# param_inputbuffers

`src/rtl/param_inputbuffers.sv`:
```
// Bank of NUM_PORTS independent show-ahead input FIFOs; head visible one cycle after push, no bypass.
// Backpressure: en_o drops when a port is full and further pushes are dropped; optional INBUF_STATS_EN adds drop counters.
module param_inputbuffers #(
  parameter int NUM_PORTS  = 5,
  parameter int DATA_WIDTH = 32,
  parameter int DEPTH      = 4,
  parameter int AF_THRESH  = 1,
  localparam int CNT_W     = $clog2(DEPTH + 1)
) (
  input  logic                            clk,
  input  logic                            rst,
  input  logic [NUM_PORTS*DATA_WIDTH-1:0] data_i,
  input  logic [NUM_PORTS-1:0]            valid_i,
  input  logic [NUM_PORTS-1:0]            pop_req_i,
  output logic [NUM_PORTS*DATA_WIDTH-1:0] data_o,
  output logic [NUM_PORTS-1:0]            valid_o,
  output logic [NUM_PORTS-1:0]            en_o,
  output logic [NUM_PORTS-1:0]            almost_full_o,
  output logic [NUM_PORTS*CNT_W-1:0]      occupancy_o,
  output logic [NUM_PORTS-1:0]            overflow_o,
  output logic [NUM_PORTS-1:0]            underflow_o,
  output logic [NUM_PORTS*16-1:0]         drop_cnt_o
);

  localparam int PTR_W = $clog2(DEPTH);
  localparam logic [CNT_W-1:0] DEPTH_C = CNT_W'(DEPTH);
  localparam logic [CNT_W-1:0] AF_C    = CNT_W'(AF_THRESH);

  for (genvar p = 0; p < NUM_PORTS; p++) begin : g_port
    logic [DATA_WIDTH-1:0] r_mem [DEPTH];
    logic [PTR_W-1:0]      r_wr_ptr;
    logic [PTR_W-1:0]      r_rd_ptr;
    logic [CNT_W-1:0]      r_count;
    logic                  r_ovf;
    logic                  r_udf;
    logic                  w_vld;
    logic                  w_en;
    logic                  w_push;
    logic                  w_pop;
    logic [CNT_W-1:0]      w_free;

    assign w_vld  = (r_count != '0);
    assign w_en   = (r_count != DEPTH_C);
    assign w_free = DEPTH_C - r_count;
    assign w_push = valid_i[p] & w_en;
    assign w_pop  = pop_req_i[p] & w_vld;

    assign valid_o[p]                        = w_vld;
    assign en_o[p]                           = w_en;
    assign almost_full_o[p]                  = (w_free <= AF_C);
    assign occupancy_o[p*CNT_W +: CNT_W]     = r_count;
    assign overflow_o[p]                     = r_ovf;
    assign underflow_o[p]                    = r_udf;
    assign data_o[p*DATA_WIDTH +: DATA_WIDTH] = w_vld ? r_mem[r_rd_ptr] : '0;

    // Storage carries no reset; an entry is only observable once the count covers it.
    always_ff @(posedge clk) begin
      if (w_push) begin
        r_mem[r_wr_ptr] <= data_i[p*DATA_WIDTH +: DATA_WIDTH];
      end
    end

    always_ff @(posedge clk) begin
      if (rst) begin
        r_wr_ptr <= '0;
        r_rd_ptr <= '0;
        r_count  <= '0;
        r_ovf    <= 1'b0;
        r_udf    <= 1'b0;
      end else begin
        if (w_push) r_wr_ptr <= r_wr_ptr + PTR_W'(1);
        if (w_pop)  r_rd_ptr <= r_rd_ptr + PTR_W'(1);
        case ({w_push, w_pop})
          2'b10:   r_count <= r_count + CNT_W'(1);
          2'b01:   r_count <= r_count - CNT_W'(1);
          default: r_count <= r_count;
        endcase
        if (valid_i[p] & ~w_en)   r_ovf <= 1'b1;
        if (pop_req_i[p] & ~w_vld) r_udf <= 1'b1;
      end
    end

`ifdef INBUF_STATS_EN
    logic [15:0] r_drop;

    always_ff @(posedge clk) begin
      if (rst) begin
        r_drop <= '0;
      end else if ((valid_i[p] & ~w_en) && (r_drop != 16'hFFFF)) begin
        r_drop <= r_drop + 16'd1;
      end
    end

    assign drop_cnt_o[p*16 +: 16] = r_drop;
`else
    assign drop_cnt_o[p*16 +: 16] = '0;
`endif
  end

endmodule

```
`config.mk`:
```
export PLATFORM = sky130hd
export DESIGN_NAME = param_inputbuffers
export DESIGN_NICKNAME = d
export VERILOG_FILES = /design/src/rtl/param_inputbuffers.sv
export SDC_FILE = /design/constraint.sdc
export NUM_CORES = 1
export LEC_CHECK = 0
export ABC_AREA = 0
export CORE_ASPECT_RATIO = 0.9
export CORE_MARGIN = 2
export CORE_UTILIZATION = 58
export DETAILED_ROUTE_END_ITERATION = 12
export PLACE_DENSITY_LB_ADDON = 0.3
export SYNTH_ARGS = -nofsm -noshare
export SYNTH_HDL_FRONTEND = slang
export SYNTH_SLANG_ARGS = --single-unit
```
`constraint.sdc`:
```
create_clock -name clk -period 4.45 [get_ports clk]
set_input_delay 0.445 -clock clk [delete_from_list [all_inputs] [get_ports clk]]
set_output_delay 0.445 -clock clk [all_outputs]
set_load 0.02 [all_outputs]
```
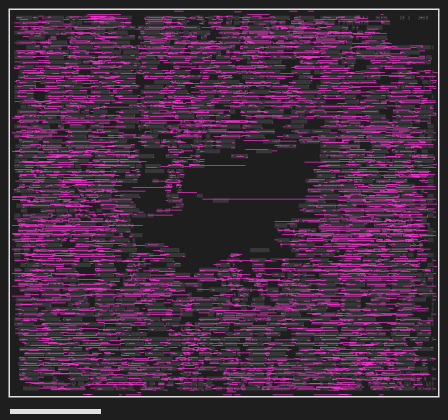
param_inputbuffers/met1.png
The bar under the picture is 50 µm long. Cells faint in the background.
- nets with wire on the layer: 1848
- wire length on this layer: 21.2 mm
- main direction: horizontal
- longest straight run: 128 µm
- share of all routed wire: 39%

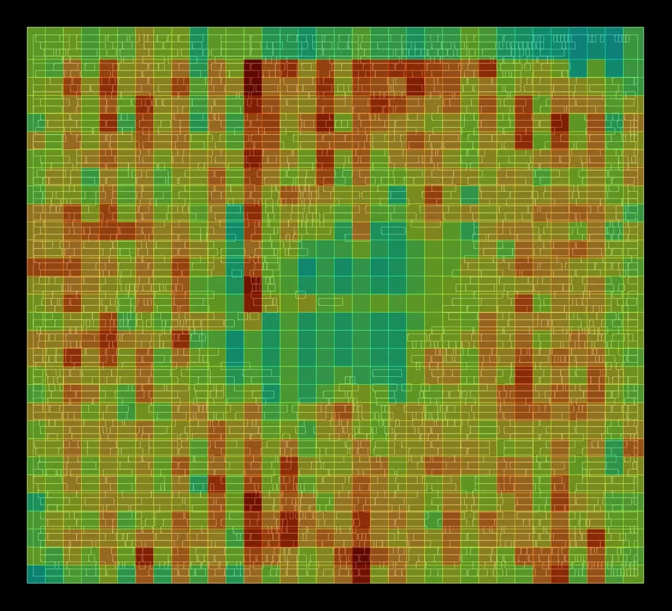
param_inputbuffers/final_congestion.png
GR Util met2: 35.8%
routing usage on met3: 6.02%

==> run notes <==
run results: Regs by FF count g_port.r_mem (640), g_port.r_count (15), crit path to data_o[159], most instantiated cells after synthesis edfxtp_1 (640), and2_1 (180), mux4_2 (150), Comb. pwr 7.87 mW, combinational share of power 35.8%, status finished, final reports clean, maximum clock rate 276 MHz, MI comb cells 605, Root Driver clkbuf_16, CTS Sinks 695, fin crit period 3.63 ns, Power Total 22.0 mW, fin. max-slew vios 0, yosys stat area 28000 µm², clk tree area frac 6.51%

# multicycle_control_flat

multicycle_control_flat/metal_stack.png
The bar under the picture is 20 µm long. Two of the layers only.
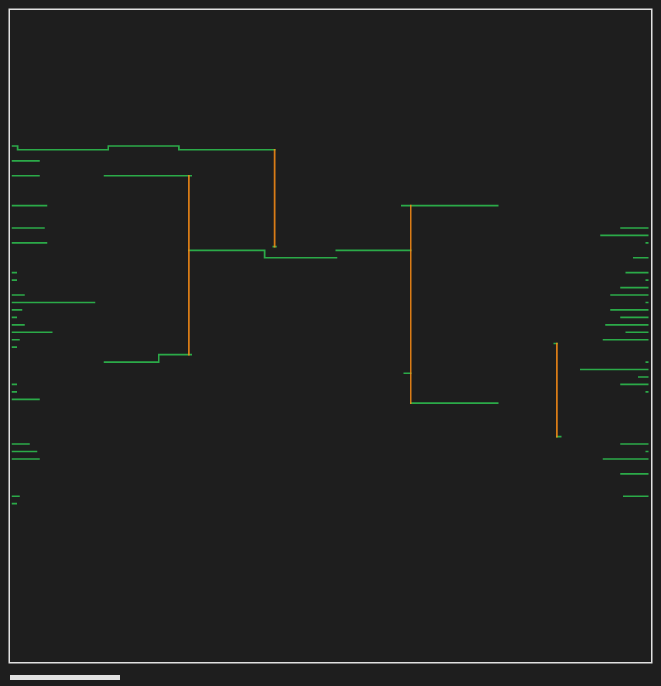
multicycle_control_flat/final_congestion.png
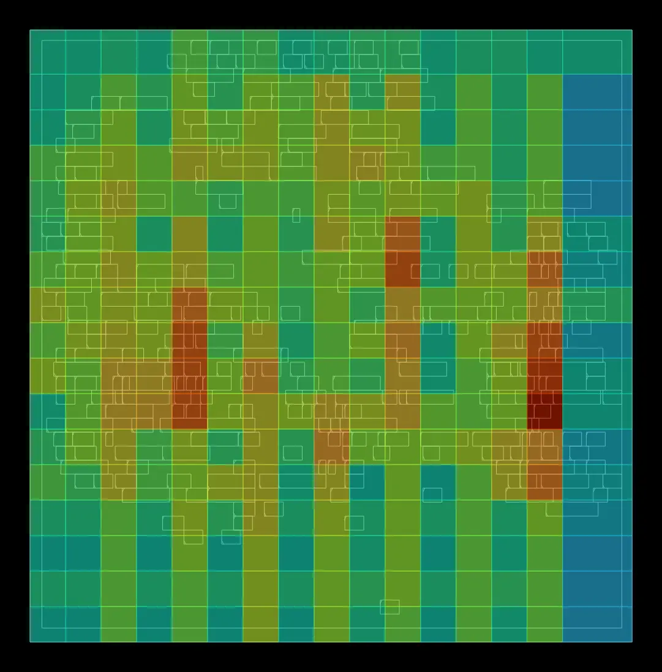
## config.mk

```make
export PLATFORM = sky130hd
export DESIGN_NAME = multicycle_control_flat
export DESIGN_NICKNAME = d
export VERILOG_FILES = /design/src/rtl/multicycle_control_if.sv /design/src/rtl/multicycle_control.sv /design/src/flat_wrapper.sv
export SDC_FILE = /design/constraint.sdc
export NUM_CORES = 1
export LEC_CHECK = 0
export CAP_MARGIN = 25
export CORE_AREA = 2 2 115 117
export CTS_CLUSTER_DIAMETER = 80
export DETAILED_ROUTE_END_ITERATION = 10
export DIE_AREA = 0 0 117 119
export HOLD_SLACK_MARGIN = 0.15
export SYNTH_ARGS = -nofsm -noshare
export SYNTH_HDL_FRONTEND = slang
export SYNTH_SLANG_ARGS = --single-unit
export TNS_END_PERCENT = 10
```

## constraint.sdc

```tcl
create_clock -name clk -period 3.6 [get_ports clk]
set_clock_uncertainty 0.1 [all_clocks]
set_input_delay 0.72 -clock clk [delete_from_list [all_inputs] [get_ports clk]]
set_output_delay 0.72 -clock clk [all_outputs]
set_load 0.01 [all_outputs]
```

## src/rtl/multicycle_control_if.sv

```systemverilog
// Control bundle between the multi-cycle sequencer and its datapath and
// instruction memory. The master side is the sequencer.
interface multicycle_control_if #(
  parameter int unsigned RETIRE_W = 16
) ();

  logic                start;
  logic [31:0]         instr;
  logic                imem_valid;
  logic                ir_write;
  logic                pc_write;
  logic                rf_write_enable;
  logic [2:0]          alu_op;
  logic                alu_src_imm;
  logic [4:0]          rs1;
  logic [4:0]          rs2;
  logic [4:0]          rd;
  logic                busy;
  logic                halted;
  logic                illegal;
  logic [RETIRE_W-1:0] retired_count;

  modport master (
    input  start,
    input  instr,
    input  imem_valid,
    output ir_write,
    output pc_write,
    output rf_write_enable,
    output alu_op,
    output alu_src_imm,
    output rs1,
    output rs2,
    output rd,
    output busy,
    output halted,
    output illegal,
    output retired_count
  );

  modport slave (
    output start,
    output instr,
    output imem_valid,
    input  ir_write,
    input  pc_write,
    input  rf_write_enable,
    input  alu_op,
    input  alu_src_imm,
    input  rs1,
    input  rs2,
    input  rd,
    input  busy,
    input  halted,
    input  illegal,
    input  retired_count
  );

endinterface

```

## src/rtl/multicycle_control.sv

```systemverilog
// Multi-cycle RV32I control sequencer: FETCH -> DECODE -> EXEC -> WB for the
// R-type and I-type ALU subsets. Halts on a zero word or unsupported encoding.
module multicycle_control #(
  parameter int unsigned RETIRE_W = 16
) (
  input  logic                 clk,
  input  logic                 rst_n,
  multicycle_control_if.master bus
);

  typedef enum logic [2:0] {
    S_IDLE,
    S_FETCH,
    S_DECODE,
    S_EXEC,
    S_WB,
    S_HALT
  } state_t;

  typedef enum logic [2:0] {
    ALU_ADD = 3'd0,
    ALU_SUB = 3'd1,
    ALU_AND = 3'd2,
    ALU_OR  = 3'd3,
    ALU_XOR = 3'd4,
    ALU_SLL = 3'd5,
    ALU_SRL = 3'd6,
    ALU_SLT = 3'd7
  } alu_op_t;

  localparam logic [6:0] OPC_R     = 7'b0110011;
  localparam logic [6:0] OPC_I     = 7'b0010011;
  localparam logic [6:0] F7_ZERO   = 7'b0000000;
  localparam logic [6:0] F7_ALT    = 7'b0100000;

  state_t              state_q;
  state_t              state_d;
  logic [31:0]         ir_q;
  logic [4:0]          rs1_q;
  logic [4:0]          rs2_q;
  logic [4:0]          rd_q;
  alu_op_t             alu_op_q;
  logic                alu_src_imm_q;
  logic                illegal_q;
  logic                pc_write_q;
  logic                rf_we_q;
  logic [RETIRE_W-1:0] retired_q;

  logic                dec_ok;
  alu_op_t             dec_op;
  logic                dec_imm;

  logic [6:0]          opcode;
  logic [2:0]          funct3;
  logic [6:0]          funct7;

  assign opcode = ir_q[6:0];
  assign funct3 = ir_q[14:12];
  assign funct7 = ir_q[31:25];

  // Classify the latched instruction word and pick its ALU operation.
  always_comb begin
    dec_ok  = 1'b0;
    dec_op  = ALU_ADD;
    dec_imm = 1'b0;
    case (opcode)
      OPC_R: begin
        case (funct3)
          3'b000: begin
            if (funct7 == F7_ZERO) begin
              dec_ok = 1'b1;
              dec_op = ALU_ADD;
            end else if (funct7 == F7_ALT) begin
              dec_ok = 1'b1;
              dec_op = ALU_SUB;
            end
          end
          3'b111: begin dec_op = ALU_AND; dec_ok = (funct7 == F7_ZERO); end
          3'b110: begin dec_op = ALU_OR;  dec_ok = (funct7 == F7_ZERO); end
          3'b100: begin dec_op = ALU_XOR; dec_ok = (funct7 == F7_ZERO); end
          3'b001: begin dec_op = ALU_SLL; dec_ok = (funct7 == F7_ZERO); end
          3'b101: begin dec_op = ALU_SRL; dec_ok = (funct7 == F7_ZERO); end
          3'b010: begin dec_op = ALU_SLT; dec_ok = (funct7 == F7_ZERO); end
          default: dec_ok = 1'b0;
        endcase
      end
      OPC_I: begin
        dec_imm = 1'b1;
        case (funct3)
          // ADDI ignores bit 30: it is part of the immediate, not a funct7.
          3'b000: begin dec_op = ALU_ADD; dec_ok = 1'b1; end
          3'b111: begin dec_op = ALU_AND; dec_ok = 1'b1; end
          3'b110: begin dec_op = ALU_OR;  dec_ok = 1'b1; end
          3'b100: begin dec_op = ALU_XOR; dec_ok = 1'b1; end
          3'b010: begin dec_op = ALU_SLT; dec_ok = 1'b1; end
          3'b001: begin dec_op = ALU_SLL; dec_ok = (funct7 == F7_ZERO); end
          3'b101: begin dec_op = ALU_SRL; dec_ok = (funct7 == F7_ZERO); end
          default: dec_ok = 1'b0;
        endcase
      end
      default: dec_ok = 1'b0;
    endcase
  end

  // Next-state sequencing; start is only honoured from IDLE or HALT.
  always_comb begin
    state_d = state_q;
    case (state_q)
      S_IDLE:   if (bus.start) state_d = S_FETCH;
      S_FETCH:  if (bus.imem_valid) state_d = S_DECODE;
      S_DECODE: state_d = dec_ok ? S_EXEC : S_HALT;
      S_EXEC:   state_d = S_WB;
      S_WB:     state_d = S_FETCH;
      S_HALT:   if (bus.start) state_d = S_FETCH;
      default:  state_d = S_IDLE;
    endcase
  end

  // State register.
  always_ff @(posedge clk or negedge rst_n) begin
    if (!rst_n) state_q <= S_IDLE;
    else        state_q <= state_d;
  end

  // Instruction register captures the word on the accepting FETCH cycle.
  always_ff @(posedge clk or negedge rst_n) begin
    if (!rst_n)                                 ir_q <= '0;
    else if (state_q == S_FETCH && bus.imem_valid) ir_q <= bus.instr;
  end

  // Operand fields and ALU controls are held from DECODE until the next DECODE.
  always_ff @(posedge clk or negedge rst_n) begin
    if (!rst_n) begin
      rs1_q         <= '0;
      rs2_q         <= '0;
      rd_q          <= '0;
      alu_op_q      <= ALU_ADD;
      alu_src_imm_q <= 1'b0;
    end else if (state_q == S_DECODE && dec_ok) begin
      rs1_q         <= ir_q[19:15];
      rs2_q         <= ir_q[24:20];
      rd_q          <= ir_q[11:7];
      alu_op_q      <= dec_op;
      alu_src_imm_q <= dec_imm;
    end
  end

  // Sticky illegal flag: a zero word halts cleanly, anything else unsupported flags.
  always_ff @(posedge clk or negedge rst_n) begin
    if (!rst_n)                               illegal_q <= 1'b0;
    else if (state_q == S_DECODE && !dec_ok)  illegal_q <= (ir_q != '0);
    else if (state_q == S_HALT && bus.start)  illegal_q <= 1'b0;
  end

  // Write strobes are registered so they are high exactly during WB
  // (EXEC always advances to WB, so EXEC is the decode of "next is WB").
  always_ff @(posedge clk or negedge rst_n) begin
    if (!rst_n) begin
      pc_write_q <= 1'b0;
      rf_we_q    <= 1'b0;
    end else begin
      pc_write_q <= (state_q == S_EXEC);
      rf_we_q    <= (state_q == S_EXEC) && (rd_q != '0);
    end
  end

  // Retired-instruction counter, wrapping modulo 2^RETIRE_W.
  always_ff @(posedge clk or negedge rst_n) begin
    if (!rst_n)              retired_q <= '0;
    else if (state_q == S_WB) retired_q <= retired_q + RETIRE_W'(1);
  end

  assign bus.ir_write        = (state_q == S_FETCH) && bus.imem_valid;
  assign bus.pc_write        = pc_write_q;
  assign bus.rf_write_enable = rf_we_q;
  assign bus.alu_op          = alu_op_q;
  assign bus.alu_src_imm     = alu_src_imm_q;
  assign bus.rs1             = rs1_q;
  assign bus.rs2             = rs2_q;
  assign bus.rd              = rd_q;
  assign bus.busy            = (state_q == S_FETCH) || (state_q == S_DECODE) ||
                               (state_q == S_EXEC)  || (state_q == S_WB);
  assign bus.halted          = (state_q == S_HALT);
  assign bus.illegal         = illegal_q;
  assign bus.retired_count   = retired_q;

endmodule

```

## src/flat_wrapper.sv

```systemverilog
// flat-port wrapper written by rule: the top's interface ports become plain ports
module multicycle_control_flat 
#(
  parameter int unsigned RETIRE_W = 16
)
  (clk, rst_n, bus_start, bus_instr, bus_imem_valid, bus_ir_write, bus_pc_write, bus_rf_write_enable, bus_alu_op, bus_alu_src_imm, bus_rs1, bus_rs2, bus_rd, bus_busy, bus_halted, bus_illegal, bus_retired_count);
  multicycle_control_if #(.RETIRE_W(RETIRE_W)) bus_i ();
  input  logic clk;
  input  logic rst_n;
  input wire logic [$bits(bus_i.start)-1:0] bus_start;
  input wire logic [$bits(bus_i.instr)-1:0] bus_instr;
  input wire logic [$bits(bus_i.imem_valid)-1:0] bus_imem_valid;
  output wire logic [$bits(bus_i.ir_write)-1:0] bus_ir_write;
  output wire logic [$bits(bus_i.pc_write)-1:0] bus_pc_write;
  output wire logic [$bits(bus_i.rf_write_enable)-1:0] bus_rf_write_enable;
  output wire logic [$bits(bus_i.alu_op)-1:0] bus_alu_op;
  output wire logic [$bits(bus_i.alu_src_imm)-1:0] bus_alu_src_imm;
  output wire logic [$bits(bus_i.rs1)-1:0] bus_rs1;
  output wire logic [$bits(bus_i.rs2)-1:0] bus_rs2;
  output wire logic [$bits(bus_i.rd)-1:0] bus_rd;
  output wire logic [$bits(bus_i.busy)-1:0] bus_busy;
  output wire logic [$bits(bus_i.halted)-1:0] bus_halted;
  output wire logic [$bits(bus_i.illegal)-1:0] bus_illegal;
  output wire logic [$bits(bus_i.retired_count)-1:0] bus_retired_count;
  assign bus_i.start = bus_start;
  assign bus_i.instr = bus_instr;
  assign bus_i.imem_valid = bus_imem_valid;
  assign bus_ir_write = bus_i.ir_write;
  assign bus_pc_write = bus_i.pc_write;
  assign bus_rf_write_enable = bus_i.rf_write_enable;
  assign bus_alu_op = bus_i.alu_op;
  assign bus_alu_src_imm = bus_i.alu_src_imm;
  assign bus_rs1 = bus_i.rs1;
  assign bus_rs2 = bus_i.rs2;
  assign bus_rd = bus_i.rd;
  assign bus_busy = bus_i.busy;
  assign bus_halted = bus_i.halted;
  assign bus_illegal = bus_i.illegal;
  assign bus_retired_count = bus_i.retired_count;
  multicycle_control #(.RETIRE_W(RETIRE_W)) u_core (.clk(clk), .rst_n(rst_n), .bus(bus_i));
endmodule
```

==> run notes <==
run results: Buffers & Inverters on Critical Path 2, crit path to bus_ir_write, Yosys top cell by instances dfrtp_1, Flops 73, status finished, final reports clean, area leader, netlist dfrtp_1, FP Rows 42, Taps Inserted 176, Pint 1.99 mW, fin crit share 78.4%, Synth Instances 231, Flop area 1830 µm², Final WS setup 0.779 ns, Largest register FFs 32, WL met2 3.28 mm, GR Overflow Total 0, 1st-iter DRT viols 88, maximum VDD drop 292 µV
## Picture notes: multicycle_control_flat/metal_stack.png
- green: met3 (wire length 344 µm)
- orange: met4 (wire length 103 µm)

## Picture notes: multicycle_control_flat/final_congestion.png
fin util: 33.9%
busiest layer in global routing: met2
Avg WL per Cell: 13.9 µm
met1 Resource Use GR: 13.8%
routing usage on met3: 3.36%


# g2b_rr_scheduler

g2b_rr_scheduler/wire_density.png
The die is cut into 14 by 14 equal tiles; white is low, dark blue is high, scaled to the fullest tile. Values are wire area over tile area, all layers added.
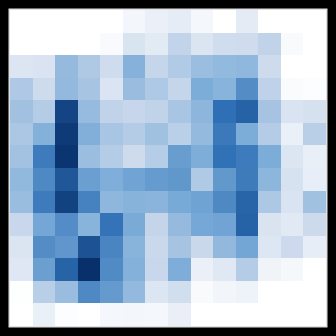
g2b_rr_scheduler/final_congestion.png
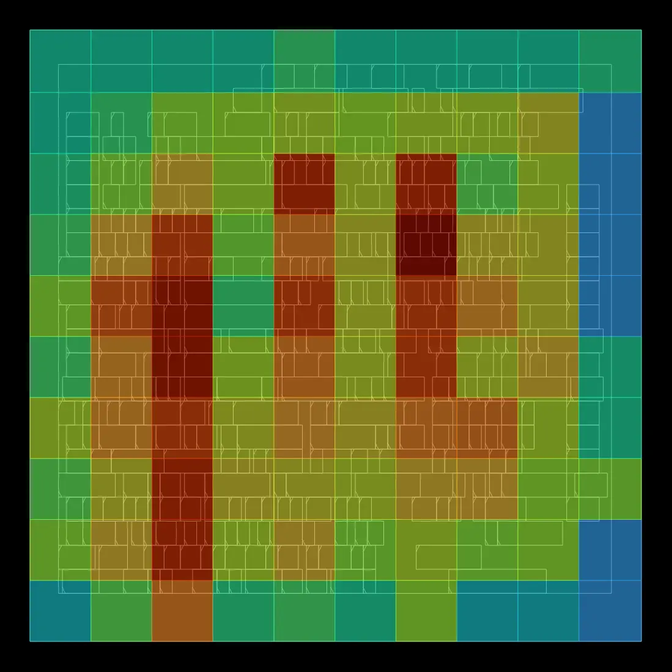
g2b_rr_scheduler/zoom.png
The bar under the picture is 5 µm long. Region (42, 42) to (62, 62) µm. Cells in gray, sequential cells in the stronger gray; small squares are vias.
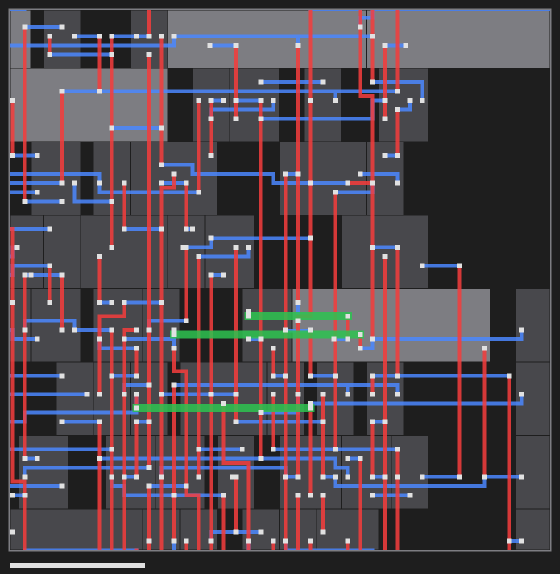
==> config.mk <==
export PLATFORM = sky130hd
export DESIGN_NAME = g2b_rr_scheduler
export DESIGN_NICKNAME = d
export VERILOG_FILES = /design/src/rtl/g2b_rr_scheduler.sv
export SDC_FILE = /design/constraint.sdc
export NUM_CORES = 1
export LEC_CHECK = 0
export ABC_AREA = 1
export CAP_MARGIN = 20
export CORE_MARGIN = 3
export CORE_UTILIZATION = 49
export DETAILED_ROUTE_END_ITERATION = 6
export GPL_TIMING_DRIVEN = 0
export PLACE_DENSITY = 0.86
export SLEW_MARGIN = 25
export SYNTH_ARGS = -nofsm -noshare
export SYNTH_HDL_FRONTEND = slang
export SYNTH_SLANG_ARGS = --single-unit
==> constraint.sdc <==
create_clock -name clk -period 3 [get_ports clk]
set_clock_uncertainty 0.05 [all_clocks]
set_input_delay 0.9 -clock clk [delete_from_list [all_inputs] [get_ports clk]]
set_output_delay 0.9 -clock clk [all_outputs]
set_load 0.005 [all_outputs]
==> src/rtl/g2b_rr_scheduler.sv <==
// g2b_rr_scheduler
//   Shares one registered Gray-to-binary converter between NREQ requesters.
//   A round-robin arbiter picks one valid requester while idle, the word is
//   converted in the following cycle, and the result is held on a single
//   response channel (tagged with the requester index) until it is accepted.
//   A saturating counter tracks the responses accepted downstream.
//
// Ports
//   clk         system clock, rising edge
//   reset       synchronous active-high reset
//   req_valid   per-requester request valid            [NREQ]
//   req_gray    flattened Gray words, k at [k*NBITS +: NBITS]
//   req_ready   per-requester accept, one-hot or zero  [NREQ]
//   rsp_valid   response valid
//   rsp_binary  converted binary word                  [NBITS]
//   rsp_id      index of the owning requester          [IDW]
//   rsp_ready   downstream accepts the response
//   busy        high whenever the scheduler is not idle
//   conv_count  saturating count of accepted responses [CNTW]
module g2b_rr_scheduler #(
    parameter int NBITS = 4,
    parameter int NREQ  = 4,
    parameter int CNTW  = 16,
    localparam int IDW  = (NREQ > 2) ? $clog2(NREQ) : 1
) (
    input  logic                  clk,
    input  logic                  reset,
    input  logic [NREQ-1:0]       req_valid,
    input  logic [NREQ*NBITS-1:0] req_gray,
    output logic [NREQ-1:0]       req_ready,
    output logic                  rsp_valid,
    output logic [NBITS-1:0]      rsp_binary,
    output logic [IDW-1:0]        rsp_id,
    input  logic                  rsp_ready,
    output logic                  busy,
    output logic [CNTW-1:0]       conv_count
);

    typedef enum logic [1:0] {
        IDLE    = 2'd0,
        CONVERT = 2'd1,
        HOLD    = 2'd2
    } state_t;

    state_t           state;
    state_t           next_state;
    logic [IDW-1:0]   last_grant;
    logic [IDW-1:0]   gnt_id;
    logic [IDW-1:0]   cand;
    logic             gnt_found;
    logic             accept;
    int               idx;
    logic [NBITS-1:0] gray_p0;
    logic [IDW-1:0]   id_p0;

    // Binary bit i is the XOR of all Gray bits from the MSB down to i.
    function automatic logic [NBITS-1:0] gray2bin(input logic [NBITS-1:0] g);
        logic [NBITS-1:0] b;
        b[NBITS-1] = g[NBITS-1];
        for (int i = NBITS - 2; i >= 0; i--) begin
            b[i] = b[i+1] ^ g[i];
        end
        return b;
    endfunction

    function automatic logic [CNTW-1:0] sat_inc(input logic [CNTW-1:0] c);
        return (&c) ? c : c + 1'b1;
    endfunction

    // Round-robin search starting just after the last grant. Walking the
    // offsets from farthest to nearest lets the nearest valid requester
    // overwrite any farther one, so no early exit is needed.
    always_comb begin
        gnt_found = 1'b0;
        gnt_id    = '0;
        idx       = 0;
        cand      = '0;
        for (int off = NREQ; off >= 1; off--) begin
            idx  = (int'(last_grant) + off) % NREQ;
            cand = IDW'(idx);
            if (req_valid[cand]) begin
                gnt_found = 1'b1;
                gnt_id    = cand;
            end
        end
    end

    // Reset gates the accept so no requester sees ready while reset is held.
    assign accept    = (state == IDLE) && gnt_found && !reset;
    assign req_ready = accept ? (NREQ'(1) << gnt_id) : '0;
    assign busy      = (state != IDLE);

    always_ff @(posedge clk) begin
        if (reset) state <= IDLE;
        else       state <= next_state;
    end

    always_comb begin
        next_state = state;
        case (state)
            IDLE:    if (accept) next_state = CONVERT;
            CONVERT: next_state = HOLD;
            HOLD:    if (rsp_valid && rsp_ready) next_state = IDLE;
            default: next_state = IDLE;
        endcase
    end

    // Stage p0: capture the granted word and its index on the accept edge.
    always_ff @(posedge clk) begin
        if (accept) begin
            gray_p0 <= req_gray[int'(gnt_id)*NBITS +: NBITS];
            id_p0   <= gnt_id;
        end
    end

    // Stage p1: converted response, held until the downstream handshake.
    always_ff @(posedge clk) begin
        if (reset) begin
            rsp_valid  <= 1'b0;
            rsp_binary <= '0;
            rsp_id     <= '0;
            conv_count <= '0;
            last_grant <= IDW'(NREQ - 1);
        end else begin
            if (accept) begin
                last_grant <= gnt_id;
            end
            if (state == CONVERT) begin
                rsp_binary <= gray2bin(gray_p0);
                rsp_id     <= id_p0;
                rsp_valid  <= 1'b1;
            end
            if (state == HOLD && rsp_valid && rsp_ready) begin
                rsp_valid  <= 1'b0;
                conv_count <= sat_inc(conv_count);
            end
        end
    end

endmodule

==> run notes <==
run results: DIE HEIGHT 69.2 µm, number of cells on the worst hold path 2, tool warnings 28, Final WS setup -0.0286 ns, Adders+Majority by Area 0.640%, met1 WL 2.05 mm, top cell type's share of synthesized area 27.6%, Top Metal Used met4, MI comb cells 213, Yosys top cell by instances nand2_1, yosys xor share 4.48%, Place WS -0.847 ns, Switch Pwr 1.14 mW, Comb/total area 40.5%, clock buffer count from CTS 5, H-tree levels 2, final setup violation count 1, simple-gate share of the synthesized area 42.0%, Worst R2R End gray_p0[1], status finished with violations, Max stage delay on crit path 0.16 ns, Largest register FFs 16, first-pass GRT wire length 8.16 mm, violated checks setup timing
Notes on g2b_rr_scheduler/wire_density.png above:
- fullest tile: 0.55
- mean over tiles: 0.18
- emptiest ninth of the die: south-east
- densest ninth of the die: west

Notes on g2b_rr_scheduler/final_congestion.png above:
routing usage on met3: 5.80%
busiest layer in global routing: met2
met1 Resource Use GR: 22.3%
GR Util All Layers: 20.7%
GR Util met2: 36.4%

Notes on g2b_rr_scheduler/zoom.png above:
- blue: met1
- green: met3
- red: met2
- netlist names of flops here include: `conv_count` (4)
- sequential cells in the window: 4
- cells with their middle in the window: 46
- most frequent: nand2_1 (15), a21oi_1 (5)


# comp_monitor_4bit

comp_monitor_4bit/met1.png
The bar under the picture is 20 µm long. Cells faint in the background.
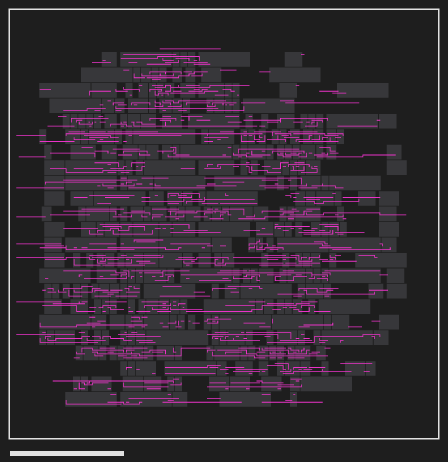
comp_monitor_4bit/wire_density.png
The die is cut into 15 by 15 equal tiles; white is low, dark blue is high, scaled to the fullest tile. Values are wire area over tile area, all layers added.
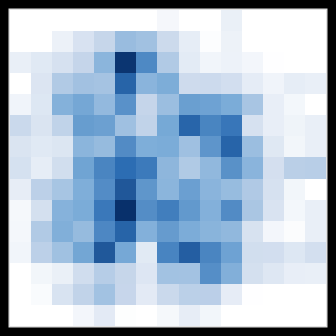
## src/rtl/comp_monitor_4bit.sv

```systemverilog
// Purpose : samples comparator flags IG/MA/ME on HAB, counts results, detects stable equality (TRAVA).
// Latency : 1 cycle from the sampling edge to every registered output.
// Backpress: none; a sample is taken on every edge with HAB=1, and CLR overrides any sample.
//
// Ports:
//   CLK, RST_N          clock (rising edge), asynchronous active-low reset
//   HAB, CLR            sample enable, synchronous clear (priority over HAB)
//   IG, MA, ME          comparator flags: equal, greater, less
//   CNT_IG/MA/ME        saturating event counters, CNT_W bits each
//   TRAVA               equal condition stable for at least STABLE_N samples
//   ERRO                sticky: a non-one-hot flag set was sampled
//   MUDOU               one-cycle pulse when a valid result differs from the previous one
//   HIST                (only with HIST_EN defined) last four valid codes, newest in [1:0]
// Optional feature macro: HIST_EN
module comp_monitor_4bit #(
  parameter int CNT_W    = 8,
  parameter int STABLE_N = 4   // legal range 1..15
) (
  input  logic             CLK,
  input  logic             RST_N,
  input  logic             HAB,
  input  logic             CLR,
  input  logic             IG,
  input  logic             MA,
  input  logic             ME,
  output logic [CNT_W-1:0] CNT_IG,
  output logic [CNT_W-1:0] CNT_MA,
  output logic [CNT_W-1:0] CNT_ME,
  output logic             TRAVA,
  output logic             ERRO,
  output logic             MUDOU
`ifdef HIST_EN
  ,
  output logic [7:0]       HIST
`endif
);

  typedef enum logic [1:0] {
    OCIOSO   = 2'd0,
    CONTANDO = 2'd1,
    TRAVADO  = 2'd2
  } state_t;

  localparam logic [1:0]       CODE_NONE  = 2'b00;
  localparam logic [1:0]       CODE_ME    = 2'b01;
  localparam logic [1:0]       CODE_MA    = 2'b10;
  localparam logic [1:0]       CODE_IG    = 2'b11;
  localparam logic [3:0]       STABLE_LIM = 4'(STABLE_N);
  localparam logic [CNT_W-1:0] CNT_MAX    = '1;

  logic             w_onehot;
  logic             w_valid;
  logic             w_valid_ig;
  logic [1:0]       w_code;
  logic [3:0]       w_run_inc;
  state_t           w_state_nxt;
  logic [3:0]       w_run_nxt;

  state_t           r_state;
  logic [3:0]       r_run;
  logic [1:0]       r_last;
  logic [CNT_W-1:0] r_cnt_ig;
  logic [CNT_W-1:0] r_cnt_ma;
  logic [CNT_W-1:0] r_cnt_me;
  logic             r_erro;
  logic             r_mudou;

  // Odd parity rules out 0 and 2 flags set; the AND term rules out all three.
  assign w_onehot   = (IG ^ MA ^ ME) & ~(IG & MA & ME);
  assign w_valid    = HAB & w_onehot;
  assign w_valid_ig = w_valid & IG;
  assign w_code     = IG ? CODE_IG : (MA ? CODE_MA : CODE_ME);
  assign w_run_inc  = r_run + 4'd1;

  // Stability FSM: state register
  always_ff @(posedge CLK or negedge RST_N) begin
    if (!RST_N) begin
      r_state <= OCIOSO;
      r_run   <= 4'd0;
    end else begin
      r_state <= w_state_nxt;
      r_run   <= w_run_nxt;
    end
  end

  // Stability FSM: next state. Any sample that is not a valid IG breaks the run.
  always_comb begin
    w_state_nxt = r_state;
    w_run_nxt   = r_run;
    if (CLR) begin
      w_state_nxt = OCIOSO;
      w_run_nxt   = 4'd0;
    end else if (w_valid_ig) begin
      case (r_state)
        OCIOSO: begin
          w_run_nxt   = 4'd1;
          w_state_nxt = (STABLE_LIM == 4'd1) ? TRAVADO : CONTANDO;
        end
        CONTANDO: begin
          w_run_nxt = w_run_inc;
          if (w_run_inc == STABLE_LIM) begin
            w_state_nxt = TRAVADO;
          end
        end
        TRAVADO: begin
          w_run_nxt   = r_run;
          w_state_nxt = TRAVADO;
        end
        default: begin
          w_run_nxt   = 4'd0;
          w_state_nxt = OCIOSO;
        end
      endcase
    end else if (HAB) begin
      w_state_nxt = OCIOSO;
      w_run_nxt   = 4'd0;
    end
  end

  // Counters, sticky error, last code and change pulse
  always_ff @(posedge CLK or negedge RST_N) begin
    if (!RST_N) begin
      r_cnt_ig <= '0;
      r_cnt_ma <= '0;
      r_cnt_me <= '0;
      r_erro   <= 1'b0;
      r_mudou  <= 1'b0;
      r_last   <= CODE_NONE;
    end else if (CLR) begin
      r_cnt_ig <= '0;
      r_cnt_ma <= '0;
      r_cnt_me <= '0;
      r_erro   <= 1'b0;
      r_mudou  <= 1'b0;
      r_last   <= CODE_NONE;
    end else begin
      r_mudou <= 1'b0;
      if (w_valid) begin
        r_last  <= w_code;
        r_mudou <= (r_last != CODE_NONE) && (r_last != w_code);
        case (w_code)
          CODE_IG: if (r_cnt_ig != CNT_MAX) r_cnt_ig <= r_cnt_ig + 1'b1;
          CODE_MA: if (r_cnt_ma != CNT_MAX) r_cnt_ma <= r_cnt_ma + 1'b1;
          default: if (r_cnt_me != CNT_MAX) r_cnt_me <= r_cnt_me + 1'b1;
        endcase
      end else if (HAB) begin
        r_erro <= 1'b1;
      end
    end
  end

`ifdef HIST_EN
  logic [7:0] r_hist;

  always_ff @(posedge CLK or negedge RST_N) begin
    if (!RST_N) begin
      r_hist <= 8'd0;
    end else if (CLR) begin
      r_hist <= 8'd0;
    end else if (w_valid) begin
      r_hist <= {r_hist[5:0], w_code};
    end
  end

  assign HIST = r_hist;
`endif

  assign CNT_IG = r_cnt_ig;
  assign CNT_MA = r_cnt_ma;
  assign CNT_ME = r_cnt_me;
  assign TRAVA  = (r_state == TRAVADO);
  assign ERRO   = r_erro;
  assign MUDOU  = r_mudou;

endmodule

```

## config.mk

```make
export PLATFORM = sky130hd
export DESIGN_NAME = comp_monitor_4bit
export DESIGN_NICKNAME = d
export VERILOG_FILES = /design/src/rtl/comp_monitor_4bit.sv
export SDC_FILE = /design/constraint.sdc
export NUM_CORES = 1
export LEC_CHECK = 0
export ABC_AREA = 1
export CORE_MARGIN = 5
export CORE_UTILIZATION = 51
export CTS_BUF_LIST = sky130_fd_sc_hd__clkbuf_16
export DETAILED_ROUTE_END_ITERATION = 10
export GPL_ROUTABILITY_DRIVEN = 0
export PLACE_DENSITY = 0.82
export RECOVER_POWER = 100
export SLEW_MARGIN = 0
export SYNTH_ARGS = -nofsm -noshare
export SYNTH_HDL_FRONTEND = slang
export SYNTH_SLANG_ARGS = --single-unit
```

## constraint.sdc

```tcl
create_clock -name CLK -period 2 [get_ports CLK]
set_clock_uncertainty 0.15 [all_clocks]
set_input_delay 0.6 -clock CLK [delete_from_list [all_inputs] [get_ports CLK]]
set_output_delay 0.6 -clock CLK [all_outputs]
set_load 0.01 [all_outputs]
```

==> run notes <==
run results: GR Util met2 31.9%, maximum clock rate 517 MHz, hold crit path type reg -> reg, area leader, netlist dfrtp_1, CP max-delay cell clkdlybuf4s50_1, hold_ws 0.359 ns, simple-gate share of the synthesized area 38.6%, Synth Area per Inst 7.41 µm², pin count of the biggest net entering global routing 35, status finished, final reports clean, GR Util All Layers 19.9%, Synth Instances 294, Main logic family simple AND/OR/NAND/NOR gates, MI comb cells 228, nets@finish 370, Dominant flop cell dfrtp_1, Taps Inserted 50, Worst-path clk slew 0.06 ns, Synth cell types 31, GR Overflow Total 0, Max Cap Viol 0, postcts setup bufs 8, pwr/cell area 747 nW/µm², Seq group 0.772 mW, post-synth net total 312, busiest layer in global routing met2
## Picture notes: comp_monitor_4bit/met1.png
- nets with wire on the layer: 330
- main direction: horizontal

## Picture notes: comp_monitor_4bit/wire_density.png
- tiles over half the peak: 19%
- emptiest ninth of the die: north-east
- fullest tile: 0.57
- densest ninth of the die: center


# bpf_forwarder_flat

--- config.mk ---
export PLATFORM = sky130hd
export DESIGN_NAME = bpf_forwarder_flat
export DESIGN_NICKNAME = d
export VERILOG_FILES = /design/src/rtl/bpf_fwd_pkg.sv /design/src/rtl/bpf_forwarder_if.sv /design/src/rtl/fwd_skid_fifo.sv /design/src/rtl/bpf_forwarder.sv /design/src/flat_wrapper.sv
export SDC_FILE = /design/constraint.sdc
export NUM_CORES = 1
export LEC_CHECK = 0
export CORE_MARGIN = 2
export CORE_UTILIZATION = 53
export CTS_CLUSTER_SIZE = 16
export DETAILED_ROUTE_END_ITERATION = 16
export GPL_ROUTABILITY_DRIVEN = 0
export PLACE_DENSITY = 0.81
export REMOVE_ABC_BUFFERS = 1
export SYNTH_ARGS = -nofsm -noshare
export SYNTH_HDL_FRONTEND = slang
export SYNTH_SLANG_ARGS = --single-unit
--- constraint.sdc ---
create_clock -name clk -period 3.63 [get_ports clk]
set_clock_uncertainty 0.1 [all_clocks]
set_input_delay 0.5445 -clock clk [delete_from_list [all_inputs] [get_ports clk]]
set_output_delay 0.5445 -clock clk [all_outputs]
set_load 0.01 [all_outputs]
--- src/rtl/bpf_fwd_pkg.sv ---
// Shared types and constants for the BPF packet forwarder.
// The FORWARDER_STATS_EN build option is implemented in bpf_forwarder.sv.
package bpf_fwd_pkg;

    localparam int FWD_SKID_DEPTH = 2;
    localparam int FWD_PLEN_EXTRA = 1;

    typedef enum logic [2:0] {
        S_IDLE,
        S_STREAM,
        S_FLUSH,
        S_DONE,
        S_HOLD
    } fwd_state_e;

    // A length of 2^AW words needs one bit more than the address.
    function automatic int fwd_plen_width(input int aw);
        return aw + FWD_PLEN_EXTRA;
    endfunction

endpackage

--- src/rtl/bpf_forwarder_if.sv ---
// AXI4-Stream bundle carrying forwarded packet words.
// The master drives data/valid/last and the slave drives ready.
interface bpf_forwarder_if #(
    parameter int DATA_WIDTH = 64
);
    logic [DATA_WIDTH-1:0] tdata;
    logic                  tvalid;
    logic                  tready;
    logic                  tlast;

    modport master (
        output tdata,
        output tvalid,
        output tlast,
        input  tready
    );

    modport slave (
        input  tdata,
        input  tvalid,
        input  tlast,
        output tready
    );
endinterface

--- src/rtl/fwd_skid_fifo.sv ---
// Two-entry registered FIFO holding returned read words plus a last flag.
// Entry 0 is always the head so the output is driven straight from a flop.
module fwd_skid_fifo
    import bpf_fwd_pkg::*;
#(
    parameter  int DATA_WIDTH = 64,
    localparam int W          = DATA_WIDTH + 1,
    localparam int OW         = $clog2(FWD_SKID_DEPTH + 1)
) (
    input  logic          clk,
    input  logic          rst,
    input  logic          push_i,
    input  logic [W-1:0]  din_i,
    input  logic          pop_i,
    output logic [OW-1:0] occ_o,
    output logic [W-1:0]  head_o,
    output logic          valid_o
);

    logic [W-1:0]  e0_q;
    logic [W-1:0]  e1_q;
    logic [OW-1:0] occ_q;

    assign occ_o   = occ_q;
    assign head_o  = e0_q;
    assign valid_o = (occ_q != '0);

    always_ff @(posedge clk or negedge rst) begin
        if (!rst) begin
            e0_q  <= '0;
            e1_q  <= '0;
            occ_q <= '0;
        end else begin
            unique case ({push_i, pop_i})
                2'b10: begin
                    if (occ_q == '0) e0_q <= din_i;
                    else             e1_q <= din_i;
                    occ_q <= occ_q + OW'(1);
                end
                2'b01: begin
                    e0_q  <= e1_q;
                    occ_q <= occ_q - OW'(1);
                end
                2'b11: begin
                    if (occ_q == OW'(1)) begin
                        e0_q <= din_i;
                    end else begin
                        e0_q <= e1_q;
                        e1_q <= din_i;
                    end
                end
                default: ;
            endcase
        end
    end

endmodule

--- src/rtl/bpf_forwarder.sv ---
// Streams an accepted packet out of packet memory as AXI4-Stream, then releases it.
// Define FORWARDER_STATS_EN to add packet and word counters.
module bpf_forwarder
    import bpf_fwd_pkg::*;
#(
    parameter int SNOOP_FWD_ADDR_WIDTH = 9,
    parameter int DATA_WIDTH           = 64,
    parameter int PLEN_WIDTH           = fwd_plen_width(SNOOP_FWD_ADDR_WIDTH)
) (
    input  logic                            clk,
    input  logic                            rst,
    output logic [SNOOP_FWD_ADDR_WIDTH-1:0] forwarder_rd_addr,
    input  logic [DATA_WIDTH-1:0]           forwarder_rd_data,
    output logic                            forwarder_rd_en,
    output logic                            forwarder_done,
    input  logic                            ready_for_forwarder,
    input  logic [PLEN_WIDTH-1:0]           len_to_forwarder,
    bpf_forwarder_if.master                 m_axis
`ifdef FORWARDER_STATS_EN
    ,
    output logic [31:0]                     pkt_count,
    output logic [31:0]                     word_count
`endif
);

    localparam int AW = SNOOP_FWD_ADDR_WIDTH;
    localparam int PW = PLEN_WIDTH;
    localparam logic [PW-1:0] DEPTH = PW'(2 ** AW);

    fwd_state_e    state_q;
    logic [PW-1:0] len_q;
    logic [PW-1:0] rd_cnt_q;
    logic [PW-1:0] tx_cnt_q;
    logic [AW-1:0] addr_q;
    logic          inflight_q;
    logic          last_q;

    logic [1:0]        occ;
    logic [DATA_WIDTH:0] head;
    logic              head_vld;
    logic              pop;
    logic              space;
    logic [2:0]        lvl;
    logic [PW-1:0]     len_clip;

    fwd_skid_fifo #(
        .DATA_WIDTH (DATA_WIDTH)
    ) u_skid (
        .clk     (clk),
        .rst     (rst),
        .push_i  (inflight_q),
        .din_i   ({last_q, forwarder_rd_data}),
        .pop_i   (pop),
        .occ_o   (occ),
        .head_o  (head),
        .valid_o (head_vld)
    );

    assign m_axis.tvalid = head_vld;
    assign m_axis.tdata  = head[DATA_WIDTH-1:0];
    assign m_axis.tlast  = head_vld & head[DATA_WIDTH];

    assign pop      = head_vld & m_axis.tready;
    assign len_clip = (len_to_forwarder > DEPTH) ? DEPTH : len_to_forwarder;

    // Words held or in flight after this cycle's pop must fit the skid buffer.
    assign lvl   = {1'b0, occ} + {2'b0, inflight_q};
    assign space = lvl < (3'(FWD_SKID_DEPTH) + {2'b0, pop});

    assign forwarder_rd_en = (state_q == S_STREAM)
                           && (rd_cnt_q != len_q) && space;
    assign forwarder_rd_addr = forwarder_rd_en ? rd_cnt_q[AW-1:0] : addr_q;
    assign forwarder_done    = (state_q == S_DONE);

    always_ff @(posedge clk or negedge rst) begin
        if (!rst) begin
            state_q    <= S_IDLE;
            len_q      <= '0;
            rd_cnt_q   <= '0;
            tx_cnt_q   <= '0;
            addr_q     <= '0;
            inflight_q <= 1'b0;
            last_q     <= 1'b0;
        end else begin
            inflight_q <= forwarder_rd_en;
            last_q     <= forwarder_rd_en && (rd_cnt_q == len_q - PW'(1));
            addr_q     <= forwarder_rd_addr;
            if (pop) tx_cnt_q <= tx_cnt_q + PW'(1);
            unique case (state_q)
                S_IDLE: begin
                    if (ready_for_forwarder) begin
                        len_q    <= len_clip;
                        rd_cnt_q <= '0;
                        tx_cnt_q <= '0;
                        state_q  <= (len_clip == '0) ? S_DONE : S_STREAM;
                    end
                end
                S_STREAM: begin
                    if (forwarder_rd_en) begin
                        rd_cnt_q <= rd_cnt_q + PW'(1);
                        if (rd_cnt_q + PW'(1) == len_q) state_q <= S_FLUSH;
                    end
                end
                S_FLUSH: begin
                    if (pop && (tx_cnt_q == len_q - PW'(1))) state_q <= S_DONE;
                end
                S_DONE:  state_q <= S_HOLD;
                S_HOLD:  state_q <= S_IDLE;
                default: state_q <= S_IDLE;
            endcase
        end
    end

`ifdef FORWARDER_STATS_EN
    always_ff @(posedge clk or negedge rst) begin
        if (!rst) begin
            pkt_count  <= '0;
            word_count <= '0;
        end else begin
            if (forwarder_done) pkt_count  <= pkt_count + 32'd1;
            if (pop)            word_count <= word_count + 32'd1;
        end
    end
`endif

endmodule

--- src/flat_wrapper.sv ---
// flat-port wrapper written by rule: the top's interface ports become plain ports
module bpf_forwarder_flat import bpf_fwd_pkg::*;
#(
    parameter int SNOOP_FWD_ADDR_WIDTH = 9,
    parameter int DATA_WIDTH           = 64,
    parameter int PLEN_WIDTH           = fwd_plen_width(SNOOP_FWD_ADDR_WIDTH)
)
  (clk, rst, forwarder_rd_addr, forwarder_rd_data, forwarder_rd_en, forwarder_done, ready_for_forwarder, len_to_forwarder, m_axis_tdata, m_axis_tvalid, m_axis_tlast, m_axis_tready);
  bpf_forwarder_if #(.DATA_WIDTH(DATA_WIDTH)) m_axis_i ();
  input  logic clk;
  input  logic rst;
  output logic [SNOOP_FWD_ADDR_WIDTH-1:0] forwarder_rd_addr;
  input  logic [DATA_WIDTH-1:0] forwarder_rd_data;
  output logic forwarder_rd_en;
  output logic forwarder_done;
  input  logic ready_for_forwarder;
  input  logic [PLEN_WIDTH-1:0] len_to_forwarder;
  output wire logic [$bits(m_axis_i.tdata)-1:0] m_axis_tdata;
  output wire logic [$bits(m_axis_i.tvalid)-1:0] m_axis_tvalid;
  output wire logic [$bits(m_axis_i.tlast)-1:0] m_axis_tlast;
  input wire logic [$bits(m_axis_i.tready)-1:0] m_axis_tready;
  assign m_axis_tdata = m_axis_i.tdata;
  assign m_axis_tvalid = m_axis_i.tvalid;
  assign m_axis_tlast = m_axis_i.tlast;
  assign m_axis_i.tready = m_axis_tready;
  bpf_forwarder #(.SNOOP_FWD_ADDR_WIDTH(SNOOP_FWD_ADDR_WIDTH), .DATA_WIDTH(DATA_WIDTH), .PLEN_WIDTH(PLEN_WIDTH)) u_core (.clk(clk), .rst(rst), .forwarder_rd_addr(forwarder_rd_addr), .forwarder_rd_data(forwarder_rd_data), .forwarder_rd_en(forwarder_rd_en), .forwarder_done(forwarder_done), .ready_for_forwarder(ready_for_forwarder), .len_to_forwarder(len_to_forwarder), .m_axis(m_axis_i));
endmodule
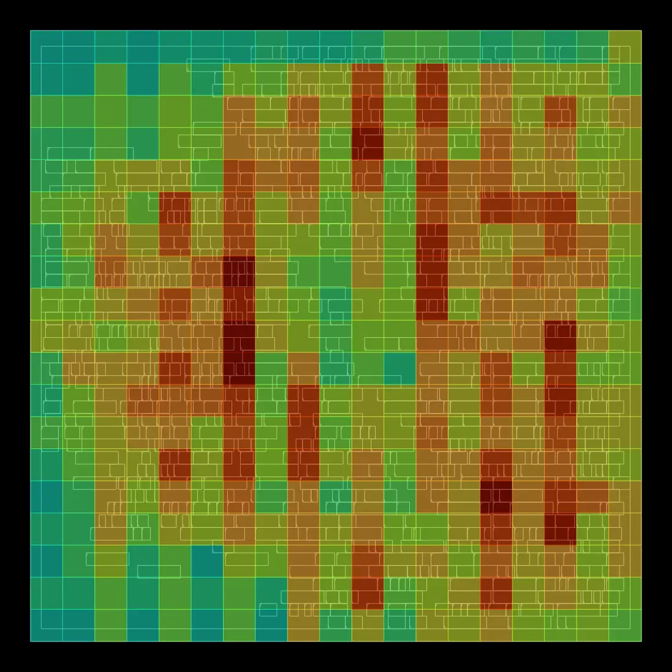
bpf_forwarder_flat/final_congestion.png
GR Util All Layers: 23.4%
routing usage on met3: 5.21%
Avg WL per Cell: 17.7 µm

==> run notes <==
run results: status finished, final reports clean, CP top delay family buffers and inverters, Flops 176, Ports 155, first-pass GRT wire length 32.5 mm, Seq area share 41.5%, crit start category flop, Place WS 0.268 ns, NonClk Buf Share 17.1%, fin crit share 96.9%, simple-gate share of the synthesized area 10.2%, Seq group 3.51 mW, DR vias 6176, CTS Sinks 176, clock buffer count from CTS 17, DIE WIDTH 131 µm, dpl cells 1069, hold crit path type reg -> reg, kind of critical path reg -> out

# alu_arbiter

$ cat src/rtl/alu_pkg.sv
// Shared encodings for the ALU front end: op codes, FSM states, request payload.
package alu_pkg;

    localparam int unsigned DATA_W = 3;
    localparam int unsigned OP_W   = 2;

    typedef enum logic [OP_W-1:0] {
        OP_ADD = 2'b00,
        OP_SUB = 2'b01,
        OP_AND = 2'b10,
        OP_XOR = 2'b11
    } alu_op_e;

    typedef enum logic [1:0] {
        IDLE = 2'b00,
        EXEC = 2'b01,
        HOLD = 2'b10
    } arb_state_e;

    typedef struct packed {
        alu_op_e           op;
        logic [DATA_W-1:0] a;
        logic [DATA_W-1:0] b;
        logic              id;
    } alu_req_t;

endpackage

$ cat src/rtl/alu_arbiter_alu.sv
// Shared 3-bit ALU datapath. M_1/M_0 select add, sub, AND, XOR.
// In sub mode c_in acts as an active-low borrow-in, so c_in=0 yields a-b
// with c_out=1 meaning no borrow. In logic modes c_out reports the
// carry-generate term, which callers mask if they want a clean flag.
module ALU
    import alu_pkg::*;
(
    input  logic [DATA_W-1:0] in_0,
    input  logic [DATA_W-1:0] in_1,
    input  logic              M_1,
    input  logic              M_0,
    input  logic              c_in,
    output logic [DATA_W-1:0] out,
    output logic              c_out
);

    // Combinational datapath selected by the mode pins.
    always_comb begin
        out   = '0;
        c_out = 1'b0;
        unique case ({M_1, M_0})
            2'b00: {c_out, out} = {1'b0, in_0} + {1'b0, in_1} + {3'b000, c_in};
            2'b01: {c_out, out} = {1'b0, in_0} + {1'b0, ~in_1} + {3'b000, ~c_in};
            2'b10: begin
                out   = in_0 & in_1;
                c_out = |(in_0 & in_1);
            end
            default: begin
                out   = in_0 ^ in_1;
                c_out = |(in_0 & in_1);
            end
        endcase
    end

endmodule

$ cat src/rtl/alu_arbiter.sv
// Two-requester round-robin front end for the shared ALU. Accepts one
// request, runs it through the ALU from registered operands, and holds a
// tagged result until the consumer takes it.
module alu_arbiter
    import alu_pkg::*;
#(
    parameter int unsigned CNT_W = 8
) (
    input  logic              clk,
    input  logic              rst,
    input  logic              req_valid_0,
    input  logic              req_valid_1,
    output logic              req_ready_0,
    output logic              req_ready_1,
    input  logic [OP_W-1:0]   req_op_0,
    input  logic [OP_W-1:0]   req_op_1,
    input  logic [DATA_W-1:0] req_a_0,
    input  logic [DATA_W-1:0] req_a_1,
    input  logic [DATA_W-1:0] req_b_0,
    input  logic [DATA_W-1:0] req_b_1,
    output logic              res_valid,
    input  logic              res_ready,
    output logic [DATA_W-1:0] res_out,
    output logic              res_c_out,
    output logic              res_id,
    output logic [CNT_W-1:0]  op_count
);

    arb_state_e        state;
    arb_state_e        state_nxt;
    logic              last;
    alu_req_t          req_r;
    logic              grant_vld_c;
    logic              grant_c;
    logic              accept_c;
    logic              capture_c;
    logic              consume_c;
    logic [OP_W-1:0]   op_bits_c;
    logic [DATA_W-1:0] alu_out;
    logic              alu_c_out;
    logic              logic_op_c;

    assign op_bits_c  = req_r.op;
    assign logic_op_c = (req_r.op == OP_AND) || (req_r.op == OP_XOR);

    // Round-robin pick: a lone requester wins, a tie goes to the one not served last.
    always_comb begin
        grant_vld_c = req_valid_0 | req_valid_1;
        grant_c     = 1'b0;
        if (req_valid_0 && req_valid_1) begin
            grant_c = ~last;
        end else if (req_valid_1) begin
            grant_c = 1'b1;
        end
    end

    // State register.
    always_ff @(posedge clk or posedge rst) begin
        if (rst) begin
            state <= IDLE;
        end else begin
            state <= state_nxt;
        end
    end

    // Next-state, request readies and datapath strobes.
    always_comb begin
        state_nxt   = state;
        accept_c    = 1'b0;
        capture_c   = 1'b0;
        consume_c   = 1'b0;
        req_ready_0 = 1'b0;
        req_ready_1 = 1'b0;
        unique case (state)
            IDLE: begin
                req_ready_0 = !rst && grant_vld_c && !grant_c;
                req_ready_1 = !rst && grant_vld_c && grant_c;
                if (grant_vld_c) begin
                    accept_c  = 1'b1;
                    state_nxt = EXEC;
                end
            end
            EXEC: begin
                capture_c = 1'b1;
                state_nxt = HOLD;
            end
            HOLD: begin
                if (res_valid && res_ready) begin
                    consume_c = 1'b1;
                    state_nxt = IDLE;
                end
            end
            default: state_nxt = IDLE;
        endcase
    end

    // Operand latch, tie-break history, result registers and consumed-op counter.
    always_ff @(posedge clk or posedge rst) begin
        if (rst) begin
            last      <= 1'b1;
            req_r     <= '0;
            res_valid <= 1'b0;
            res_out   <= '0;
            res_c_out <= 1'b0;
            res_id    <= 1'b0;
            op_count  <= '0;
        end else begin
            if (accept_c) begin
                req_r.op <= alu_op_e'(grant_c ? req_op_1 : req_op_0);
                req_r.a  <= grant_c ? req_a_1 : req_a_0;
                req_r.b  <= grant_c ? req_b_1 : req_b_0;
                req_r.id <= grant_c;
                last     <= grant_c;
            end
            if (capture_c) begin
                res_valid <= 1'b1;
                res_out   <= alu_out;
                res_c_out <= logic_op_c ? 1'b0 : alu_c_out;
                res_id    <= req_r.id;
            end
            if (consume_c) begin
                res_valid <= 1'b0;
                op_count  <= op_count + CNT_W'(1);
            end
        end
    end

    ALU u_alu (
        .in_0  (req_r.a),
        .in_1  (req_r.b),
        .M_1   (op_bits_c[1]),
        .M_0   (op_bits_c[0]),
        .c_in  (1'b0),
        .out   (alu_out),
        .c_out (alu_c_out)
    );

endmodule

$ cat config.mk
export PLATFORM = sky130hd
export DESIGN_NAME = alu_arbiter
export DESIGN_NICKNAME = d
export VERILOG_FILES = /design/src/rtl/alu_pkg.sv /design/src/rtl/alu_arbiter_alu.sv /design/src/rtl/alu_arbiter.sv
export SDC_FILE = /design/constraint.sdc
export NUM_CORES = 1
export LEC_CHECK = 0
export CORE_ASPECT_RATIO = 0.9
export CORE_MARGIN = 1
export CORE_UTILIZATION = 35
export DETAILED_ROUTE_END_ITERATION = 7
export PLACE_DENSITY = 0.64
export SKIP_CTS_REPAIR_TIMING = 1
export SLEW_MARGIN = 20
export SYNTH_ARGS = -nofsm -noshare
export SYNTH_HDL_FRONTEND = slang
export SYNTH_SLANG_ARGS = --single-unit
$ cat constraint.sdc
create_clock -name clk -period 3.95 [get_ports clk]
set_input_delay 1.185 -clock clk [delete_from_list [all_inputs] [get_ports clk]]
set_output_delay 1.185 -clock clk [all_outputs]
set_load 0.05 [all_outputs]
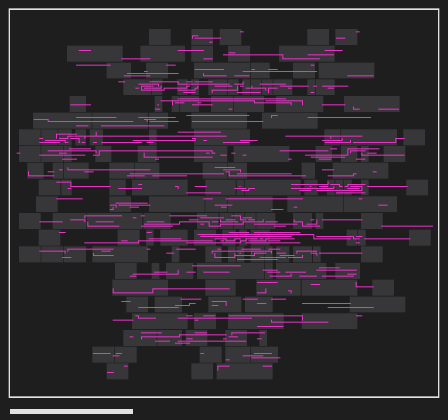
alu_arbiter/met1.png
The bar under the picture is 20 µm long. Cells faint in the background.
- main direction: horizontal
- longest straight run: 25.8 µm
- nets with wire on the layer: 159

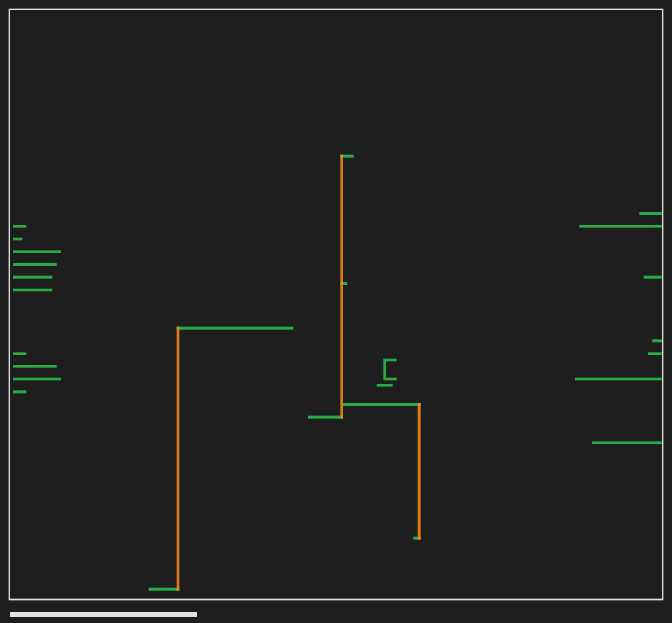
alu_arbiter/metal_stack.png
The bar under the picture is 20 µm long. Two of the layers only.
- orange: met4 (wire length 70.0 µm)
- green: met3 (wire length 94.5 µm)

==> run notes <==
run results: MI comb area 733 µm², pwr/cell area 272 nW/µm², crit start category input pin, routing usage on met3 1.94%, Clk pwr share 42.1%, CP top delay family buffers and inverters, clk tree area frac 3.68%, Root Driver clkbuf_8, GPL Wtd Cong 0.897, DIE WIDTH 69.6 µm, core area 3840 µm², mux share of post-synthesis cell area 16.8%, NonClk Buf Share 20.1%, CP Capture Type output pin, Pint 0.428 mW, status finished, final reports clean, Finished Cell Area 1940 µm², Post-synth regs 26, area leader, netlist dfrtp_1, fp util 37.6%, Flops 26, most instantiated logic cells after routing clkdlybuf4s50_1 (34), dfrtp_1 (25), nand2_1 (11), inv_1 (9), mux2_2 (8), Sequential Power Share 50.4%, Main logic family multiplexers, tool warnings 29, Seq group 0.266 mW, Insertion Delay late pin 0.27 ns, Largest register FFs 8

# hsr_axi_csr_bridge_flat

File: src/rtl/hsr_axi_csr_bridge_if.sv
// AXI4 slave and CSR request/ack bundle for the HSR host bridge.
// The slave modport is the bridge side; the master modport is the host/register side.
interface hsr_axi_csr_bridge_if #(
    parameter int ADDR_W = 12
);
    logic [31:0]       s_axi_awaddr;
    logic [7:0]        s_axi_awlen;
    logic [2:0]        s_axi_awsize;
    logic [1:0]        s_axi_awburst;
    logic              s_axi_awvalid;
    logic              s_axi_awready;
    logic [31:0]       s_axi_araddr;
    logic [7:0]        s_axi_arlen;
    logic [2:0]        s_axi_arsize;
    logic [1:0]        s_axi_arburst;
    logic              s_axi_arvalid;
    logic              s_axi_arready;
    logic [31:0]       s_axi_wdata;
    logic [3:0]        s_axi_wstrb;
    logic              s_axi_wlast;
    logic              s_axi_wvalid;
    logic              s_axi_wready;
    logic [1:0]        s_axi_bresp;
    logic              s_axi_bvalid;
    logic              s_axi_bready;
    logic [31:0]       s_axi_rdata;
    logic [1:0]        s_axi_rresp;
    logic              s_axi_rlast;
    logic              s_axi_rvalid;
    logic              s_axi_rready;
    logic              csr_req;
    logic              csr_we;
    logic [ADDR_W-1:0] csr_addr;
    logic [31:0]       csr_wdata;
    logic [3:0]        csr_be;
    logic              csr_ack;
    logic [31:0]       csr_rdata;

    modport slave (
        input  s_axi_awaddr, s_axi_awlen, s_axi_awsize, s_axi_awburst,
        input  s_axi_awvalid,
        output s_axi_awready,
        input  s_axi_araddr, s_axi_arlen, s_axi_arsize, s_axi_arburst,
        input  s_axi_arvalid,
        output s_axi_arready,
        input  s_axi_wdata, s_axi_wstrb, s_axi_wlast, s_axi_wvalid,
        output s_axi_wready,
        output s_axi_bresp, s_axi_bvalid,
        input  s_axi_bready,
        output s_axi_rdata, s_axi_rresp, s_axi_rlast, s_axi_rvalid,
        input  s_axi_rready,
        output csr_req, csr_we, csr_addr, csr_wdata, csr_be,
        input  csr_ack, csr_rdata
    );

    modport master (
        output s_axi_awaddr, s_axi_awlen, s_axi_awsize, s_axi_awburst,
        output s_axi_awvalid,
        input  s_axi_awready,
        output s_axi_araddr, s_axi_arlen, s_axi_arsize, s_axi_arburst,
        output s_axi_arvalid,
        input  s_axi_arready,
        output s_axi_wdata, s_axi_wstrb, s_axi_wlast, s_axi_wvalid,
        input  s_axi_wready,
        input  s_axi_bresp, s_axi_bvalid,
        output s_axi_bready,
        input  s_axi_rdata, s_axi_rresp, s_axi_rlast, s_axi_rvalid,
        output s_axi_rready,
        input  csr_req, csr_we, csr_addr, csr_wdata, csr_be,
        output csr_ack, csr_rdata
    );
endinterface

File: src/rtl/hsr_axi_csr_bridge.sv
// AXI4 burst slave that splits host bursts into single-word CSR cycles.
// Each CSR beat has a bounded wait so a dead register target cannot stall the bus.
module hsr_axi_csr_bridge #(
    parameter int ADDR_W  = 12,
    parameter int TIMEOUT = 255
) (
    input logic                s_axi_aclk,
    input logic                s_axi_areset,
    hsr_axi_csr_bridge_if.slave bus
);
    localparam int TW = $clog2(TIMEOUT + 1) + 1;

    typedef enum logic [2:0] {
        IDLE,
        WR_DATA,
        WR_CSR,
        WR_RESP,
        RD_CSR,
        RD_DATA
    } state_t;

    state_t            state;
    logic              prefer_wr;
    logic [ADDR_W-1:0] addr;
    logic [7:0]        len;
    logic [1:0]        burst;
    logic [7:0]        beat;
    logic              berr;
    logic              werr;
    logic [TW-1:0]     tcnt;

    logic [ADDR_W-1:0] inc_addr;
    logic [ADDR_W-1:0] wmask;
    logic [ADDR_W-1:0] nxt_addr;
    logic              last_beat;
    logic              tmo;
    logic              aw_bad;
    logic              ar_bad;
    logic              take_wr;
    logic              take_rd;

    function automatic logic burst_bad(
        input logic [31:0] a,
        input logic [7:0]  l,
        input logic [2:0]  s,
        input logic [1:0]  b
    );
        logic wrap_ok;
        wrap_ok = (l == 8'd1) || (l == 8'd3) || (l == 8'd7) || (l == 8'd15);
        return (a[31:ADDR_W] != '0) || (s != 3'd2) || (b == 2'b11) ||
               ((b == 2'b10) && !wrap_ok);
    endfunction

    // WRAP lengths are 2/4/8/16 beats, so the window mask is {len,2'b11}
    always_comb begin
        inc_addr = addr + ADDR_W'(4);
        wmask    = ADDR_W'({len[3:0], 2'b11});
        nxt_addr = addr;
        unique case (burst)
            2'b01:   nxt_addr = inc_addr;
            2'b10:   nxt_addr = (addr & ~wmask) | (inc_addr & wmask);
            default: nxt_addr = addr;
        endcase
    end

    assign last_beat = (beat == len);
    assign tmo       = (tcnt == TW'(TIMEOUT));
    assign aw_bad    = burst_bad(bus.s_axi_awaddr, bus.s_axi_awlen,
                                 bus.s_axi_awsize, bus.s_axi_awburst);
    assign ar_bad    = burst_bad(bus.s_axi_araddr, bus.s_axi_arlen,
                                 bus.s_axi_arsize, bus.s_axi_arburst);
    assign take_wr   = bus.s_axi_awvalid && (!bus.s_axi_arvalid || prefer_wr);
    assign take_rd   = bus.s_axi_arvalid && (!bus.s_axi_awvalid || !prefer_wr);

    always_ff @(posedge s_axi_aclk or posedge s_axi_areset) begin
        if (s_axi_areset) begin
            state             <= IDLE;
            prefer_wr         <= 1'b1;
            addr              <= '0;
            len               <= '0;
            burst             <= '0;
            beat              <= '0;
            berr              <= 1'b0;
            werr              <= 1'b0;
            tcnt              <= '0;
            bus.s_axi_awready <= 1'b0;
            bus.s_axi_arready <= 1'b0;
            bus.s_axi_wready  <= 1'b0;
            bus.s_axi_bresp   <= 2'b00;
            bus.s_axi_bvalid  <= 1'b0;
            bus.s_axi_rdata   <= 32'd0;
            bus.s_axi_rresp   <= 2'b00;
            bus.s_axi_rlast   <= 1'b0;
            bus.s_axi_rvalid  <= 1'b0;
            bus.csr_req       <= 1'b0;
            bus.csr_we        <= 1'b0;
            bus.csr_addr      <= '0;
            bus.csr_wdata     <= 32'd0;
            bus.csr_be        <= 4'd0;
        end else begin
            unique case (state)
                IDLE: begin
                    if (bus.s_axi_awready) begin
                        bus.s_axi_awready <= 1'b0;
                        addr              <= bus.s_axi_awaddr[ADDR_W-1:0];
                        len               <= bus.s_axi_awlen;
                        burst             <= bus.s_axi_awburst;
                        berr              <= aw_bad;
                        werr              <= aw_bad;
                        beat              <= '0;
                        bus.s_axi_wready  <= 1'b1;
                        state             <= WR_DATA;
                    end else if (bus.s_axi_arready) begin
                        bus.s_axi_arready <= 1'b0;
                        addr              <= bus.s_axi_araddr[ADDR_W-1:0];
                        len               <= bus.s_axi_arlen;
                        burst             <= bus.s_axi_arburst;
                        berr              <= ar_bad;
                        beat              <= '0;
                        if (ar_bad) begin
                            bus.s_axi_rvalid <= 1'b1;
                            bus.s_axi_rdata  <= 32'd0;
                            bus.s_axi_rresp  <= 2'b10;
                            bus.s_axi_rlast  <= (bus.s_axi_arlen == 8'd0);
                            state            <= RD_DATA;
                        end else begin
                            bus.csr_req  <= 1'b1;
                            bus.csr_we   <= 1'b0;
                            bus.csr_be   <= 4'hF;
                            bus.csr_addr <= {bus.s_axi_araddr[ADDR_W-1:2], 2'b00};
                            tcnt         <= TW'(1);
                            state        <= RD_CSR;
                        end
                    end else begin
                        bus.s_axi_awready <= take_wr;
                        bus.s_axi_arready <= take_rd;
                        if (take_wr || take_rd) begin
                            prefer_wr <= !take_wr;
                        end
                    end
                end

                WR_DATA: begin
                    if (bus.s_axi_wvalid) begin
                        if (berr) begin
                            if (last_beat) begin
                                bus.s_axi_wready <= 1'b0;
                                bus.s_axi_bvalid <= 1'b1;
                                bus.s_axi_bresp  <= 2'b10;
                                state            <= WR_RESP;
                            end else begin
                                beat <= beat + 8'd1;
                                addr <= nxt_addr;
                            end
                        end else begin
                            bus.s_axi_wready <= 1'b0;
                            bus.csr_req      <= 1'b1;
                            bus.csr_we       <= 1'b1;
                            bus.csr_addr     <= {addr[ADDR_W-1:2], 2'b00};
                            bus.csr_wdata    <= bus.s_axi_wdata;
                            bus.csr_be       <= bus.s_axi_wstrb;
                            tcnt             <= TW'(1);
                            state            <= WR_CSR;
                        end
                    end
                end

                WR_CSR: begin
                    if (bus.csr_ack || tmo) begin
                        bus.csr_req <= 1'b0;
                        bus.csr_we  <= 1'b0;
                        werr        <= werr || !bus.csr_ack;
                        if (last_beat) begin
                            bus.s_axi_bvalid <= 1'b1;
                            bus.s_axi_bresp  <= (werr || !bus.csr_ack) ? 2'b10 : 2'b00;
                            state            <= WR_RESP;
                        end else begin
                            beat             <= beat + 8'd1;
                            addr             <= nxt_addr;
                            bus.s_axi_wready <= 1'b1;
                            state            <= WR_DATA;
                        end
                    end else begin
                        tcnt <= tcnt + TW'(1);
                    end
                end

                WR_RESP: begin
                    if (bus.s_axi_bready) begin
                        bus.s_axi_bvalid <= 1'b0;
                        bus.s_axi_bresp  <= 2'b00;
                        state            <= IDLE;
                    end
                end

                RD_CSR: begin
                    if (bus.csr_ack || tmo) begin
                        bus.csr_req      <= 1'b0;
                        bus.s_axi_rvalid <= 1'b1;
                        bus.s_axi_rdata  <= bus.csr_ack ? bus.csr_rdata : 32'd0;
                        bus.s_axi_rresp  <= bus.csr_ack ? 2'b00 : 2'b10;
                        bus.s_axi_rlast  <= last_beat;
                        state            <= RD_DATA;
                    end else begin
                        tcnt <= tcnt + TW'(1);
                    end
                end

                RD_DATA: begin
                    if (bus.s_axi_rready) begin
                        if (last_beat) begin
                            bus.s_axi_rvalid <= 1'b0;
                            bus.s_axi_rlast  <= 1'b0;
                            bus.s_axi_rdata  <= 32'd0;
                            bus.s_axi_rresp  <= 2'b00;
                            state            <= IDLE;
                        end else begin
                            beat <= beat + 8'd1;
                            addr <= nxt_addr;
                            // a bad burst never touches the CSR bus, beats stream out as errors
                            if (berr) begin
                                bus.s_axi_rdata <= 32'd0;
                                bus.s_axi_rresp <= 2'b10;
                                bus.s_axi_rlast <= ((beat + 8'd1) == len);
                            end else begin
                                bus.s_axi_rvalid <= 1'b0;
                                bus.s_axi_rlast  <= 1'b0;
                                bus.csr_req      <= 1'b1;
                                bus.csr_we       <= 1'b0;
                                bus.csr_be       <= 4'hF;
                                bus.csr_addr     <= {nxt_addr[ADDR_W-1:2], 2'b00};
                                tcnt             <= TW'(1);
                                state            <= RD_CSR;
                            end
                        end
                    end
                end

                default: state <= IDLE;
            endcase
        end
    end
endmodule

File: src/flat_wrapper.sv
// flat-port wrapper written by rule: the top's interface ports become plain ports
module hsr_axi_csr_bridge_flat 
#(
    parameter int ADDR_W  = 12,
    parameter int TIMEOUT = 255
)
  (s_axi_aclk, s_axi_areset, bus_s_axi_awaddr, bus_s_axi_awlen, bus_s_axi_awsize, bus_s_axi_awburst, bus_s_axi_awvalid, bus_s_axi_awready, bus_s_axi_araddr, bus_s_axi_arlen, bus_s_axi_arsize, bus_s_axi_arburst, bus_s_axi_arvalid, bus_s_axi_arready, bus_s_axi_wdata, bus_s_axi_wstrb, bus_s_axi_wlast, bus_s_axi_wvalid, bus_s_axi_wready, bus_s_axi_bresp, bus_s_axi_bvalid, bus_s_axi_bready, bus_s_axi_rdata, bus_s_axi_rresp, bus_s_axi_rlast, bus_s_axi_rvalid, bus_s_axi_rready, bus_csr_req, bus_csr_we, bus_csr_addr, bus_csr_wdata, bus_csr_be, bus_csr_ack, bus_csr_rdata);
  hsr_axi_csr_bridge_if #(.ADDR_W(ADDR_W)) bus_i ();
  input logic s_axi_aclk;
  input logic s_axi_areset;
  input wire logic [$bits(bus_i.s_axi_awaddr)-1:0] bus_s_axi_awaddr;
  input wire logic [$bits(bus_i.s_axi_awlen)-1:0] bus_s_axi_awlen;
  input wire logic [$bits(bus_i.s_axi_awsize)-1:0] bus_s_axi_awsize;
  input wire logic [$bits(bus_i.s_axi_awburst)-1:0] bus_s_axi_awburst;
  input wire logic [$bits(bus_i.s_axi_awvalid)-1:0] bus_s_axi_awvalid;
  output wire logic [$bits(bus_i.s_axi_awready)-1:0] bus_s_axi_awready;
  input wire logic [$bits(bus_i.s_axi_araddr)-1:0] bus_s_axi_araddr;
  input wire logic [$bits(bus_i.s_axi_arlen)-1:0] bus_s_axi_arlen;
  input wire logic [$bits(bus_i.s_axi_arsize)-1:0] bus_s_axi_arsize;
  input wire logic [$bits(bus_i.s_axi_arburst)-1:0] bus_s_axi_arburst;
  input wire logic [$bits(bus_i.s_axi_arvalid)-1:0] bus_s_axi_arvalid;
  output wire logic [$bits(bus_i.s_axi_arready)-1:0] bus_s_axi_arready;
  input wire logic [$bits(bus_i.s_axi_wdata)-1:0] bus_s_axi_wdata;
  input wire logic [$bits(bus_i.s_axi_wstrb)-1:0] bus_s_axi_wstrb;
  input wire logic [$bits(bus_i.s_axi_wlast)-1:0] bus_s_axi_wlast;
  input wire logic [$bits(bus_i.s_axi_wvalid)-1:0] bus_s_axi_wvalid;
  output wire logic [$bits(bus_i.s_axi_wready)-1:0] bus_s_axi_wready;
  output wire logic [$bits(bus_i.s_axi_bresp)-1:0] bus_s_axi_bresp;
  output wire logic [$bits(bus_i.s_axi_bvalid)-1:0] bus_s_axi_bvalid;
  input wire logic [$bits(bus_i.s_axi_bready)-1:0] bus_s_axi_bready;
  output wire logic [$bits(bus_i.s_axi_rdata)-1:0] bus_s_axi_rdata;
  output wire logic [$bits(bus_i.s_axi_rresp)-1:0] bus_s_axi_rresp;
  output wire logic [$bits(bus_i.s_axi_rlast)-1:0] bus_s_axi_rlast;
  output wire logic [$bits(bus_i.s_axi_rvalid)-1:0] bus_s_axi_rvalid;
  input wire logic [$bits(bus_i.s_axi_rready)-1:0] bus_s_axi_rready;
  output wire logic [$bits(bus_i.csr_req)-1:0] bus_csr_req;
  output wire logic [$bits(bus_i.csr_we)-1:0] bus_csr_we;
  output wire logic [$bits(bus_i.csr_addr)-1:0] bus_csr_addr;
  output wire logic [$bits(bus_i.csr_wdata)-1:0] bus_csr_wdata;
  output wire logic [$bits(bus_i.csr_be)-1:0] bus_csr_be;
  input wire logic [$bits(bus_i.csr_ack)-1:0] bus_csr_ack;
  input wire logic [$bits(bus_i.csr_rdata)-1:0] bus_csr_rdata;
  assign bus_i.s_axi_awaddr = bus_s_axi_awaddr;
  assign bus_i.s_axi_awlen = bus_s_axi_awlen;
  assign bus_i.s_axi_awsize = bus_s_axi_awsize;
  assign bus_i.s_axi_awburst = bus_s_axi_awburst;
  assign bus_i.s_axi_awvalid = bus_s_axi_awvalid;
  assign bus_s_axi_awready = bus_i.s_axi_awready;
  assign bus_i.s_axi_araddr = bus_s_axi_araddr;
  assign bus_i.s_axi_arlen = bus_s_axi_arlen;
  assign bus_i.s_axi_arsize = bus_s_axi_arsize;
  assign bus_i.s_axi_arburst = bus_s_axi_arburst;
  assign bus_i.s_axi_arvalid = bus_s_axi_arvalid;
  assign bus_s_axi_arready = bus_i.s_axi_arready;
  assign bus_i.s_axi_wdata = bus_s_axi_wdata;
  assign bus_i.s_axi_wstrb = bus_s_axi_wstrb;
  assign bus_i.s_axi_wlast = bus_s_axi_wlast;
  assign bus_i.s_axi_wvalid = bus_s_axi_wvalid;
  assign bus_s_axi_wready = bus_i.s_axi_wready;
  assign bus_s_axi_bresp = bus_i.s_axi_bresp;
  assign bus_s_axi_bvalid = bus_i.s_axi_bvalid;
  assign bus_i.s_axi_bready = bus_s_axi_bready;
  assign bus_s_axi_rdata = bus_i.s_axi_rdata;
  assign bus_s_axi_rresp = bus_i.s_axi_rresp;
  assign bus_s_axi_rlast = bus_i.s_axi_rlast;
  assign bus_s_axi_rvalid = bus_i.s_axi_rvalid;
  assign bus_i.s_axi_rready = bus_s_axi_rready;
  assign bus_csr_req = bus_i.csr_req;
  assign bus_csr_we = bus_i.csr_we;
  assign bus_csr_addr = bus_i.csr_addr;
  assign bus_csr_wdata = bus_i.csr_wdata;
  assign bus_csr_be = bus_i.csr_be;
  assign bus_i.csr_ack = bus_csr_ack;
  assign bus_i.csr_rdata = bus_csr_rdata;
  hsr_axi_csr_bridge #(.ADDR_W(ADDR_W), .TIMEOUT(TIMEOUT)) u_core (.s_axi_aclk(s_axi_aclk), .s_axi_areset(s_axi_areset), .bus(bus_i));
endmodule
File: config.mk
export PLATFORM = sky130hd
export DESIGN_NAME = hsr_axi_csr_bridge_flat
export DESIGN_NICKNAME = d
export VERILOG_FILES = /design/src/rtl/hsr_axi_csr_bridge_if.sv /design/src/rtl/hsr_axi_csr_bridge.sv /design/src/flat_wrapper.sv
export SDC_FILE = /design/constraint.sdc
export NUM_CORES = 1
export LEC_CHECK = 0
export CORE_ASPECT_RATIO = 0.5
export CORE_MARGIN = 2
export CORE_UTILIZATION = 50
export CTS_BUF_LIST = sky130_fd_sc_hd__clkbuf_8
export CTS_CLUSTER_DIAMETER = 150
export CTS_CLUSTER_SIZE = 40
export DETAILED_ROUTE_END_ITERATION = 8
export PLACE_DENSITY = 0.95
export RECOVER_POWER = 100
export SLEW_MARGIN = 0
export SYNTH_ARGS = -nofsm -noshare
export SYNTH_HDL_FRONTEND = slang
export SYNTH_SLANG_ARGS = --single-unit
export TNS_END_PERCENT = 1
File: constraint.sdc
create_clock -name s_axi_aclk -period 14.3 [get_ports s_axi_aclk]
set_input_delay 3.575 -clock s_axi_aclk [delete_from_list [all_inputs] [get_ports s_axi_aclk]]
set_output_delay 3.575 -clock s_axi_aclk [all_outputs]
set_load 0.005 [all_outputs]
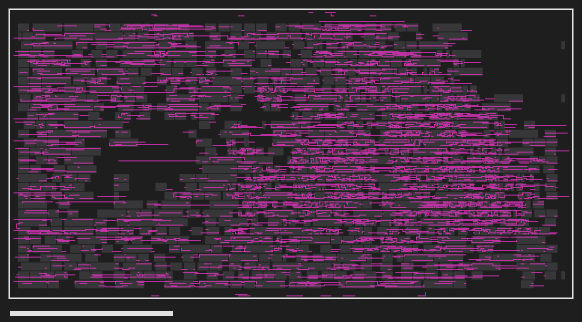
hsr_axi_csr_bridge_flat/met1.png
The bar under the picture is 50 µm long. Cells faint in the background.
- longest straight run: 35.9 µm
- main direction: horizontal
- wire length on this layer: 8620 µm
- nets with wire on the layer: 979

==> run notes <==
run results: Place WS 7.97 ns, CTS tree done, drt drc 2, status finished with violations, first-pass GRT wire length 34.4 mm, CTS Sinks 131, Ports 259, Final WS setup 7.52 ns, fp util 51.8%, Max Cap Viol 2, violated checks DRC, capacitance limit, slew limit, DIE WIDTH 173 µm, fin. max-slew vios 80, Final Hold Vio Count 0, DRT Pass-1 Iters 9, number of cells on the worst hold path 1

# dmem_arbiter_flat

dmem_arbiter_flat/met1.png
The bar under the picture is 50 µm long. Cells faint in the background.
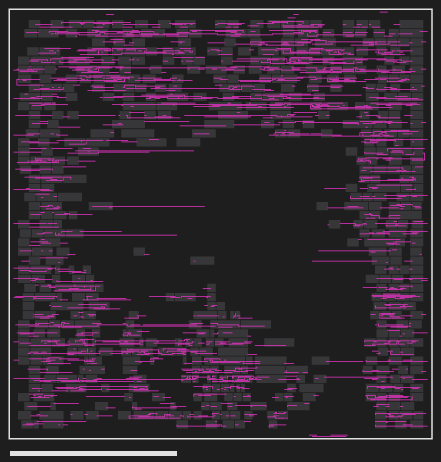
dmem_arbiter_flat/wire_density.png
The die is cut into 25 by 26 equal tiles; white is low, dark blue is high, scaled to the fullest tile. Values are wire area over tile area, all layers added.
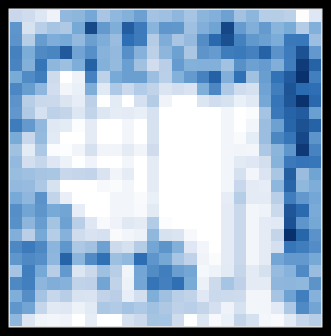
dmem_arbiter_flat/final_congestion.png
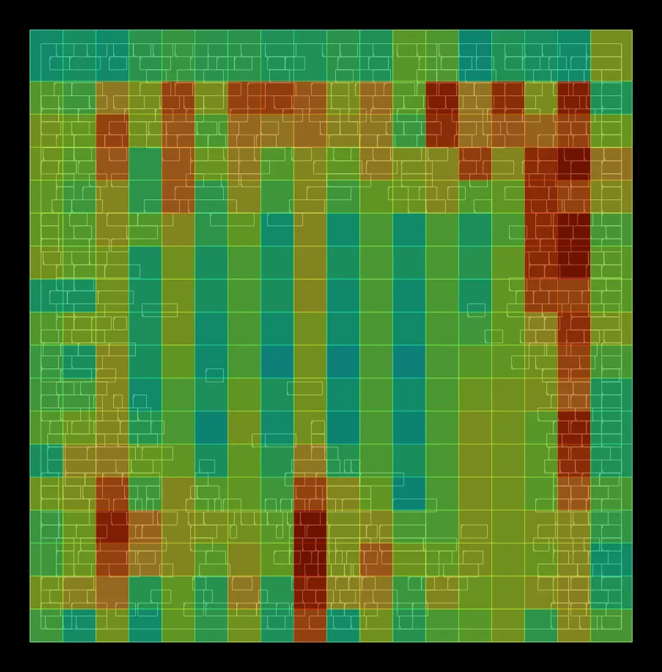
### src/rtl/dmem_arbiter_if.sv
// dmem_arbiter_if: one requester port of the data-memory arbiter.
//   master modport : requester side (drives req/we/addr/wdata/be/lock,
//                    receives gnt/rvalid/rdata/err)
//   slave modport  : arbiter side (mirror of master)
// lock is only honoured on the m1 port; the m0 requester ties it low.
interface dmem_arbiter_if #(
  parameter int ADDR_WIDTH = 32,
  parameter int DATA_WIDTH = 32
);
  logic                    req;
  logic                    we;
  logic [ADDR_WIDTH-1:0]   addr;
  logic [DATA_WIDTH-1:0]   wdata;
  logic [DATA_WIDTH/8-1:0] be;
  logic                    lock;
  logic                    gnt;
  logic                    rvalid;
  logic [DATA_WIDTH-1:0]   rdata;
  logic                    err;

  modport master (
    output req, we, addr, wdata, be, lock,
    input  gnt, rvalid, rdata, err
  );

  modport slave (
    input  req, we, addr, wdata, be, lock,
    output gnt, rvalid, rdata, err
  );
endinterface

### src/rtl/dmem_arbiter.sv
// dmem_arbiter: shares the core data memory between the core load/store
// port (m0) and the debug/loader port (m1). Round-robin arbitration, m1 may
// lock m0 out for burst loads, byte enables are alignment-checked, and load
// data / alignment errors return to the requester exactly one cycle later.
// Ports:
//   clk, reset   : clock, asynchronous active-high reset
//   m0, m1       : requester ports (dmem_arbiter_if.slave)
//   mem_en/we/addr/wdata/be : granted access to memory (zero when idle)
//   mem_rdata    : memory read data, valid one cycle after a load access
module dmem_arbiter #(
  parameter int ADDR_WIDTH = 32,
  parameter int DATA_WIDTH = 32
) (
  input  logic                    clk,
  input  logic                    reset,
  dmem_arbiter_if.slave           m0,
  dmem_arbiter_if.slave           m1,
  output logic                    mem_en,
  output logic                    mem_we,
  output logic [ADDR_WIDTH-1:0]   mem_addr,
  output logic [DATA_WIDTH-1:0]   mem_wdata,
  output logic [DATA_WIDTH/8-1:0] mem_be,
  input  logic [DATA_WIDTH-1:0]   mem_rdata
);

  localparam int BE_W = DATA_WIDTH / 8;

  typedef enum logic [1:0] {
    RESP_NONE = 2'd0,
    RESP_M0   = 2'd1,
    RESP_M1   = 2'd2
  } resp_sel_e;

  typedef enum logic {
    KIND_READ = 1'b0,
    KIND_ERR  = 1'b1
  } resp_kind_e;

  logic       prio_q, prio_d;       // 0: m0 preferred on a tie
  logic       locked_q, locked_d;
  resp_sel_e  resp_sel_q, resp_sel_d;
  resp_kind_e resp_kind_q, resp_kind_d;

  logic                  gnt0, gnt1, any_gnt, legal;
  logic                  sel_we;
  logic [ADDR_WIDTH-1:0] sel_addr;
  logic [DATA_WIDTH-1:0] sel_wdata;
  logic [BE_W-1:0]       sel_be;

  function automatic logic be_aligned(input logic [BE_W-1:0] be,
                                      input logic [1:0]      off);
    case (be)
      4'hF, 4'h3: return off == 2'd0;
      4'hC:       return off == 2'd2;
      4'h1:       return off == 2'd0;
      4'h2:       return off == 2'd1;
      4'h4:       return off == 2'd2;
      4'h8:       return off == 2'd3;
      default:    return 1'b0;
    endcase
  endfunction

  always_comb begin
    gnt0 = 1'b0;
    gnt1 = 1'b0;
    if (!reset) begin
      // While locked m0 is never eligible; otherwise prio breaks the tie.
      gnt0 = m0.req && !locked_q && (!m1.req || !prio_q);
      gnt1 = m1.req && !gnt0;
    end
    any_gnt = gnt0 || gnt1;

    sel_we    = gnt1 ? m1.we    : m0.we;
    sel_addr  = gnt1 ? m1.addr  : m0.addr;
    sel_wdata = gnt1 ? m1.wdata : m0.wdata;
    sel_be    = gnt1 ? m1.be    : m0.be;
    legal     = be_aligned(sel_be, sel_addr[1:0]);

    mem_en    = any_gnt && legal;
    mem_we    = mem_en ? sel_we    : 1'b0;
    mem_addr  = mem_en ? sel_addr  : '0;
    mem_wdata = mem_en ? sel_wdata : '0;
    mem_be    = mem_en ? sel_be    : '0;

    prio_d      = prio_q;
    locked_d    = locked_q;
    resp_sel_d  = RESP_NONE;
    resp_kind_d = KIND_READ;

    if (any_gnt) begin
      // The master just served drops to lowest priority.
      prio_d = gnt0;
      if (!legal) begin
        resp_sel_d  = gnt0 ? RESP_M0 : RESP_M1;
        resp_kind_d = KIND_ERR;
      end else if (!sel_we) begin
        resp_sel_d  = gnt0 ? RESP_M0 : RESP_M1;
        resp_kind_d = KIND_READ;
      end
    end
    // Lock follows every m1 grant, aligned or not.
    if (gnt1) begin
      locked_d = m1.lock;
    end
  end

  always_ff @(posedge clk or posedge reset) begin
    if (reset) begin
      prio_q      <= 1'b0;
      locked_q    <= 1'b0;
      resp_sel_q  <= RESP_NONE;
      resp_kind_q <= KIND_READ;
    end else begin
      prio_q      <= prio_d;
      locked_q    <= locked_d;
      resp_sel_q  <= resp_sel_d;
      resp_kind_q <= resp_kind_d;
    end
  end

  assign m0.gnt    = gnt0;
  assign m1.gnt    = gnt1;
  assign m0.rvalid = (resp_sel_q == RESP_M0) && (resp_kind_q == KIND_READ);
  assign m1.rvalid = (resp_sel_q == RESP_M1) && (resp_kind_q == KIND_READ);
  assign m0.err    = (resp_sel_q == RESP_M0) && (resp_kind_q == KIND_ERR);
  assign m1.err    = (resp_sel_q == RESP_M1) && (resp_kind_q == KIND_ERR);
  assign m0.rdata  = m0.rvalid ? mem_rdata : '0;
  assign m1.rdata  = m1.rvalid ? mem_rdata : '0;

endmodule

### src/flat_wrapper.sv
// flat-port wrapper written by rule: the top's interface ports become plain ports
module dmem_arbiter_flat 
#(
  parameter int ADDR_WIDTH = 32,
  parameter int DATA_WIDTH = 32
)
  (clk, reset, mem_en, mem_we, mem_addr, mem_wdata, mem_be, mem_rdata, m0_req, m0_we, m0_addr, m0_wdata, m0_be, m0_lock, m0_gnt, m0_rvalid, m0_rdata, m0_err, m1_req, m1_we, m1_addr, m1_wdata, m1_be, m1_lock, m1_gnt, m1_rvalid, m1_rdata, m1_err);
  dmem_arbiter_if #(.ADDR_WIDTH(ADDR_WIDTH), .DATA_WIDTH(DATA_WIDTH)) m0_i ();
  dmem_arbiter_if #(.ADDR_WIDTH(ADDR_WIDTH), .DATA_WIDTH(DATA_WIDTH)) m1_i ();
  input  logic clk;
  input  logic reset;
  output logic mem_en;
  output logic mem_we;
  output logic [ADDR_WIDTH-1:0] mem_addr;
  output logic [DATA_WIDTH-1:0] mem_wdata;
  output logic [DATA_WIDTH/8-1:0] mem_be;
  input  logic [DATA_WIDTH-1:0] mem_rdata;
  input wire logic [$bits(m0_i.req)-1:0] m0_req;
  input wire logic [$bits(m0_i.we)-1:0] m0_we;
  input wire logic [$bits(m0_i.addr)-1:0] m0_addr;
  input wire logic [$bits(m0_i.wdata)-1:0] m0_wdata;
  input wire logic [$bits(m0_i.be)-1:0] m0_be;
  input wire logic [$bits(m0_i.lock)-1:0] m0_lock;
  output wire logic [$bits(m0_i.gnt)-1:0] m0_gnt;
  output wire logic [$bits(m0_i.rvalid)-1:0] m0_rvalid;
  output wire logic [$bits(m0_i.rdata)-1:0] m0_rdata;
  output wire logic [$bits(m0_i.err)-1:0] m0_err;
  input wire logic [$bits(m1_i.req)-1:0] m1_req;
  input wire logic [$bits(m1_i.we)-1:0] m1_we;
  input wire logic [$bits(m1_i.addr)-1:0] m1_addr;
  input wire logic [$bits(m1_i.wdata)-1:0] m1_wdata;
  input wire logic [$bits(m1_i.be)-1:0] m1_be;
  input wire logic [$bits(m1_i.lock)-1:0] m1_lock;
  output wire logic [$bits(m1_i.gnt)-1:0] m1_gnt;
  output wire logic [$bits(m1_i.rvalid)-1:0] m1_rvalid;
  output wire logic [$bits(m1_i.rdata)-1:0] m1_rdata;
  output wire logic [$bits(m1_i.err)-1:0] m1_err;
  assign m0_i.req = m0_req;
  assign m0_i.we = m0_we;
  assign m0_i.addr = m0_addr;
  assign m0_i.wdata = m0_wdata;
  assign m0_i.be = m0_be;
  assign m0_i.lock = m0_lock;
  assign m0_gnt = m0_i.gnt;
  assign m0_rvalid = m0_i.rvalid;
  assign m0_rdata = m0_i.rdata;
  assign m0_err = m0_i.err;
  assign m1_i.req = m1_req;
  assign m1_i.we = m1_we;
  assign m1_i.addr = m1_addr;
  assign m1_i.wdata = m1_wdata;
  assign m1_i.be = m1_be;
  assign m1_i.lock = m1_lock;
  assign m1_gnt = m1_i.gnt;
  assign m1_rvalid = m1_i.rvalid;
  assign m1_rdata = m1_i.rdata;
  assign m1_err = m1_i.err;
  dmem_arbiter #(.ADDR_WIDTH(ADDR_WIDTH), .DATA_WIDTH(DATA_WIDTH)) u_core (.clk(clk), .reset(reset), .m0(m0_i), .m1(m1_i), .mem_en(mem_en), .mem_we(mem_we), .mem_addr(mem_addr), .mem_wdata(mem_wdata), .mem_be(mem_be), .mem_rdata(mem_rdata));
endmodule
### config.mk
export PLATFORM = sky130hd
export DESIGN_NAME = dmem_arbiter_flat
export DESIGN_NICKNAME = d
export VERILOG_FILES = /design/src/rtl/dmem_arbiter_if.sv /design/src/rtl/dmem_arbiter.sv /design/src/flat_wrapper.sv
export SDC_FILE = /design/constraint.sdc
export NUM_CORES = 1
export LEC_CHECK = 0
export CORE_AREA = 2 2 124 126
export CTS_CLUSTER_DIAMETER = 50
export DETAILED_ROUTE_END_ITERATION = 12
export DIE_AREA = 0 0 126 128
export PLACE_DENSITY = 0.55
export SLEW_MARGIN = 20
export SYNTH_ARGS = -nofsm -noshare
export SYNTH_HDL_FRONTEND = slang
export SYNTH_SLANG_ARGS = --single-unit
### constraint.sdc
create_clock -name clk -period 1.6 [get_ports clk]
set_clock_uncertainty 0.15 [all_clocks]
set_input_delay 0.24 -clock clk [delete_from_list [all_inputs] [get_ports clk]]
set_output_delay 0.24 -clock clk [all_outputs]
set_load 0.03 [all_outputs]
==> run notes <==
run results: status finished with violations, violated checks setup timing, GPL Wtd Cong 0.853, Critical path origin u_core.prio_q, RSZ-0062 raised after global routing true, Final Hold Vio Count 0, final setup violation count 140, CTS hold repair buffers 0, Post-synth regs 5, Inverters 3, maximum clock rate 455 MHz, met1 WL 5.24 mm, NonClk Buf Share 62.4%, mux share of post-synthesis cell area 0%, CP top delay family AND-OR/OR-AND gates, asr flop ratio synth 100%, pin count of the biggest net entering global routing 26, Seq group 0.167 mW, Largest register FFs 2, Flop area 126 µm², Seq area share 1.84%, Max power group combinational cells, GR Overflow Total 0, maximum VDD drop 353 µV, crit start category flop, most instantiated logic cells after routing clkdlybuf4s50_1 (159), buf_6 (138), and2_4 (65), a22o_4 (56), buf_4 (45), Inserted Diodes 0, Final WS setup -0.600 ns, Yosys top cell by instances a22o_1, Main logic family AND-OR/OR-AND gates
Notes on dmem_arbiter_flat/met1.png above:
- longest straight run: 51.5 µm
- share of all routed wire: 35%

Notes on dmem_arbiter_flat/wire_density.png above:
- fullest tile: 0.46
- mean over tiles: 0.15
- tiles over half the peak: 28%

Notes on dmem_arbiter_flat/final_congestion.png above:
GR Util met2: 31.9%
met1 Resource Use GR: 16.2%
GR Util All Layers: 15.6%
fin util: 46.2%


# rename_unit

rename_unit/met1.png
The bar under the picture is 50 µm long. Cells faint in the background.
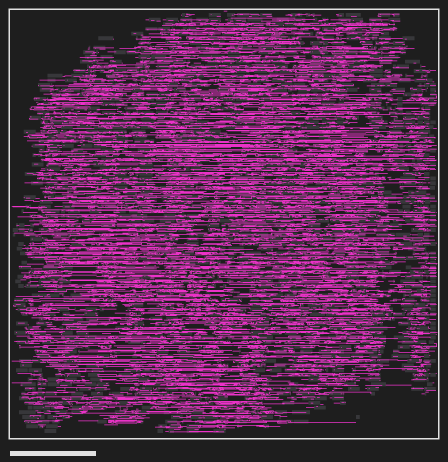
rename_unit/wire_density.png
The die is cut into 25 by 25 equal tiles; white is low, dark blue is high, scaled to the fullest tile. Values are wire area over tile area, all layers added.
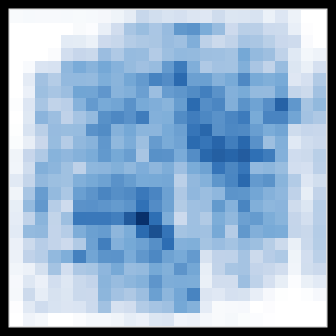
rename_unit/metal_stack.png
The bar under the picture is 50 µm long. Two of the layers only.
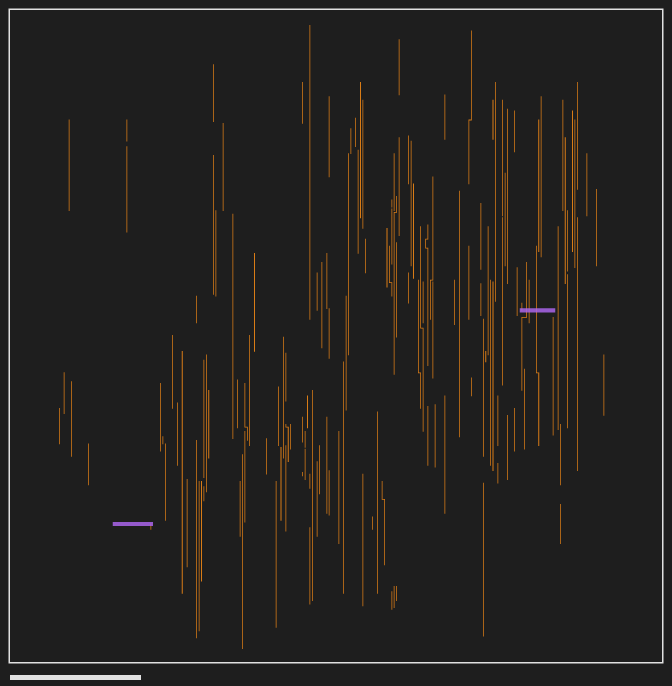
$ cat config.mk
export PLATFORM = sky130hd
export DESIGN_NAME = rename_unit
export DESIGN_NICKNAME = d
export VERILOG_FILES = /design/src/rtl/rename_unit_pkg.sv /design/src/rtl/rename_unit_preg_find_first.sv /design/src/rtl/rename_unit.sv
export SDC_FILE = /design/constraint.sdc
export NUM_CORES = 2
export LEC_CHECK = 0
export CORE_UTILIZATION = 50
export DETAILED_ROUTE_END_ITERATION = 10
export PLACE_DENSITY = 0.74
export SYNTH_ARGS = -nofsm -noshare
export SYNTH_HDL_FRONTEND = slang
export SYNTH_HIERARCHICAL = 1
export SYNTH_SLANG_ARGS = --single-unit
$ cat constraint.sdc
create_clock -name clk -period 6.7 [get_ports clk]
set_input_delay 1.34 -clock clk [delete_from_list [all_inputs] [get_ports clk]]
set_output_delay 1.34 -clock clk [all_outputs]
set_load 0.05 [all_outputs]
$ cat src/rtl/rename_unit_pkg.sv
// Shared constants and helpers for the register-rename stage.
package rename_pkg;

   localparam int ARCH_W = 5;

   localparam logic [6:0] OPC_STORE  = 7'b0100011;
   localparam logic [6:0] OPC_BRANCH = 7'b1100011;

   // An instruction writes a register only if rd is not x0 and it is not a store/branch
   // (those encodings reuse the rd field for immediate bits).
   function automatic logic needs_rd(input logic [6:0] opcode, input logic [ARCH_W-1:0] rd);
      return (rd != '0) && (opcode != OPC_STORE) && (opcode != OPC_BRANCH);
   endfunction

endpackage

$ cat src/rtl/rename_unit_preg_find_first.sv
// Priority encoder: index of the lowest set bit of req_i, plus a found flag.
module preg_find_first #(
   parameter int N = 64,
   parameter int W = $clog2(N)
) (
   input  logic [N-1:0] req_i,
   output logic [W-1:0] idx_o,
   output logic         found_o
);

   // Scan high to low so the lowest set bit is the last one written.
   always_comb begin
      idx_o   = '0;
      found_o = 1'b0;
      for (int i = N - 1; i >= 0; i--) begin
         if (req_i[i]) begin
            idx_o   = W'(i);
            found_o = 1'b1;
         end
      end
   end

endmodule

$ cat src/rtl/rename_unit.sv
// Register-rename stage: speculative RAT, busy-bit free pool, retirement RAT
// for flush recovery, one registered output stage with valid/ready.
module rename_unit
   import rename_pkg::*;
#(
   parameter int ARCH_REGS = 32,
   parameter int PHYS_REGS = 64,
   parameter int PREG_W    = $clog2(PHYS_REGS)
) (
   input  logic              clk,
   input  logic              rst,
   // decode side
   input  logic              in_valid,
   output logic              in_ready,
   input  logic [6:0]        in_opcode,
   input  logic [4:0]        in_rs1,
   input  logic [4:0]        in_rs2,
   input  logic [4:0]        in_rd,
   input  logic [31:0]       in_instr,
   // dispatch side
   output logic              out_valid,
   input  logic              out_ready,
   output logic [6:0]        out_opcode,
   output logic [31:0]       out_instr,
   output logic [PREG_W-1:0] out_ps1,
   output logic [PREG_W-1:0] out_ps2,
   output logic [PREG_W-1:0] out_pd,
   output logic [PREG_W-1:0] out_old_pd,
   output logic              out_has_rd,
   // retirement
   input  logic              commit_valid,
   input  logic [4:0]        commit_rd,
   input  logic [PREG_W-1:0] commit_pd,
   input  logic [PREG_W-1:0] commit_old_pd,
   input  logic              flush,
   output logic [PREG_W:0]   free_count
);

   // P0..P(ARCH_REGS-1) hold the identity mapping out of reset.
   localparam logic [PHYS_REGS-1:0] RESET_BUSY =
      {{(PHYS_REGS - ARCH_REGS){1'b0}}, {ARCH_REGS{1'b1}}};

   logic [PREG_W-1:0]    rat_q  [ARCH_REGS];
   logic [PREG_W-1:0]    rat_d  [ARCH_REGS];
   logic [PREG_W-1:0]    rrat_q [ARCH_REGS];
   logic [PREG_W-1:0]    rrat_d [ARCH_REGS];
   logic [PHYS_REGS-1:0] busy_q, busy_d;
   logic [PHYS_REGS-1:0] arch_busy_q, arch_busy_d;

   logic                 out_valid_q;
   logic [6:0]           out_opcode_q;
   logic [31:0]          out_instr_q;
   logic [PREG_W-1:0]    out_ps1_q, out_ps2_q, out_pd_q, out_old_pd_q;
   logic                 out_has_rd_q;

   logic                 rd_needed;
   logic                 accept;
   logic                 commit_en;
   logic [PREG_W-1:0]    alloc_pd;
   logic                 alloc_found;
   logic [PHYS_REGS-1:0] free_vec;

   // P0 is excluded from allocation even though it is permanently busy anyway.
   assign free_vec = {~busy_q[PHYS_REGS-1:1], 1'b0};

   preg_find_first #(
      .N (PHYS_REGS),
      .W (PREG_W)
   ) u_find (
      .req_i   (free_vec),
      .idx_o   (alloc_pd),
      .found_o (alloc_found)
   );

   assign rd_needed = needs_rd(in_opcode, in_rd);
   assign in_ready  = (!out_valid_q || out_ready) && !flush && (alloc_found || !rd_needed);
   assign accept    = in_valid && in_ready;
   assign commit_en = commit_valid && (commit_rd != '0);

   // Population count of free physical registers, always consistent with busy_q.
   always_comb begin
      free_count = '0;
      for (int i = 0; i < PHYS_REGS; i++) begin
         free_count = free_count + (PREG_W + 1)'(!busy_q[i]);
      end
   end

   // Next-state of the mapping tables: commit first, then either flush-restore or rename.
   always_comb begin
      rat_d       = rat_q;
      rrat_d      = rrat_q;
      busy_d      = busy_q;
      arch_busy_d = arch_busy_q;

      if (commit_en) begin
         rrat_d[commit_rd] = commit_pd;
         if (commit_old_pd != '0) begin
            arch_busy_d[commit_old_pd] = 1'b0;
            busy_d[commit_old_pd]      = 1'b0;
         end
         arch_busy_d[commit_pd] = 1'b1;
      end

      if (flush) begin
         // Flush restores from the post-commit retirement state.
         rat_d  = rrat_d;
         busy_d = arch_busy_d;
      end else if (accept && rd_needed) begin
         // alloc_pd comes from pre-commit busy_q, so a register freed this
         // cycle can only be handed out next cycle.
         rat_d[in_rd]     = alloc_pd;
         busy_d[alloc_pd] = 1'b1;
      end
   end

   // Mapping table state registers.
   always_ff @(posedge clk) begin
      if (rst) begin
         for (int i = 0; i < ARCH_REGS; i++) begin
            rat_q[i]  <= PREG_W'(i);
            rrat_q[i] <= PREG_W'(i);
         end
         busy_q      <= RESET_BUSY;
         arch_busy_q <= RESET_BUSY;
      end else begin
         rat_q       <= rat_d;
         rrat_q      <= rrat_d;
         busy_q      <= busy_d;
         arch_busy_q <= arch_busy_d;
      end
   end

   // Output stage: load on accept, drop on transfer or flush, hold while stalled.
   always_ff @(posedge clk) begin
      if (rst) begin
         out_valid_q  <= 1'b0;
         out_opcode_q <= '0;
         out_instr_q  <= '0;
         out_ps1_q    <= '0;
         out_ps2_q    <= '0;
         out_pd_q     <= '0;
         out_old_pd_q <= '0;
         out_has_rd_q <= 1'b0;
      end else if (flush) begin
         out_valid_q <= 1'b0;
      end else if (accept) begin
         out_valid_q  <= 1'b1;
         out_opcode_q <= in_opcode;
         out_instr_q  <= in_instr;
         out_ps1_q    <= rat_q[in_rs1];
         out_ps2_q    <= rat_q[in_rs2];
         out_pd_q     <= rd_needed ? alloc_pd : '0;
         out_old_pd_q <= rd_needed ? rat_q[in_rd] : '0;
         out_has_rd_q <= rd_needed;
      end else if (out_ready) begin
         out_valid_q <= 1'b0;
      end
   end

   assign out_valid  = out_valid_q;
   assign out_opcode = out_opcode_q;
   assign out_instr  = out_instr_q;
   assign out_ps1    = out_ps1_q;
   assign out_ps2    = out_ps2_q;
   assign out_pd     = out_pd_q;
   assign out_old_pd = out_old_pd_q;
   assign out_has_rd = out_has_rd_q;

endmodule

==> run notes <==
run results: status finished with violations, Final WS setup -1.08 ns, violated checks setup timing, Flops 577, Synth warnings 6, RSZ-0062 raised after global routing true, MI comb area 17500 µm², critical path data required time 5.36 ns, fp util 50.5%, Worst path depth 20, clock buffer count 81, Top class by area logic gates, 1st-iter DRT viols 3459, hold crit path type reg -> reg, Max Cap Viol 0, Power Total 14.8 mW, final setup violation count 7, dpl cells 3935, Pint 9.13 mW, CP Capture Type output pin, Place WS -0.419 ns, Reg-to-Reg Start busy_q[6], Yosys top cell by instances dfxtp_1, crit path to free_count[6], Synth Area per Inst 9.63 µm², GR Util All Layers 35.5%, fin. max-slew vios 0, Signal buffers 245, Ports 150
## Picture notes: rename_unit/met1.png
- wire length on this layer: 45.2 mm
- share of all routed wire: 40%
- main direction: horizontal

## Picture notes: rename_unit/wire_density.png
- tiles over half the peak: 26%
- mean over tiles: 0.31
- fullest tile: 0.88
- densest ninth of the die: center
- nearly empty tiles: 7.0%

## Picture notes: rename_unit/metal_stack.png
- orange: met4 (wire length 5200 µm)
- purple: met5 (wire length 25.8 µm)


# seg7_capture_decoder

seg7_capture_decoder/wire_density.png
The die is cut into 16 by 16 equal tiles; white is low, dark blue is high, scaled to the fullest tile. Values are wire area over tile area, all layers added.
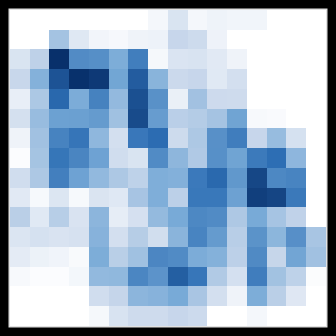
seg7_capture_decoder/met1.png
The bar under the picture is 20 µm long. Cells faint in the background.
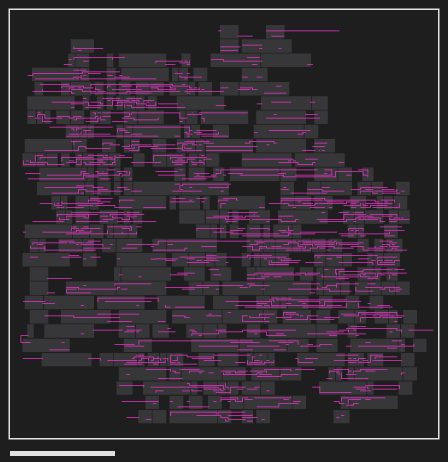
**config.mk**
```make
export PLATFORM = sky130hd
export DESIGN_NAME = seg7_capture_decoder
export DESIGN_NICKNAME = d
export VERILOG_FILES = /design/src/rtl/seg7_pkg.sv /design/src/rtl/seg7_to_hex.sv /design/src/rtl/seg7_capture_decoder.sv
export SDC_FILE = /design/constraint.sdc
export NUM_CORES = 1
export LEC_CHECK = 0
export CORE_MARGIN = 2
export CORE_UTILIZATION = 45
export CTS_CLUSTER_DIAMETER = 100
export DETAILED_ROUTE_END_ITERATION = 12
export PLACE_DENSITY = 0.7
export SLEW_MARGIN = 10
export SYNTH_ARGS = -nofsm -noshare
export SYNTH_HDL_FRONTEND = slang
export SYNTH_SLANG_ARGS = --single-unit
export TNS_END_PERCENT = 20
```
**constraint.sdc**
```tcl
create_clock -name CLOCK_50 -period 2.1 [get_ports CLOCK_50]
set_clock_uncertainty 0.05 [all_clocks]
set_input_delay 0.63 -clock CLOCK_50 [delete_from_list [all_inputs] [get_ports CLOCK_50]]
set_output_delay 0.63 -clock CLOCK_50 [all_outputs]
set_load 0.05 [all_outputs]
```
**src/rtl/seg7_pkg.sv**
```systemverilog
// Shared 7-segment definitions: glyph table, blank pattern and the capture FSM states.
// The display encoder uses the same table so both ends of the link agree on the glyphs.
package seg7_pkg;

    // All segments off on an active-low bus
    localparam logic [6:0] SEG_BLANK = 7'h7F;

    // Active-low patterns ordered g..a, indexed by hex value 0..F
    localparam logic [6:0] GLYPH_TABLE [16] = '{
        7'h40, 7'h79, 7'h24, 7'h30,
        7'h19, 7'h12, 7'h02, 7'h78,
        7'h00, 7'h10, 7'h08, 7'h03,
        7'h46, 7'h21, 7'h06, 7'h0E
    };

    typedef enum logic {
        SETTLE = 1'b0,
        LOCKED = 1'b1
    } state_t;

endpackage

```
**src/rtl/seg7_to_hex.sv**
```systemverilog
// Combinational classifier: maps an active-low segment pattern back to its hex value,
// flags whether it matched a glyph and whether it is the all-off blank pattern.
module seg7_to_hex
    import seg7_pkg::*;
(
    input  logic [6:0] seg_n,
    output logic       hit,
    output logic [3:0] value,
    output logic       is_blank
);

    // Search the glyph table; patterns are unique so at most one entry matches
    always_comb begin
        hit   = 1'b0;
        value = 4'h0;
        for (int i = 0; i < 16; i++) begin
            if (seg_n == GLYPH_TABLE[i]) begin
                hit   = 1'b1;
                value = 4'(i);
            end
        end
    end

    assign is_blank = (seg_n == SEG_BLANK);

endmodule

```
**src/rtl/seg7_capture_decoder.sv**
```systemverilog
// Receive side of the 7-seg link: synchronizes the looped-back segment bus, waits for it
// to hold still for STABLE_CYCLES, then commits one classification (glyph/blank/invalid).
module seg7_capture_decoder
    import seg7_pkg::*;
#(
    parameter int STABLE_CYCLES = 50_000,
    parameter int CNT_W         = 16
) (
    input  logic       CLOCK_50,
    input  logic       reset_n,
    input  logic [6:0] seg_n,
    output logic [3:0] nibble,
    output logic       valid,
    output logic       blank,
    output logic       invalid,
    output logic       update,
    output logic [7:0] err_count
);

    localparam logic [CNT_W-1:0] LAST_COUNT = CNT_W'(STABLE_CYCLES - 1);

    logic             rst_meta;
    logic             rst_sync_n;
    logic [6:0]       sync1;
    logic [6:0]       s2;
    logic [6:0]       s3;
    logic             change;
    logic [CNT_W-1:0] counter;
    logic [CNT_W-1:0] counter_next;
    state_t           state;
    state_t           state_next;
    logic             commit;
    logic             hit;
    logic [3:0]       value;
    logic             is_blank;

    // Board reset asserts immediately but releases on a clock edge
    always_ff @(posedge CLOCK_50 or negedge reset_n) begin
        if (!reset_n) begin
            rst_meta   <= 1'b0;
            rst_sync_n <= 1'b0;
        end else begin
            rst_meta   <= 1'b1;
            rst_sync_n <= rst_meta;
        end
    end

    // Two-flop synchronizer on the segment bus plus one extra delay for change detection
    always_ff @(posedge CLOCK_50 or negedge rst_sync_n) begin
        if (!rst_sync_n) begin
            sync1 <= SEG_BLANK;
            s2    <= SEG_BLANK;
            s3    <= SEG_BLANK;
        end else begin
            sync1 <= seg_n;
            s2    <= sync1;
            s3    <= s2;
        end
    end

    assign change = (s2 != s3);

    seg7_to_hex u_seg7_to_hex (
        .seg_n    (s2),
        .hit      (hit),
        .value    (value),
        .is_blank (is_blank)
    );

    // FSM state and stability counter registers
    always_ff @(posedge CLOCK_50 or negedge rst_sync_n) begin
        if (!rst_sync_n) begin
            state   <= SETTLE;
            counter <= '0;
        end else begin
            state   <= state_next;
            counter <= counter_next;
        end
    end

    // Count quiet cycles while settling; a change always restarts, even on the commit cycle
    always_comb begin
        state_next   = state;
        counter_next = counter;
        commit       = 1'b0;
        case (state)
            SETTLE: begin
                if (change) begin
                    counter_next = '0;
                end else if (counter == LAST_COUNT) begin
                    commit       = 1'b1;
                    state_next   = LOCKED;
                    counter_next = '0;
                end else begin
                    counter_next = counter + CNT_W'(1);
                end
            end
            LOCKED: begin
                if (change) begin
                    state_next   = SETTLE;
                    counter_next = '0;
                end
            end
            default: begin
                state_next   = SETTLE;
                counter_next = '0;
            end
        endcase
    end

    // Status registers move only on a commit; update flags a new or newly valid glyph
    always_ff @(posedge CLOCK_50 or negedge rst_sync_n) begin
        if (!rst_sync_n) begin
            nibble    <= 4'h0;
            valid     <= 1'b0;
            blank     <= 1'b0;
            invalid   <= 1'b0;
            update    <= 1'b0;
            err_count <= 8'h00;
        end else begin
            update <= 1'b0;
            if (commit) begin
                if (hit) begin
                    update  <= (value != nibble) || !valid;
                    nibble  <= value;
                    valid   <= 1'b1;
                    blank   <= 1'b0;
                    invalid <= 1'b0;
                end else if (is_blank) begin
                    valid   <= 1'b0;
                    blank   <= 1'b1;
                    invalid <= 1'b0;
                end else begin
                    valid   <= 1'b0;
                    blank   <= 1'b0;
                    invalid <= 1'b1;
                    if (err_count != 8'hFF) begin
                        err_count <= err_count + 8'd1;
                    end
                end
            end
        end
    end

endmodule

```
==> run notes <==
run results: Final Routed Wirelength 5.82 mm, Comb/total area 36.5%, Final WS setup -0.550 ns, violated checks setup timing, Synth Instances 267, Top class by area registers, final setup violation count 15, post-route ant nets 0, GPL Wtd Cong 0.832, status finished with violations, 1st-iter DRT viols 125, hold crit path type reg -> reg, Clk pwr share 30.5%, Reg-to-Reg Start s3[2], Cell Area, Placed 3300 µm², MI comb cells 195
About seg7_capture_decoder/wire_density.png:
- fullest tile: 0.44
- mean over tiles: 0.14
- emptiest ninth of the die: north-east
- tiles over half the peak: 25%
- nearly empty tiles: 21%

About seg7_capture_decoder/met1.png:
- wire length on this layer: 2630 µm
- longest straight run: 21.6 µm
- share of all routed wire: 45%


# alu_req_driver

alu_req_driver/metal_stack.png
The bar under the picture is 20 µm long. Two of the layers only.
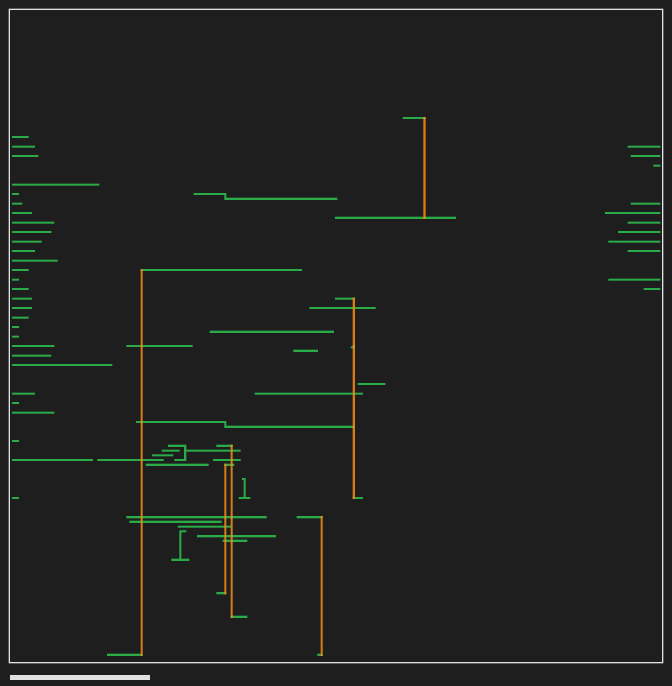
alu_req_driver/met1.png
The bar under the picture is 20 µm long. Cells faint in the background.
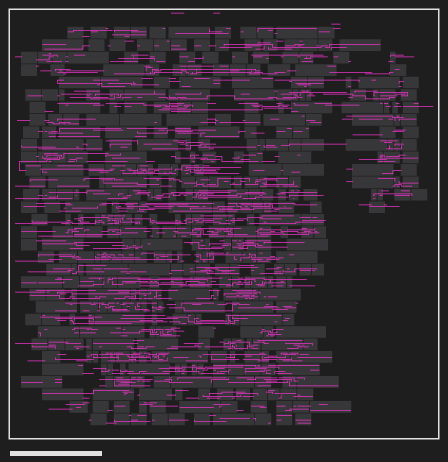
alu_req_driver/wire_density.png
The die is cut into 19 by 19 equal tiles; white is low, dark blue is high, scaled to the fullest tile. Values are wire area over tile area, all layers added.
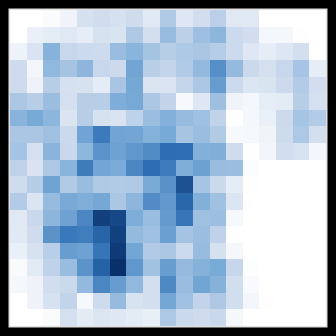
===== config.mk =====
export PLATFORM = sky130hd
export DESIGN_NAME = alu_req_driver
export DESIGN_NICKNAME = d
export VERILOG_FILES = /design/src/rtl/alu_req_driver.sv
export SDC_FILE = /design/constraint.sdc
export NUM_CORES = 1
export LEC_CHECK = 0
export CAP_MARGIN = 25
export CORE_MARGIN = 2
export CORE_UTILIZATION = 42
export CTS_CLUSTER_SIZE = 25
export DETAILED_ROUTE_END_ITERATION = 8
export MAX_ROUTING_LAYER = met4
export PLACE_DENSITY = 0.84
export REMOVE_ABC_BUFFERS = 1
export SLEW_MARGIN = 20
export SYNTH_ARGS = -nofsm -noshare
export SYNTH_HDL_FRONTEND = slang
export SYNTH_SLANG_ARGS = --single-unit

===== constraint.sdc =====
create_clock -name CLK -period 2.1 [get_ports CLK]
set_input_delay 0.21 -clock CLK [delete_from_list [all_inputs] [get_ports CLK]]
set_output_delay 0.21 -clock CLK [all_outputs]
set_load 0.05 [all_outputs]

===== src/rtl/alu_req_driver.sv =====
// ALU operand-protocol initiator: takes one request over valid/ready, drives the ALU
// pins in one or two beats, waits the ALU latency, and returns RES and flags over valid/ready.
`timescale 1ns/1ps
module alu_req_driver #(
  parameter int WIDTH   = 8,
  parameter int CWIDTH  = 4,
  parameter int LAT     = 1,
  parameter int MUL_LAT = 2
) (
  input  logic               CLK,
  input  logic               RST,
  input  logic               flush,
  input  logic               req_valid,
  output logic               req_ready,
  input  logic               req_mode,
  input  logic [CWIDTH-1:0]  req_cmd,
  input  logic               req_cin,
  input  logic [WIDTH-1:0]   req_opa,
  input  logic [WIDTH-1:0]   req_opb,
  input  logic [1:0]         req_ops,
  input  logic               req_split,
  input  logic [3:0]         req_gap,
  output logic               CE,
  output logic               MODE,
  output logic               CIN,
  output logic [CWIDTH-1:0]  CMD,
  output logic [1:0]         INP_VALID,
  output logic [WIDTH-1:0]   OPA,
  output logic [WIDTH-1:0]   OPB,
  input  logic [2*WIDTH-1:0] RES,
  input  logic               COUT,
  input  logic               OFLOW,
  input  logic               G,
  input  logic               E,
  input  logic               L,
  input  logic               ERR,
  output logic               resp_valid,
  input  logic               resp_ready,
  output logic [2*WIDTH-1:0] resp_res,
  output logic [5:0]         resp_flags
);

  typedef enum logic [2:0] {IDLE, BEAT_A, GAP, BEAT_B, WAIT, RESP} state_t;

  state_t           state;
  logic [4:0]       cnt;
  logic [3:0]       gap_r;
  logic [WIDTH-1:0] opb_r;
  logic             mul_r;
  logic [1:0]       ops_n;
  logic             is_mul;

  // An all-zero operand mask means "both operands".
  function automatic logic [1:0] norm_ops(input logic [1:0] ops);
    return (ops == 2'b00) ? 2'b11 : ops;
  endfunction

  assign ops_n  = norm_ops(req_ops);
  assign is_mul = req_mode && ((req_cmd == CWIDTH'(9)) || (req_cmd == CWIDTH'(10)));

  // Outputs are registered for the state being entered, so each beat appears right after its edge.
  always_ff @(posedge CLK or posedge RST) begin
    if (RST) begin
      state      <= IDLE;
      cnt        <= 5'd0;
      gap_r      <= 4'd0;
      opb_r      <= '0;
      mul_r      <= 1'b0;
      req_ready  <= 1'b0;
      CE         <= 1'b0;
      MODE       <= 1'b0;
      CIN        <= 1'b0;
      CMD        <= '0;
      INP_VALID  <= 2'b00;
      OPA        <= '0;
      OPB        <= '0;
      resp_valid <= 1'b0;
      resp_res   <= '0;
      resp_flags <= 6'd0;
    end else if (flush) begin
      state      <= IDLE;
      cnt        <= 5'd0;
      gap_r      <= 4'd0;
      opb_r      <= '0;
      mul_r      <= 1'b0;
      req_ready  <= 1'b0;
      CE         <= 1'b0;
      MODE       <= 1'b0;
      CIN        <= 1'b0;
      CMD        <= '0;
      INP_VALID  <= 2'b00;
      OPA        <= '0;
      OPB        <= '0;
      resp_valid <= 1'b0;
      resp_res   <= '0;
      resp_flags <= 6'd0;
    end else begin
      case (state)
        IDLE: begin
          req_ready <= 1'b1;
          if (req_valid && req_ready) begin
            req_ready <= 1'b0;
            gap_r     <= req_gap;
            opb_r     <= req_opb;
            mul_r     <= is_mul;
            CE        <= 1'b1;
            MODE      <= req_mode;
            CMD       <= req_cmd;
            CIN       <= req_cin;
            if (req_split && (ops_n == 2'b11)) begin
              state     <= BEAT_A;
              INP_VALID <= 2'b01;
              OPA       <= req_opa;
              OPB       <= '0;
            end else begin
              state     <= BEAT_B;
              INP_VALID <= ops_n;
              OPA       <= ops_n[0] ? req_opa : '0;
              OPB       <= ops_n[1] ? req_opb : '0;
            end
          end
        end
        BEAT_A: begin
          OPA <= '0;
          if (gap_r != 4'd0) begin
            state     <= GAP;
            cnt       <= {1'b0, gap_r};
            INP_VALID <= 2'b00;
          end else begin
            state     <= BEAT_B;
            INP_VALID <= 2'b10;
            OPB       <= opb_r;
          end
        end
        GAP: begin
          if (cnt == 5'd1) begin
            state     <= BEAT_B;
            INP_VALID <= 2'b10;
            OPB       <= opb_r;
          end else begin
            cnt <= cnt - 5'd1;
          end
        end
        BEAT_B: begin
          state     <= WAIT;
          INP_VALID <= 2'b00;
          OPA       <= '0;
          OPB       <= '0;
          cnt       <= mul_r ? 5'(MUL_LAT) : 5'(LAT);
        end
        WAIT: begin
          // Capture cycle is the last one with CE high.
          if (cnt <= 5'd1) begin
            state      <= RESP;
            resp_res   <= RES;
            resp_flags <= {COUT, OFLOW, G, E, L, ERR};
            resp_valid <= 1'b1;
            CE         <= 1'b0;
            MODE       <= 1'b0;
            CMD        <= '0;
            CIN        <= 1'b0;
          end else begin
            cnt <= cnt - 5'd1;
          end
        end
        RESP: begin
          if (resp_ready) begin
            state      <= IDLE;
            resp_valid <= 1'b0;
            req_ready  <= 1'b1;
          end
        end
        default: begin
          state <= IDLE;
        end
      endcase
    end
  end

endmodule


==> run notes <==
run results: status finished, final reports clean, WL met2 4.41 mm, CP Max Fanout 8, MI comb area 1460 µm², Post-synth regs 70, R2R Setup Slk 0.04 ns, kind of critical path reg -> reg, maximum VDD drop 751 µV, switching share of power 37.6%, maximum clock rate 486 MHz, simple-gate share of the synthesized area 11.6%, Inserted Diodes 0, Final WS setup 0.0411 ns, pwr/cell area 1010 nW/µm², 1st-iter DRT viols 277, Signal buffers 131, GR Util All Layers 21.4%, GR Overflow Total 0, Worst R2R End OPB[2], slew margin rel. 64.5%, CTS Buffer Depth 2, fin. max-slew vios 0, Synth Instances 315, combinational share of power 41.3%, AO/OA Area Share 23.1%, CP top delay family AND-OR/OR-AND gates
About alu_req_driver/metal_stack.png:
- green: met3 (wire length 440 µm)
- orange: met4 (wire length 161 µm)

About alu_req_driver/met1.png:
- wire length on this layer: 3730 µm
- longest straight run: 22.5 µm
- nets with wire on the layer: 453
- main direction: horizontal
- share of all routed wire: 43%

About alu_req_driver/wire_density.png:
- densest ninth of the die: center
- nearly empty tiles: 18%
- fullest tile: 0.58
- mean over tiles: 0.16
- tiles over half the peak: 16%
- emptiest ninth of the die: south-east



==> layout pictures side by side <==
Signal wires on met1.
Plate I
The bar under the picture is 20 µm long. Cells faint in the background.
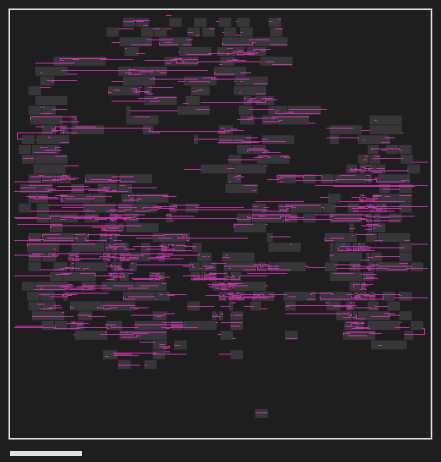
Plate II
The bar under the picture is 50 µm long. Cells faint in the background.
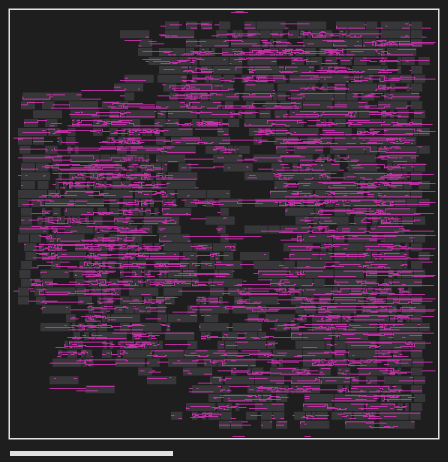
Plate III
The bar under the picture is 20 µm long. Cells faint in the background.
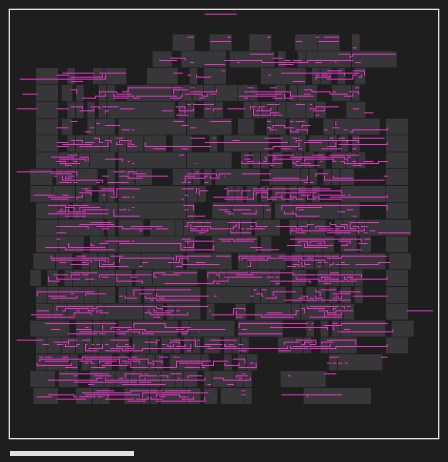
Plate II comes from bpf_forwarder_flat.
Plate I comes from multicycle_control_flat.
Plate III comes from g2b_rr_scheduler.
Of these, largest die: Plate II
Of these, smallest die: Plate III

Key to Plate I:
- share of all routed wire: 46%
- wire length on this layer: 3130 µm


==> gallery <==
Routed metal, one color a layer.
panel A
The bar under the picture is 20 µm long. Two of the layers only.
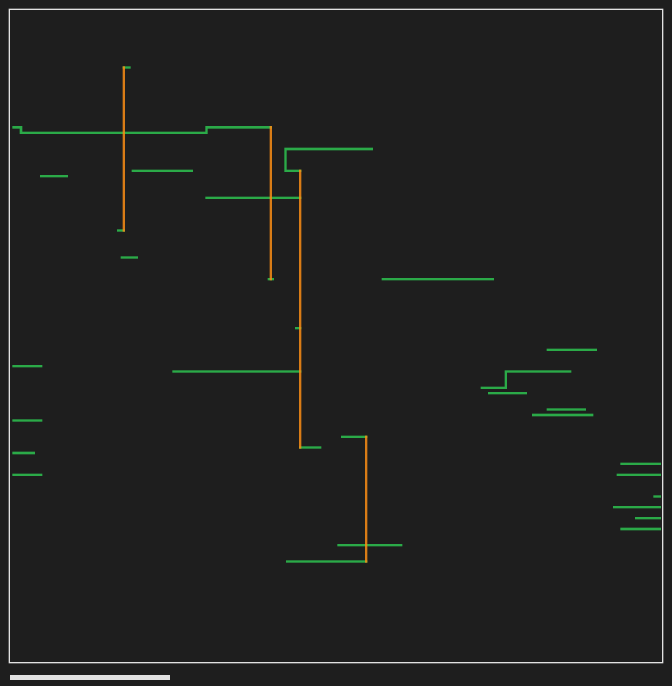
panel B
The bar under the picture is 50 µm long. Two of the layers only.
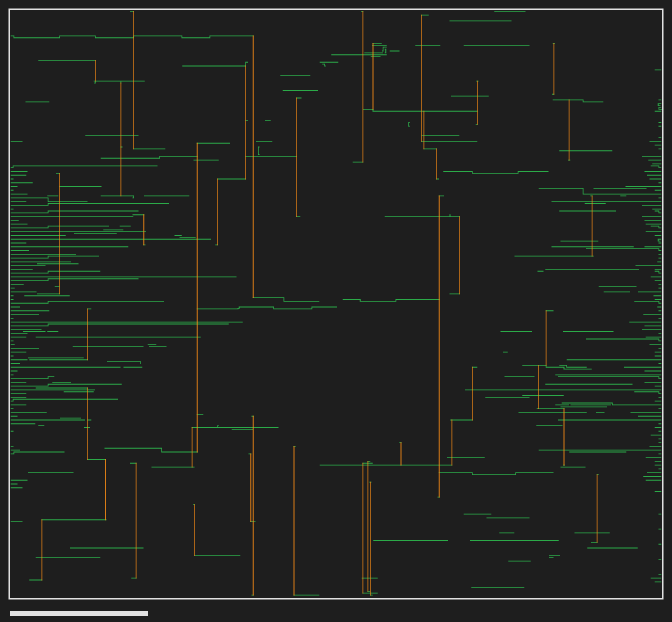
panel C
The bar under the picture is 50 µm long. Two of the layers only.
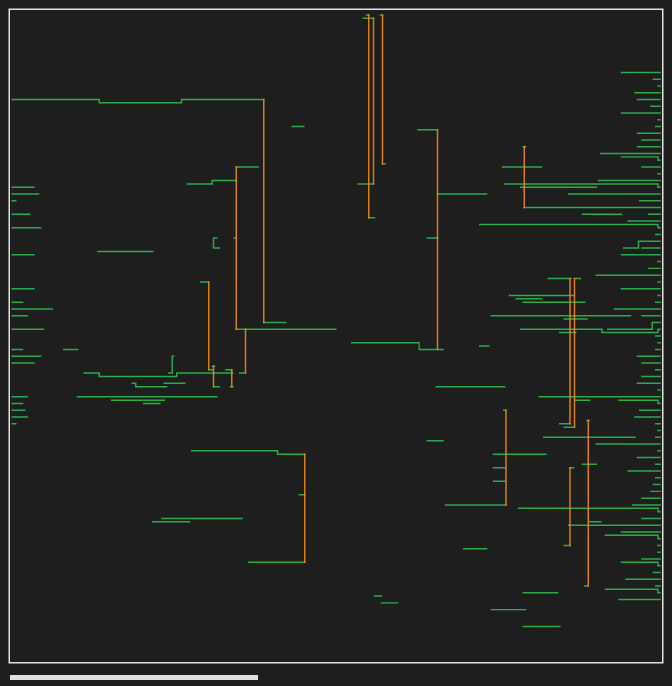
panel D
The bar under the picture is 50 µm long. Two of the layers only.
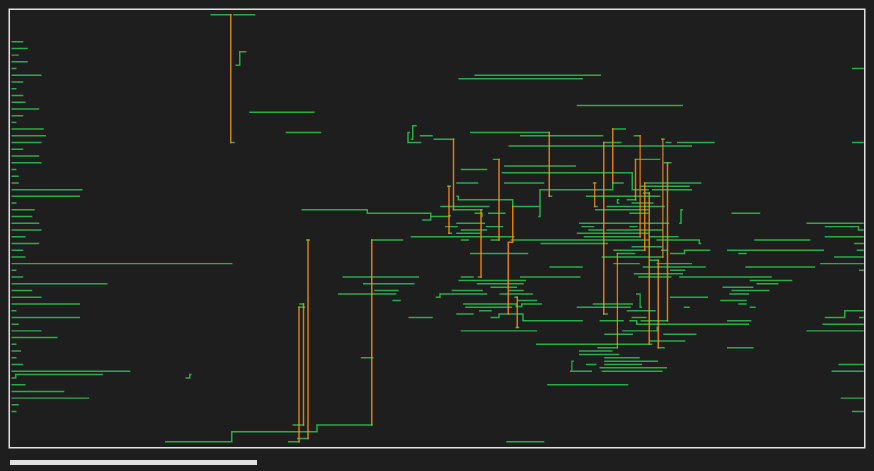
panel E
The bar under the picture is 20 µm long. Two of the layers only.
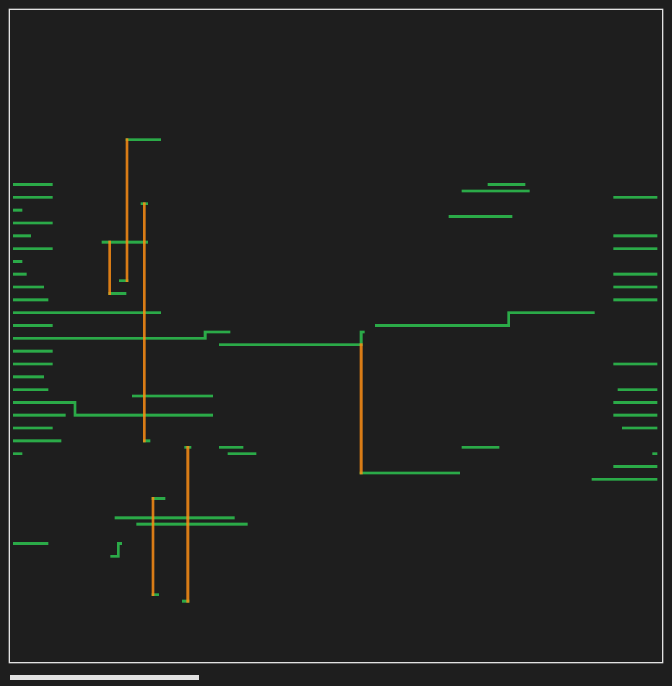
panel F
The bar under the picture is 20 µm long. Two of the layers only.
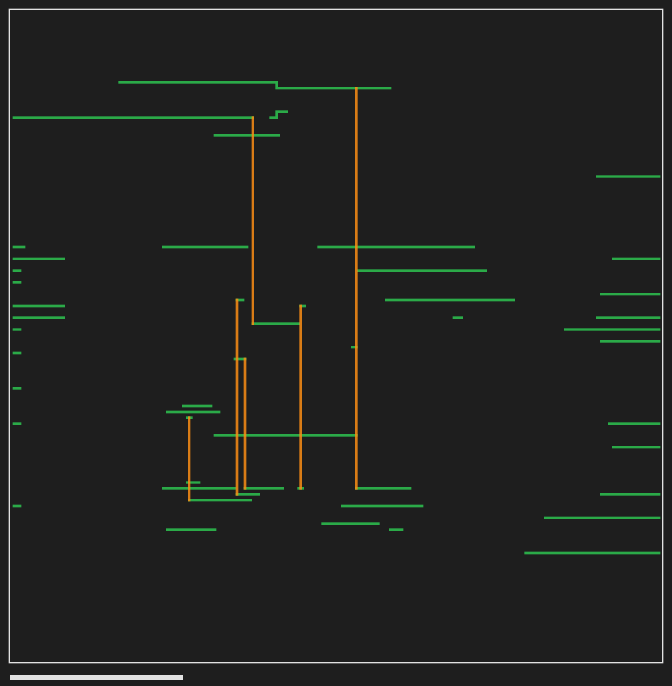
panel C: bpf_forwarder_flat
panel B: param_inputbuffers
panel F: comp_monitor_4bit
panel A: seg7_capture_decoder
panel D: hsr_axi_csr_bridge_flat
panel E: g2b_rr_scheduler
The one with the largest die is panel B.

Power and IR drop assume default switching activity.
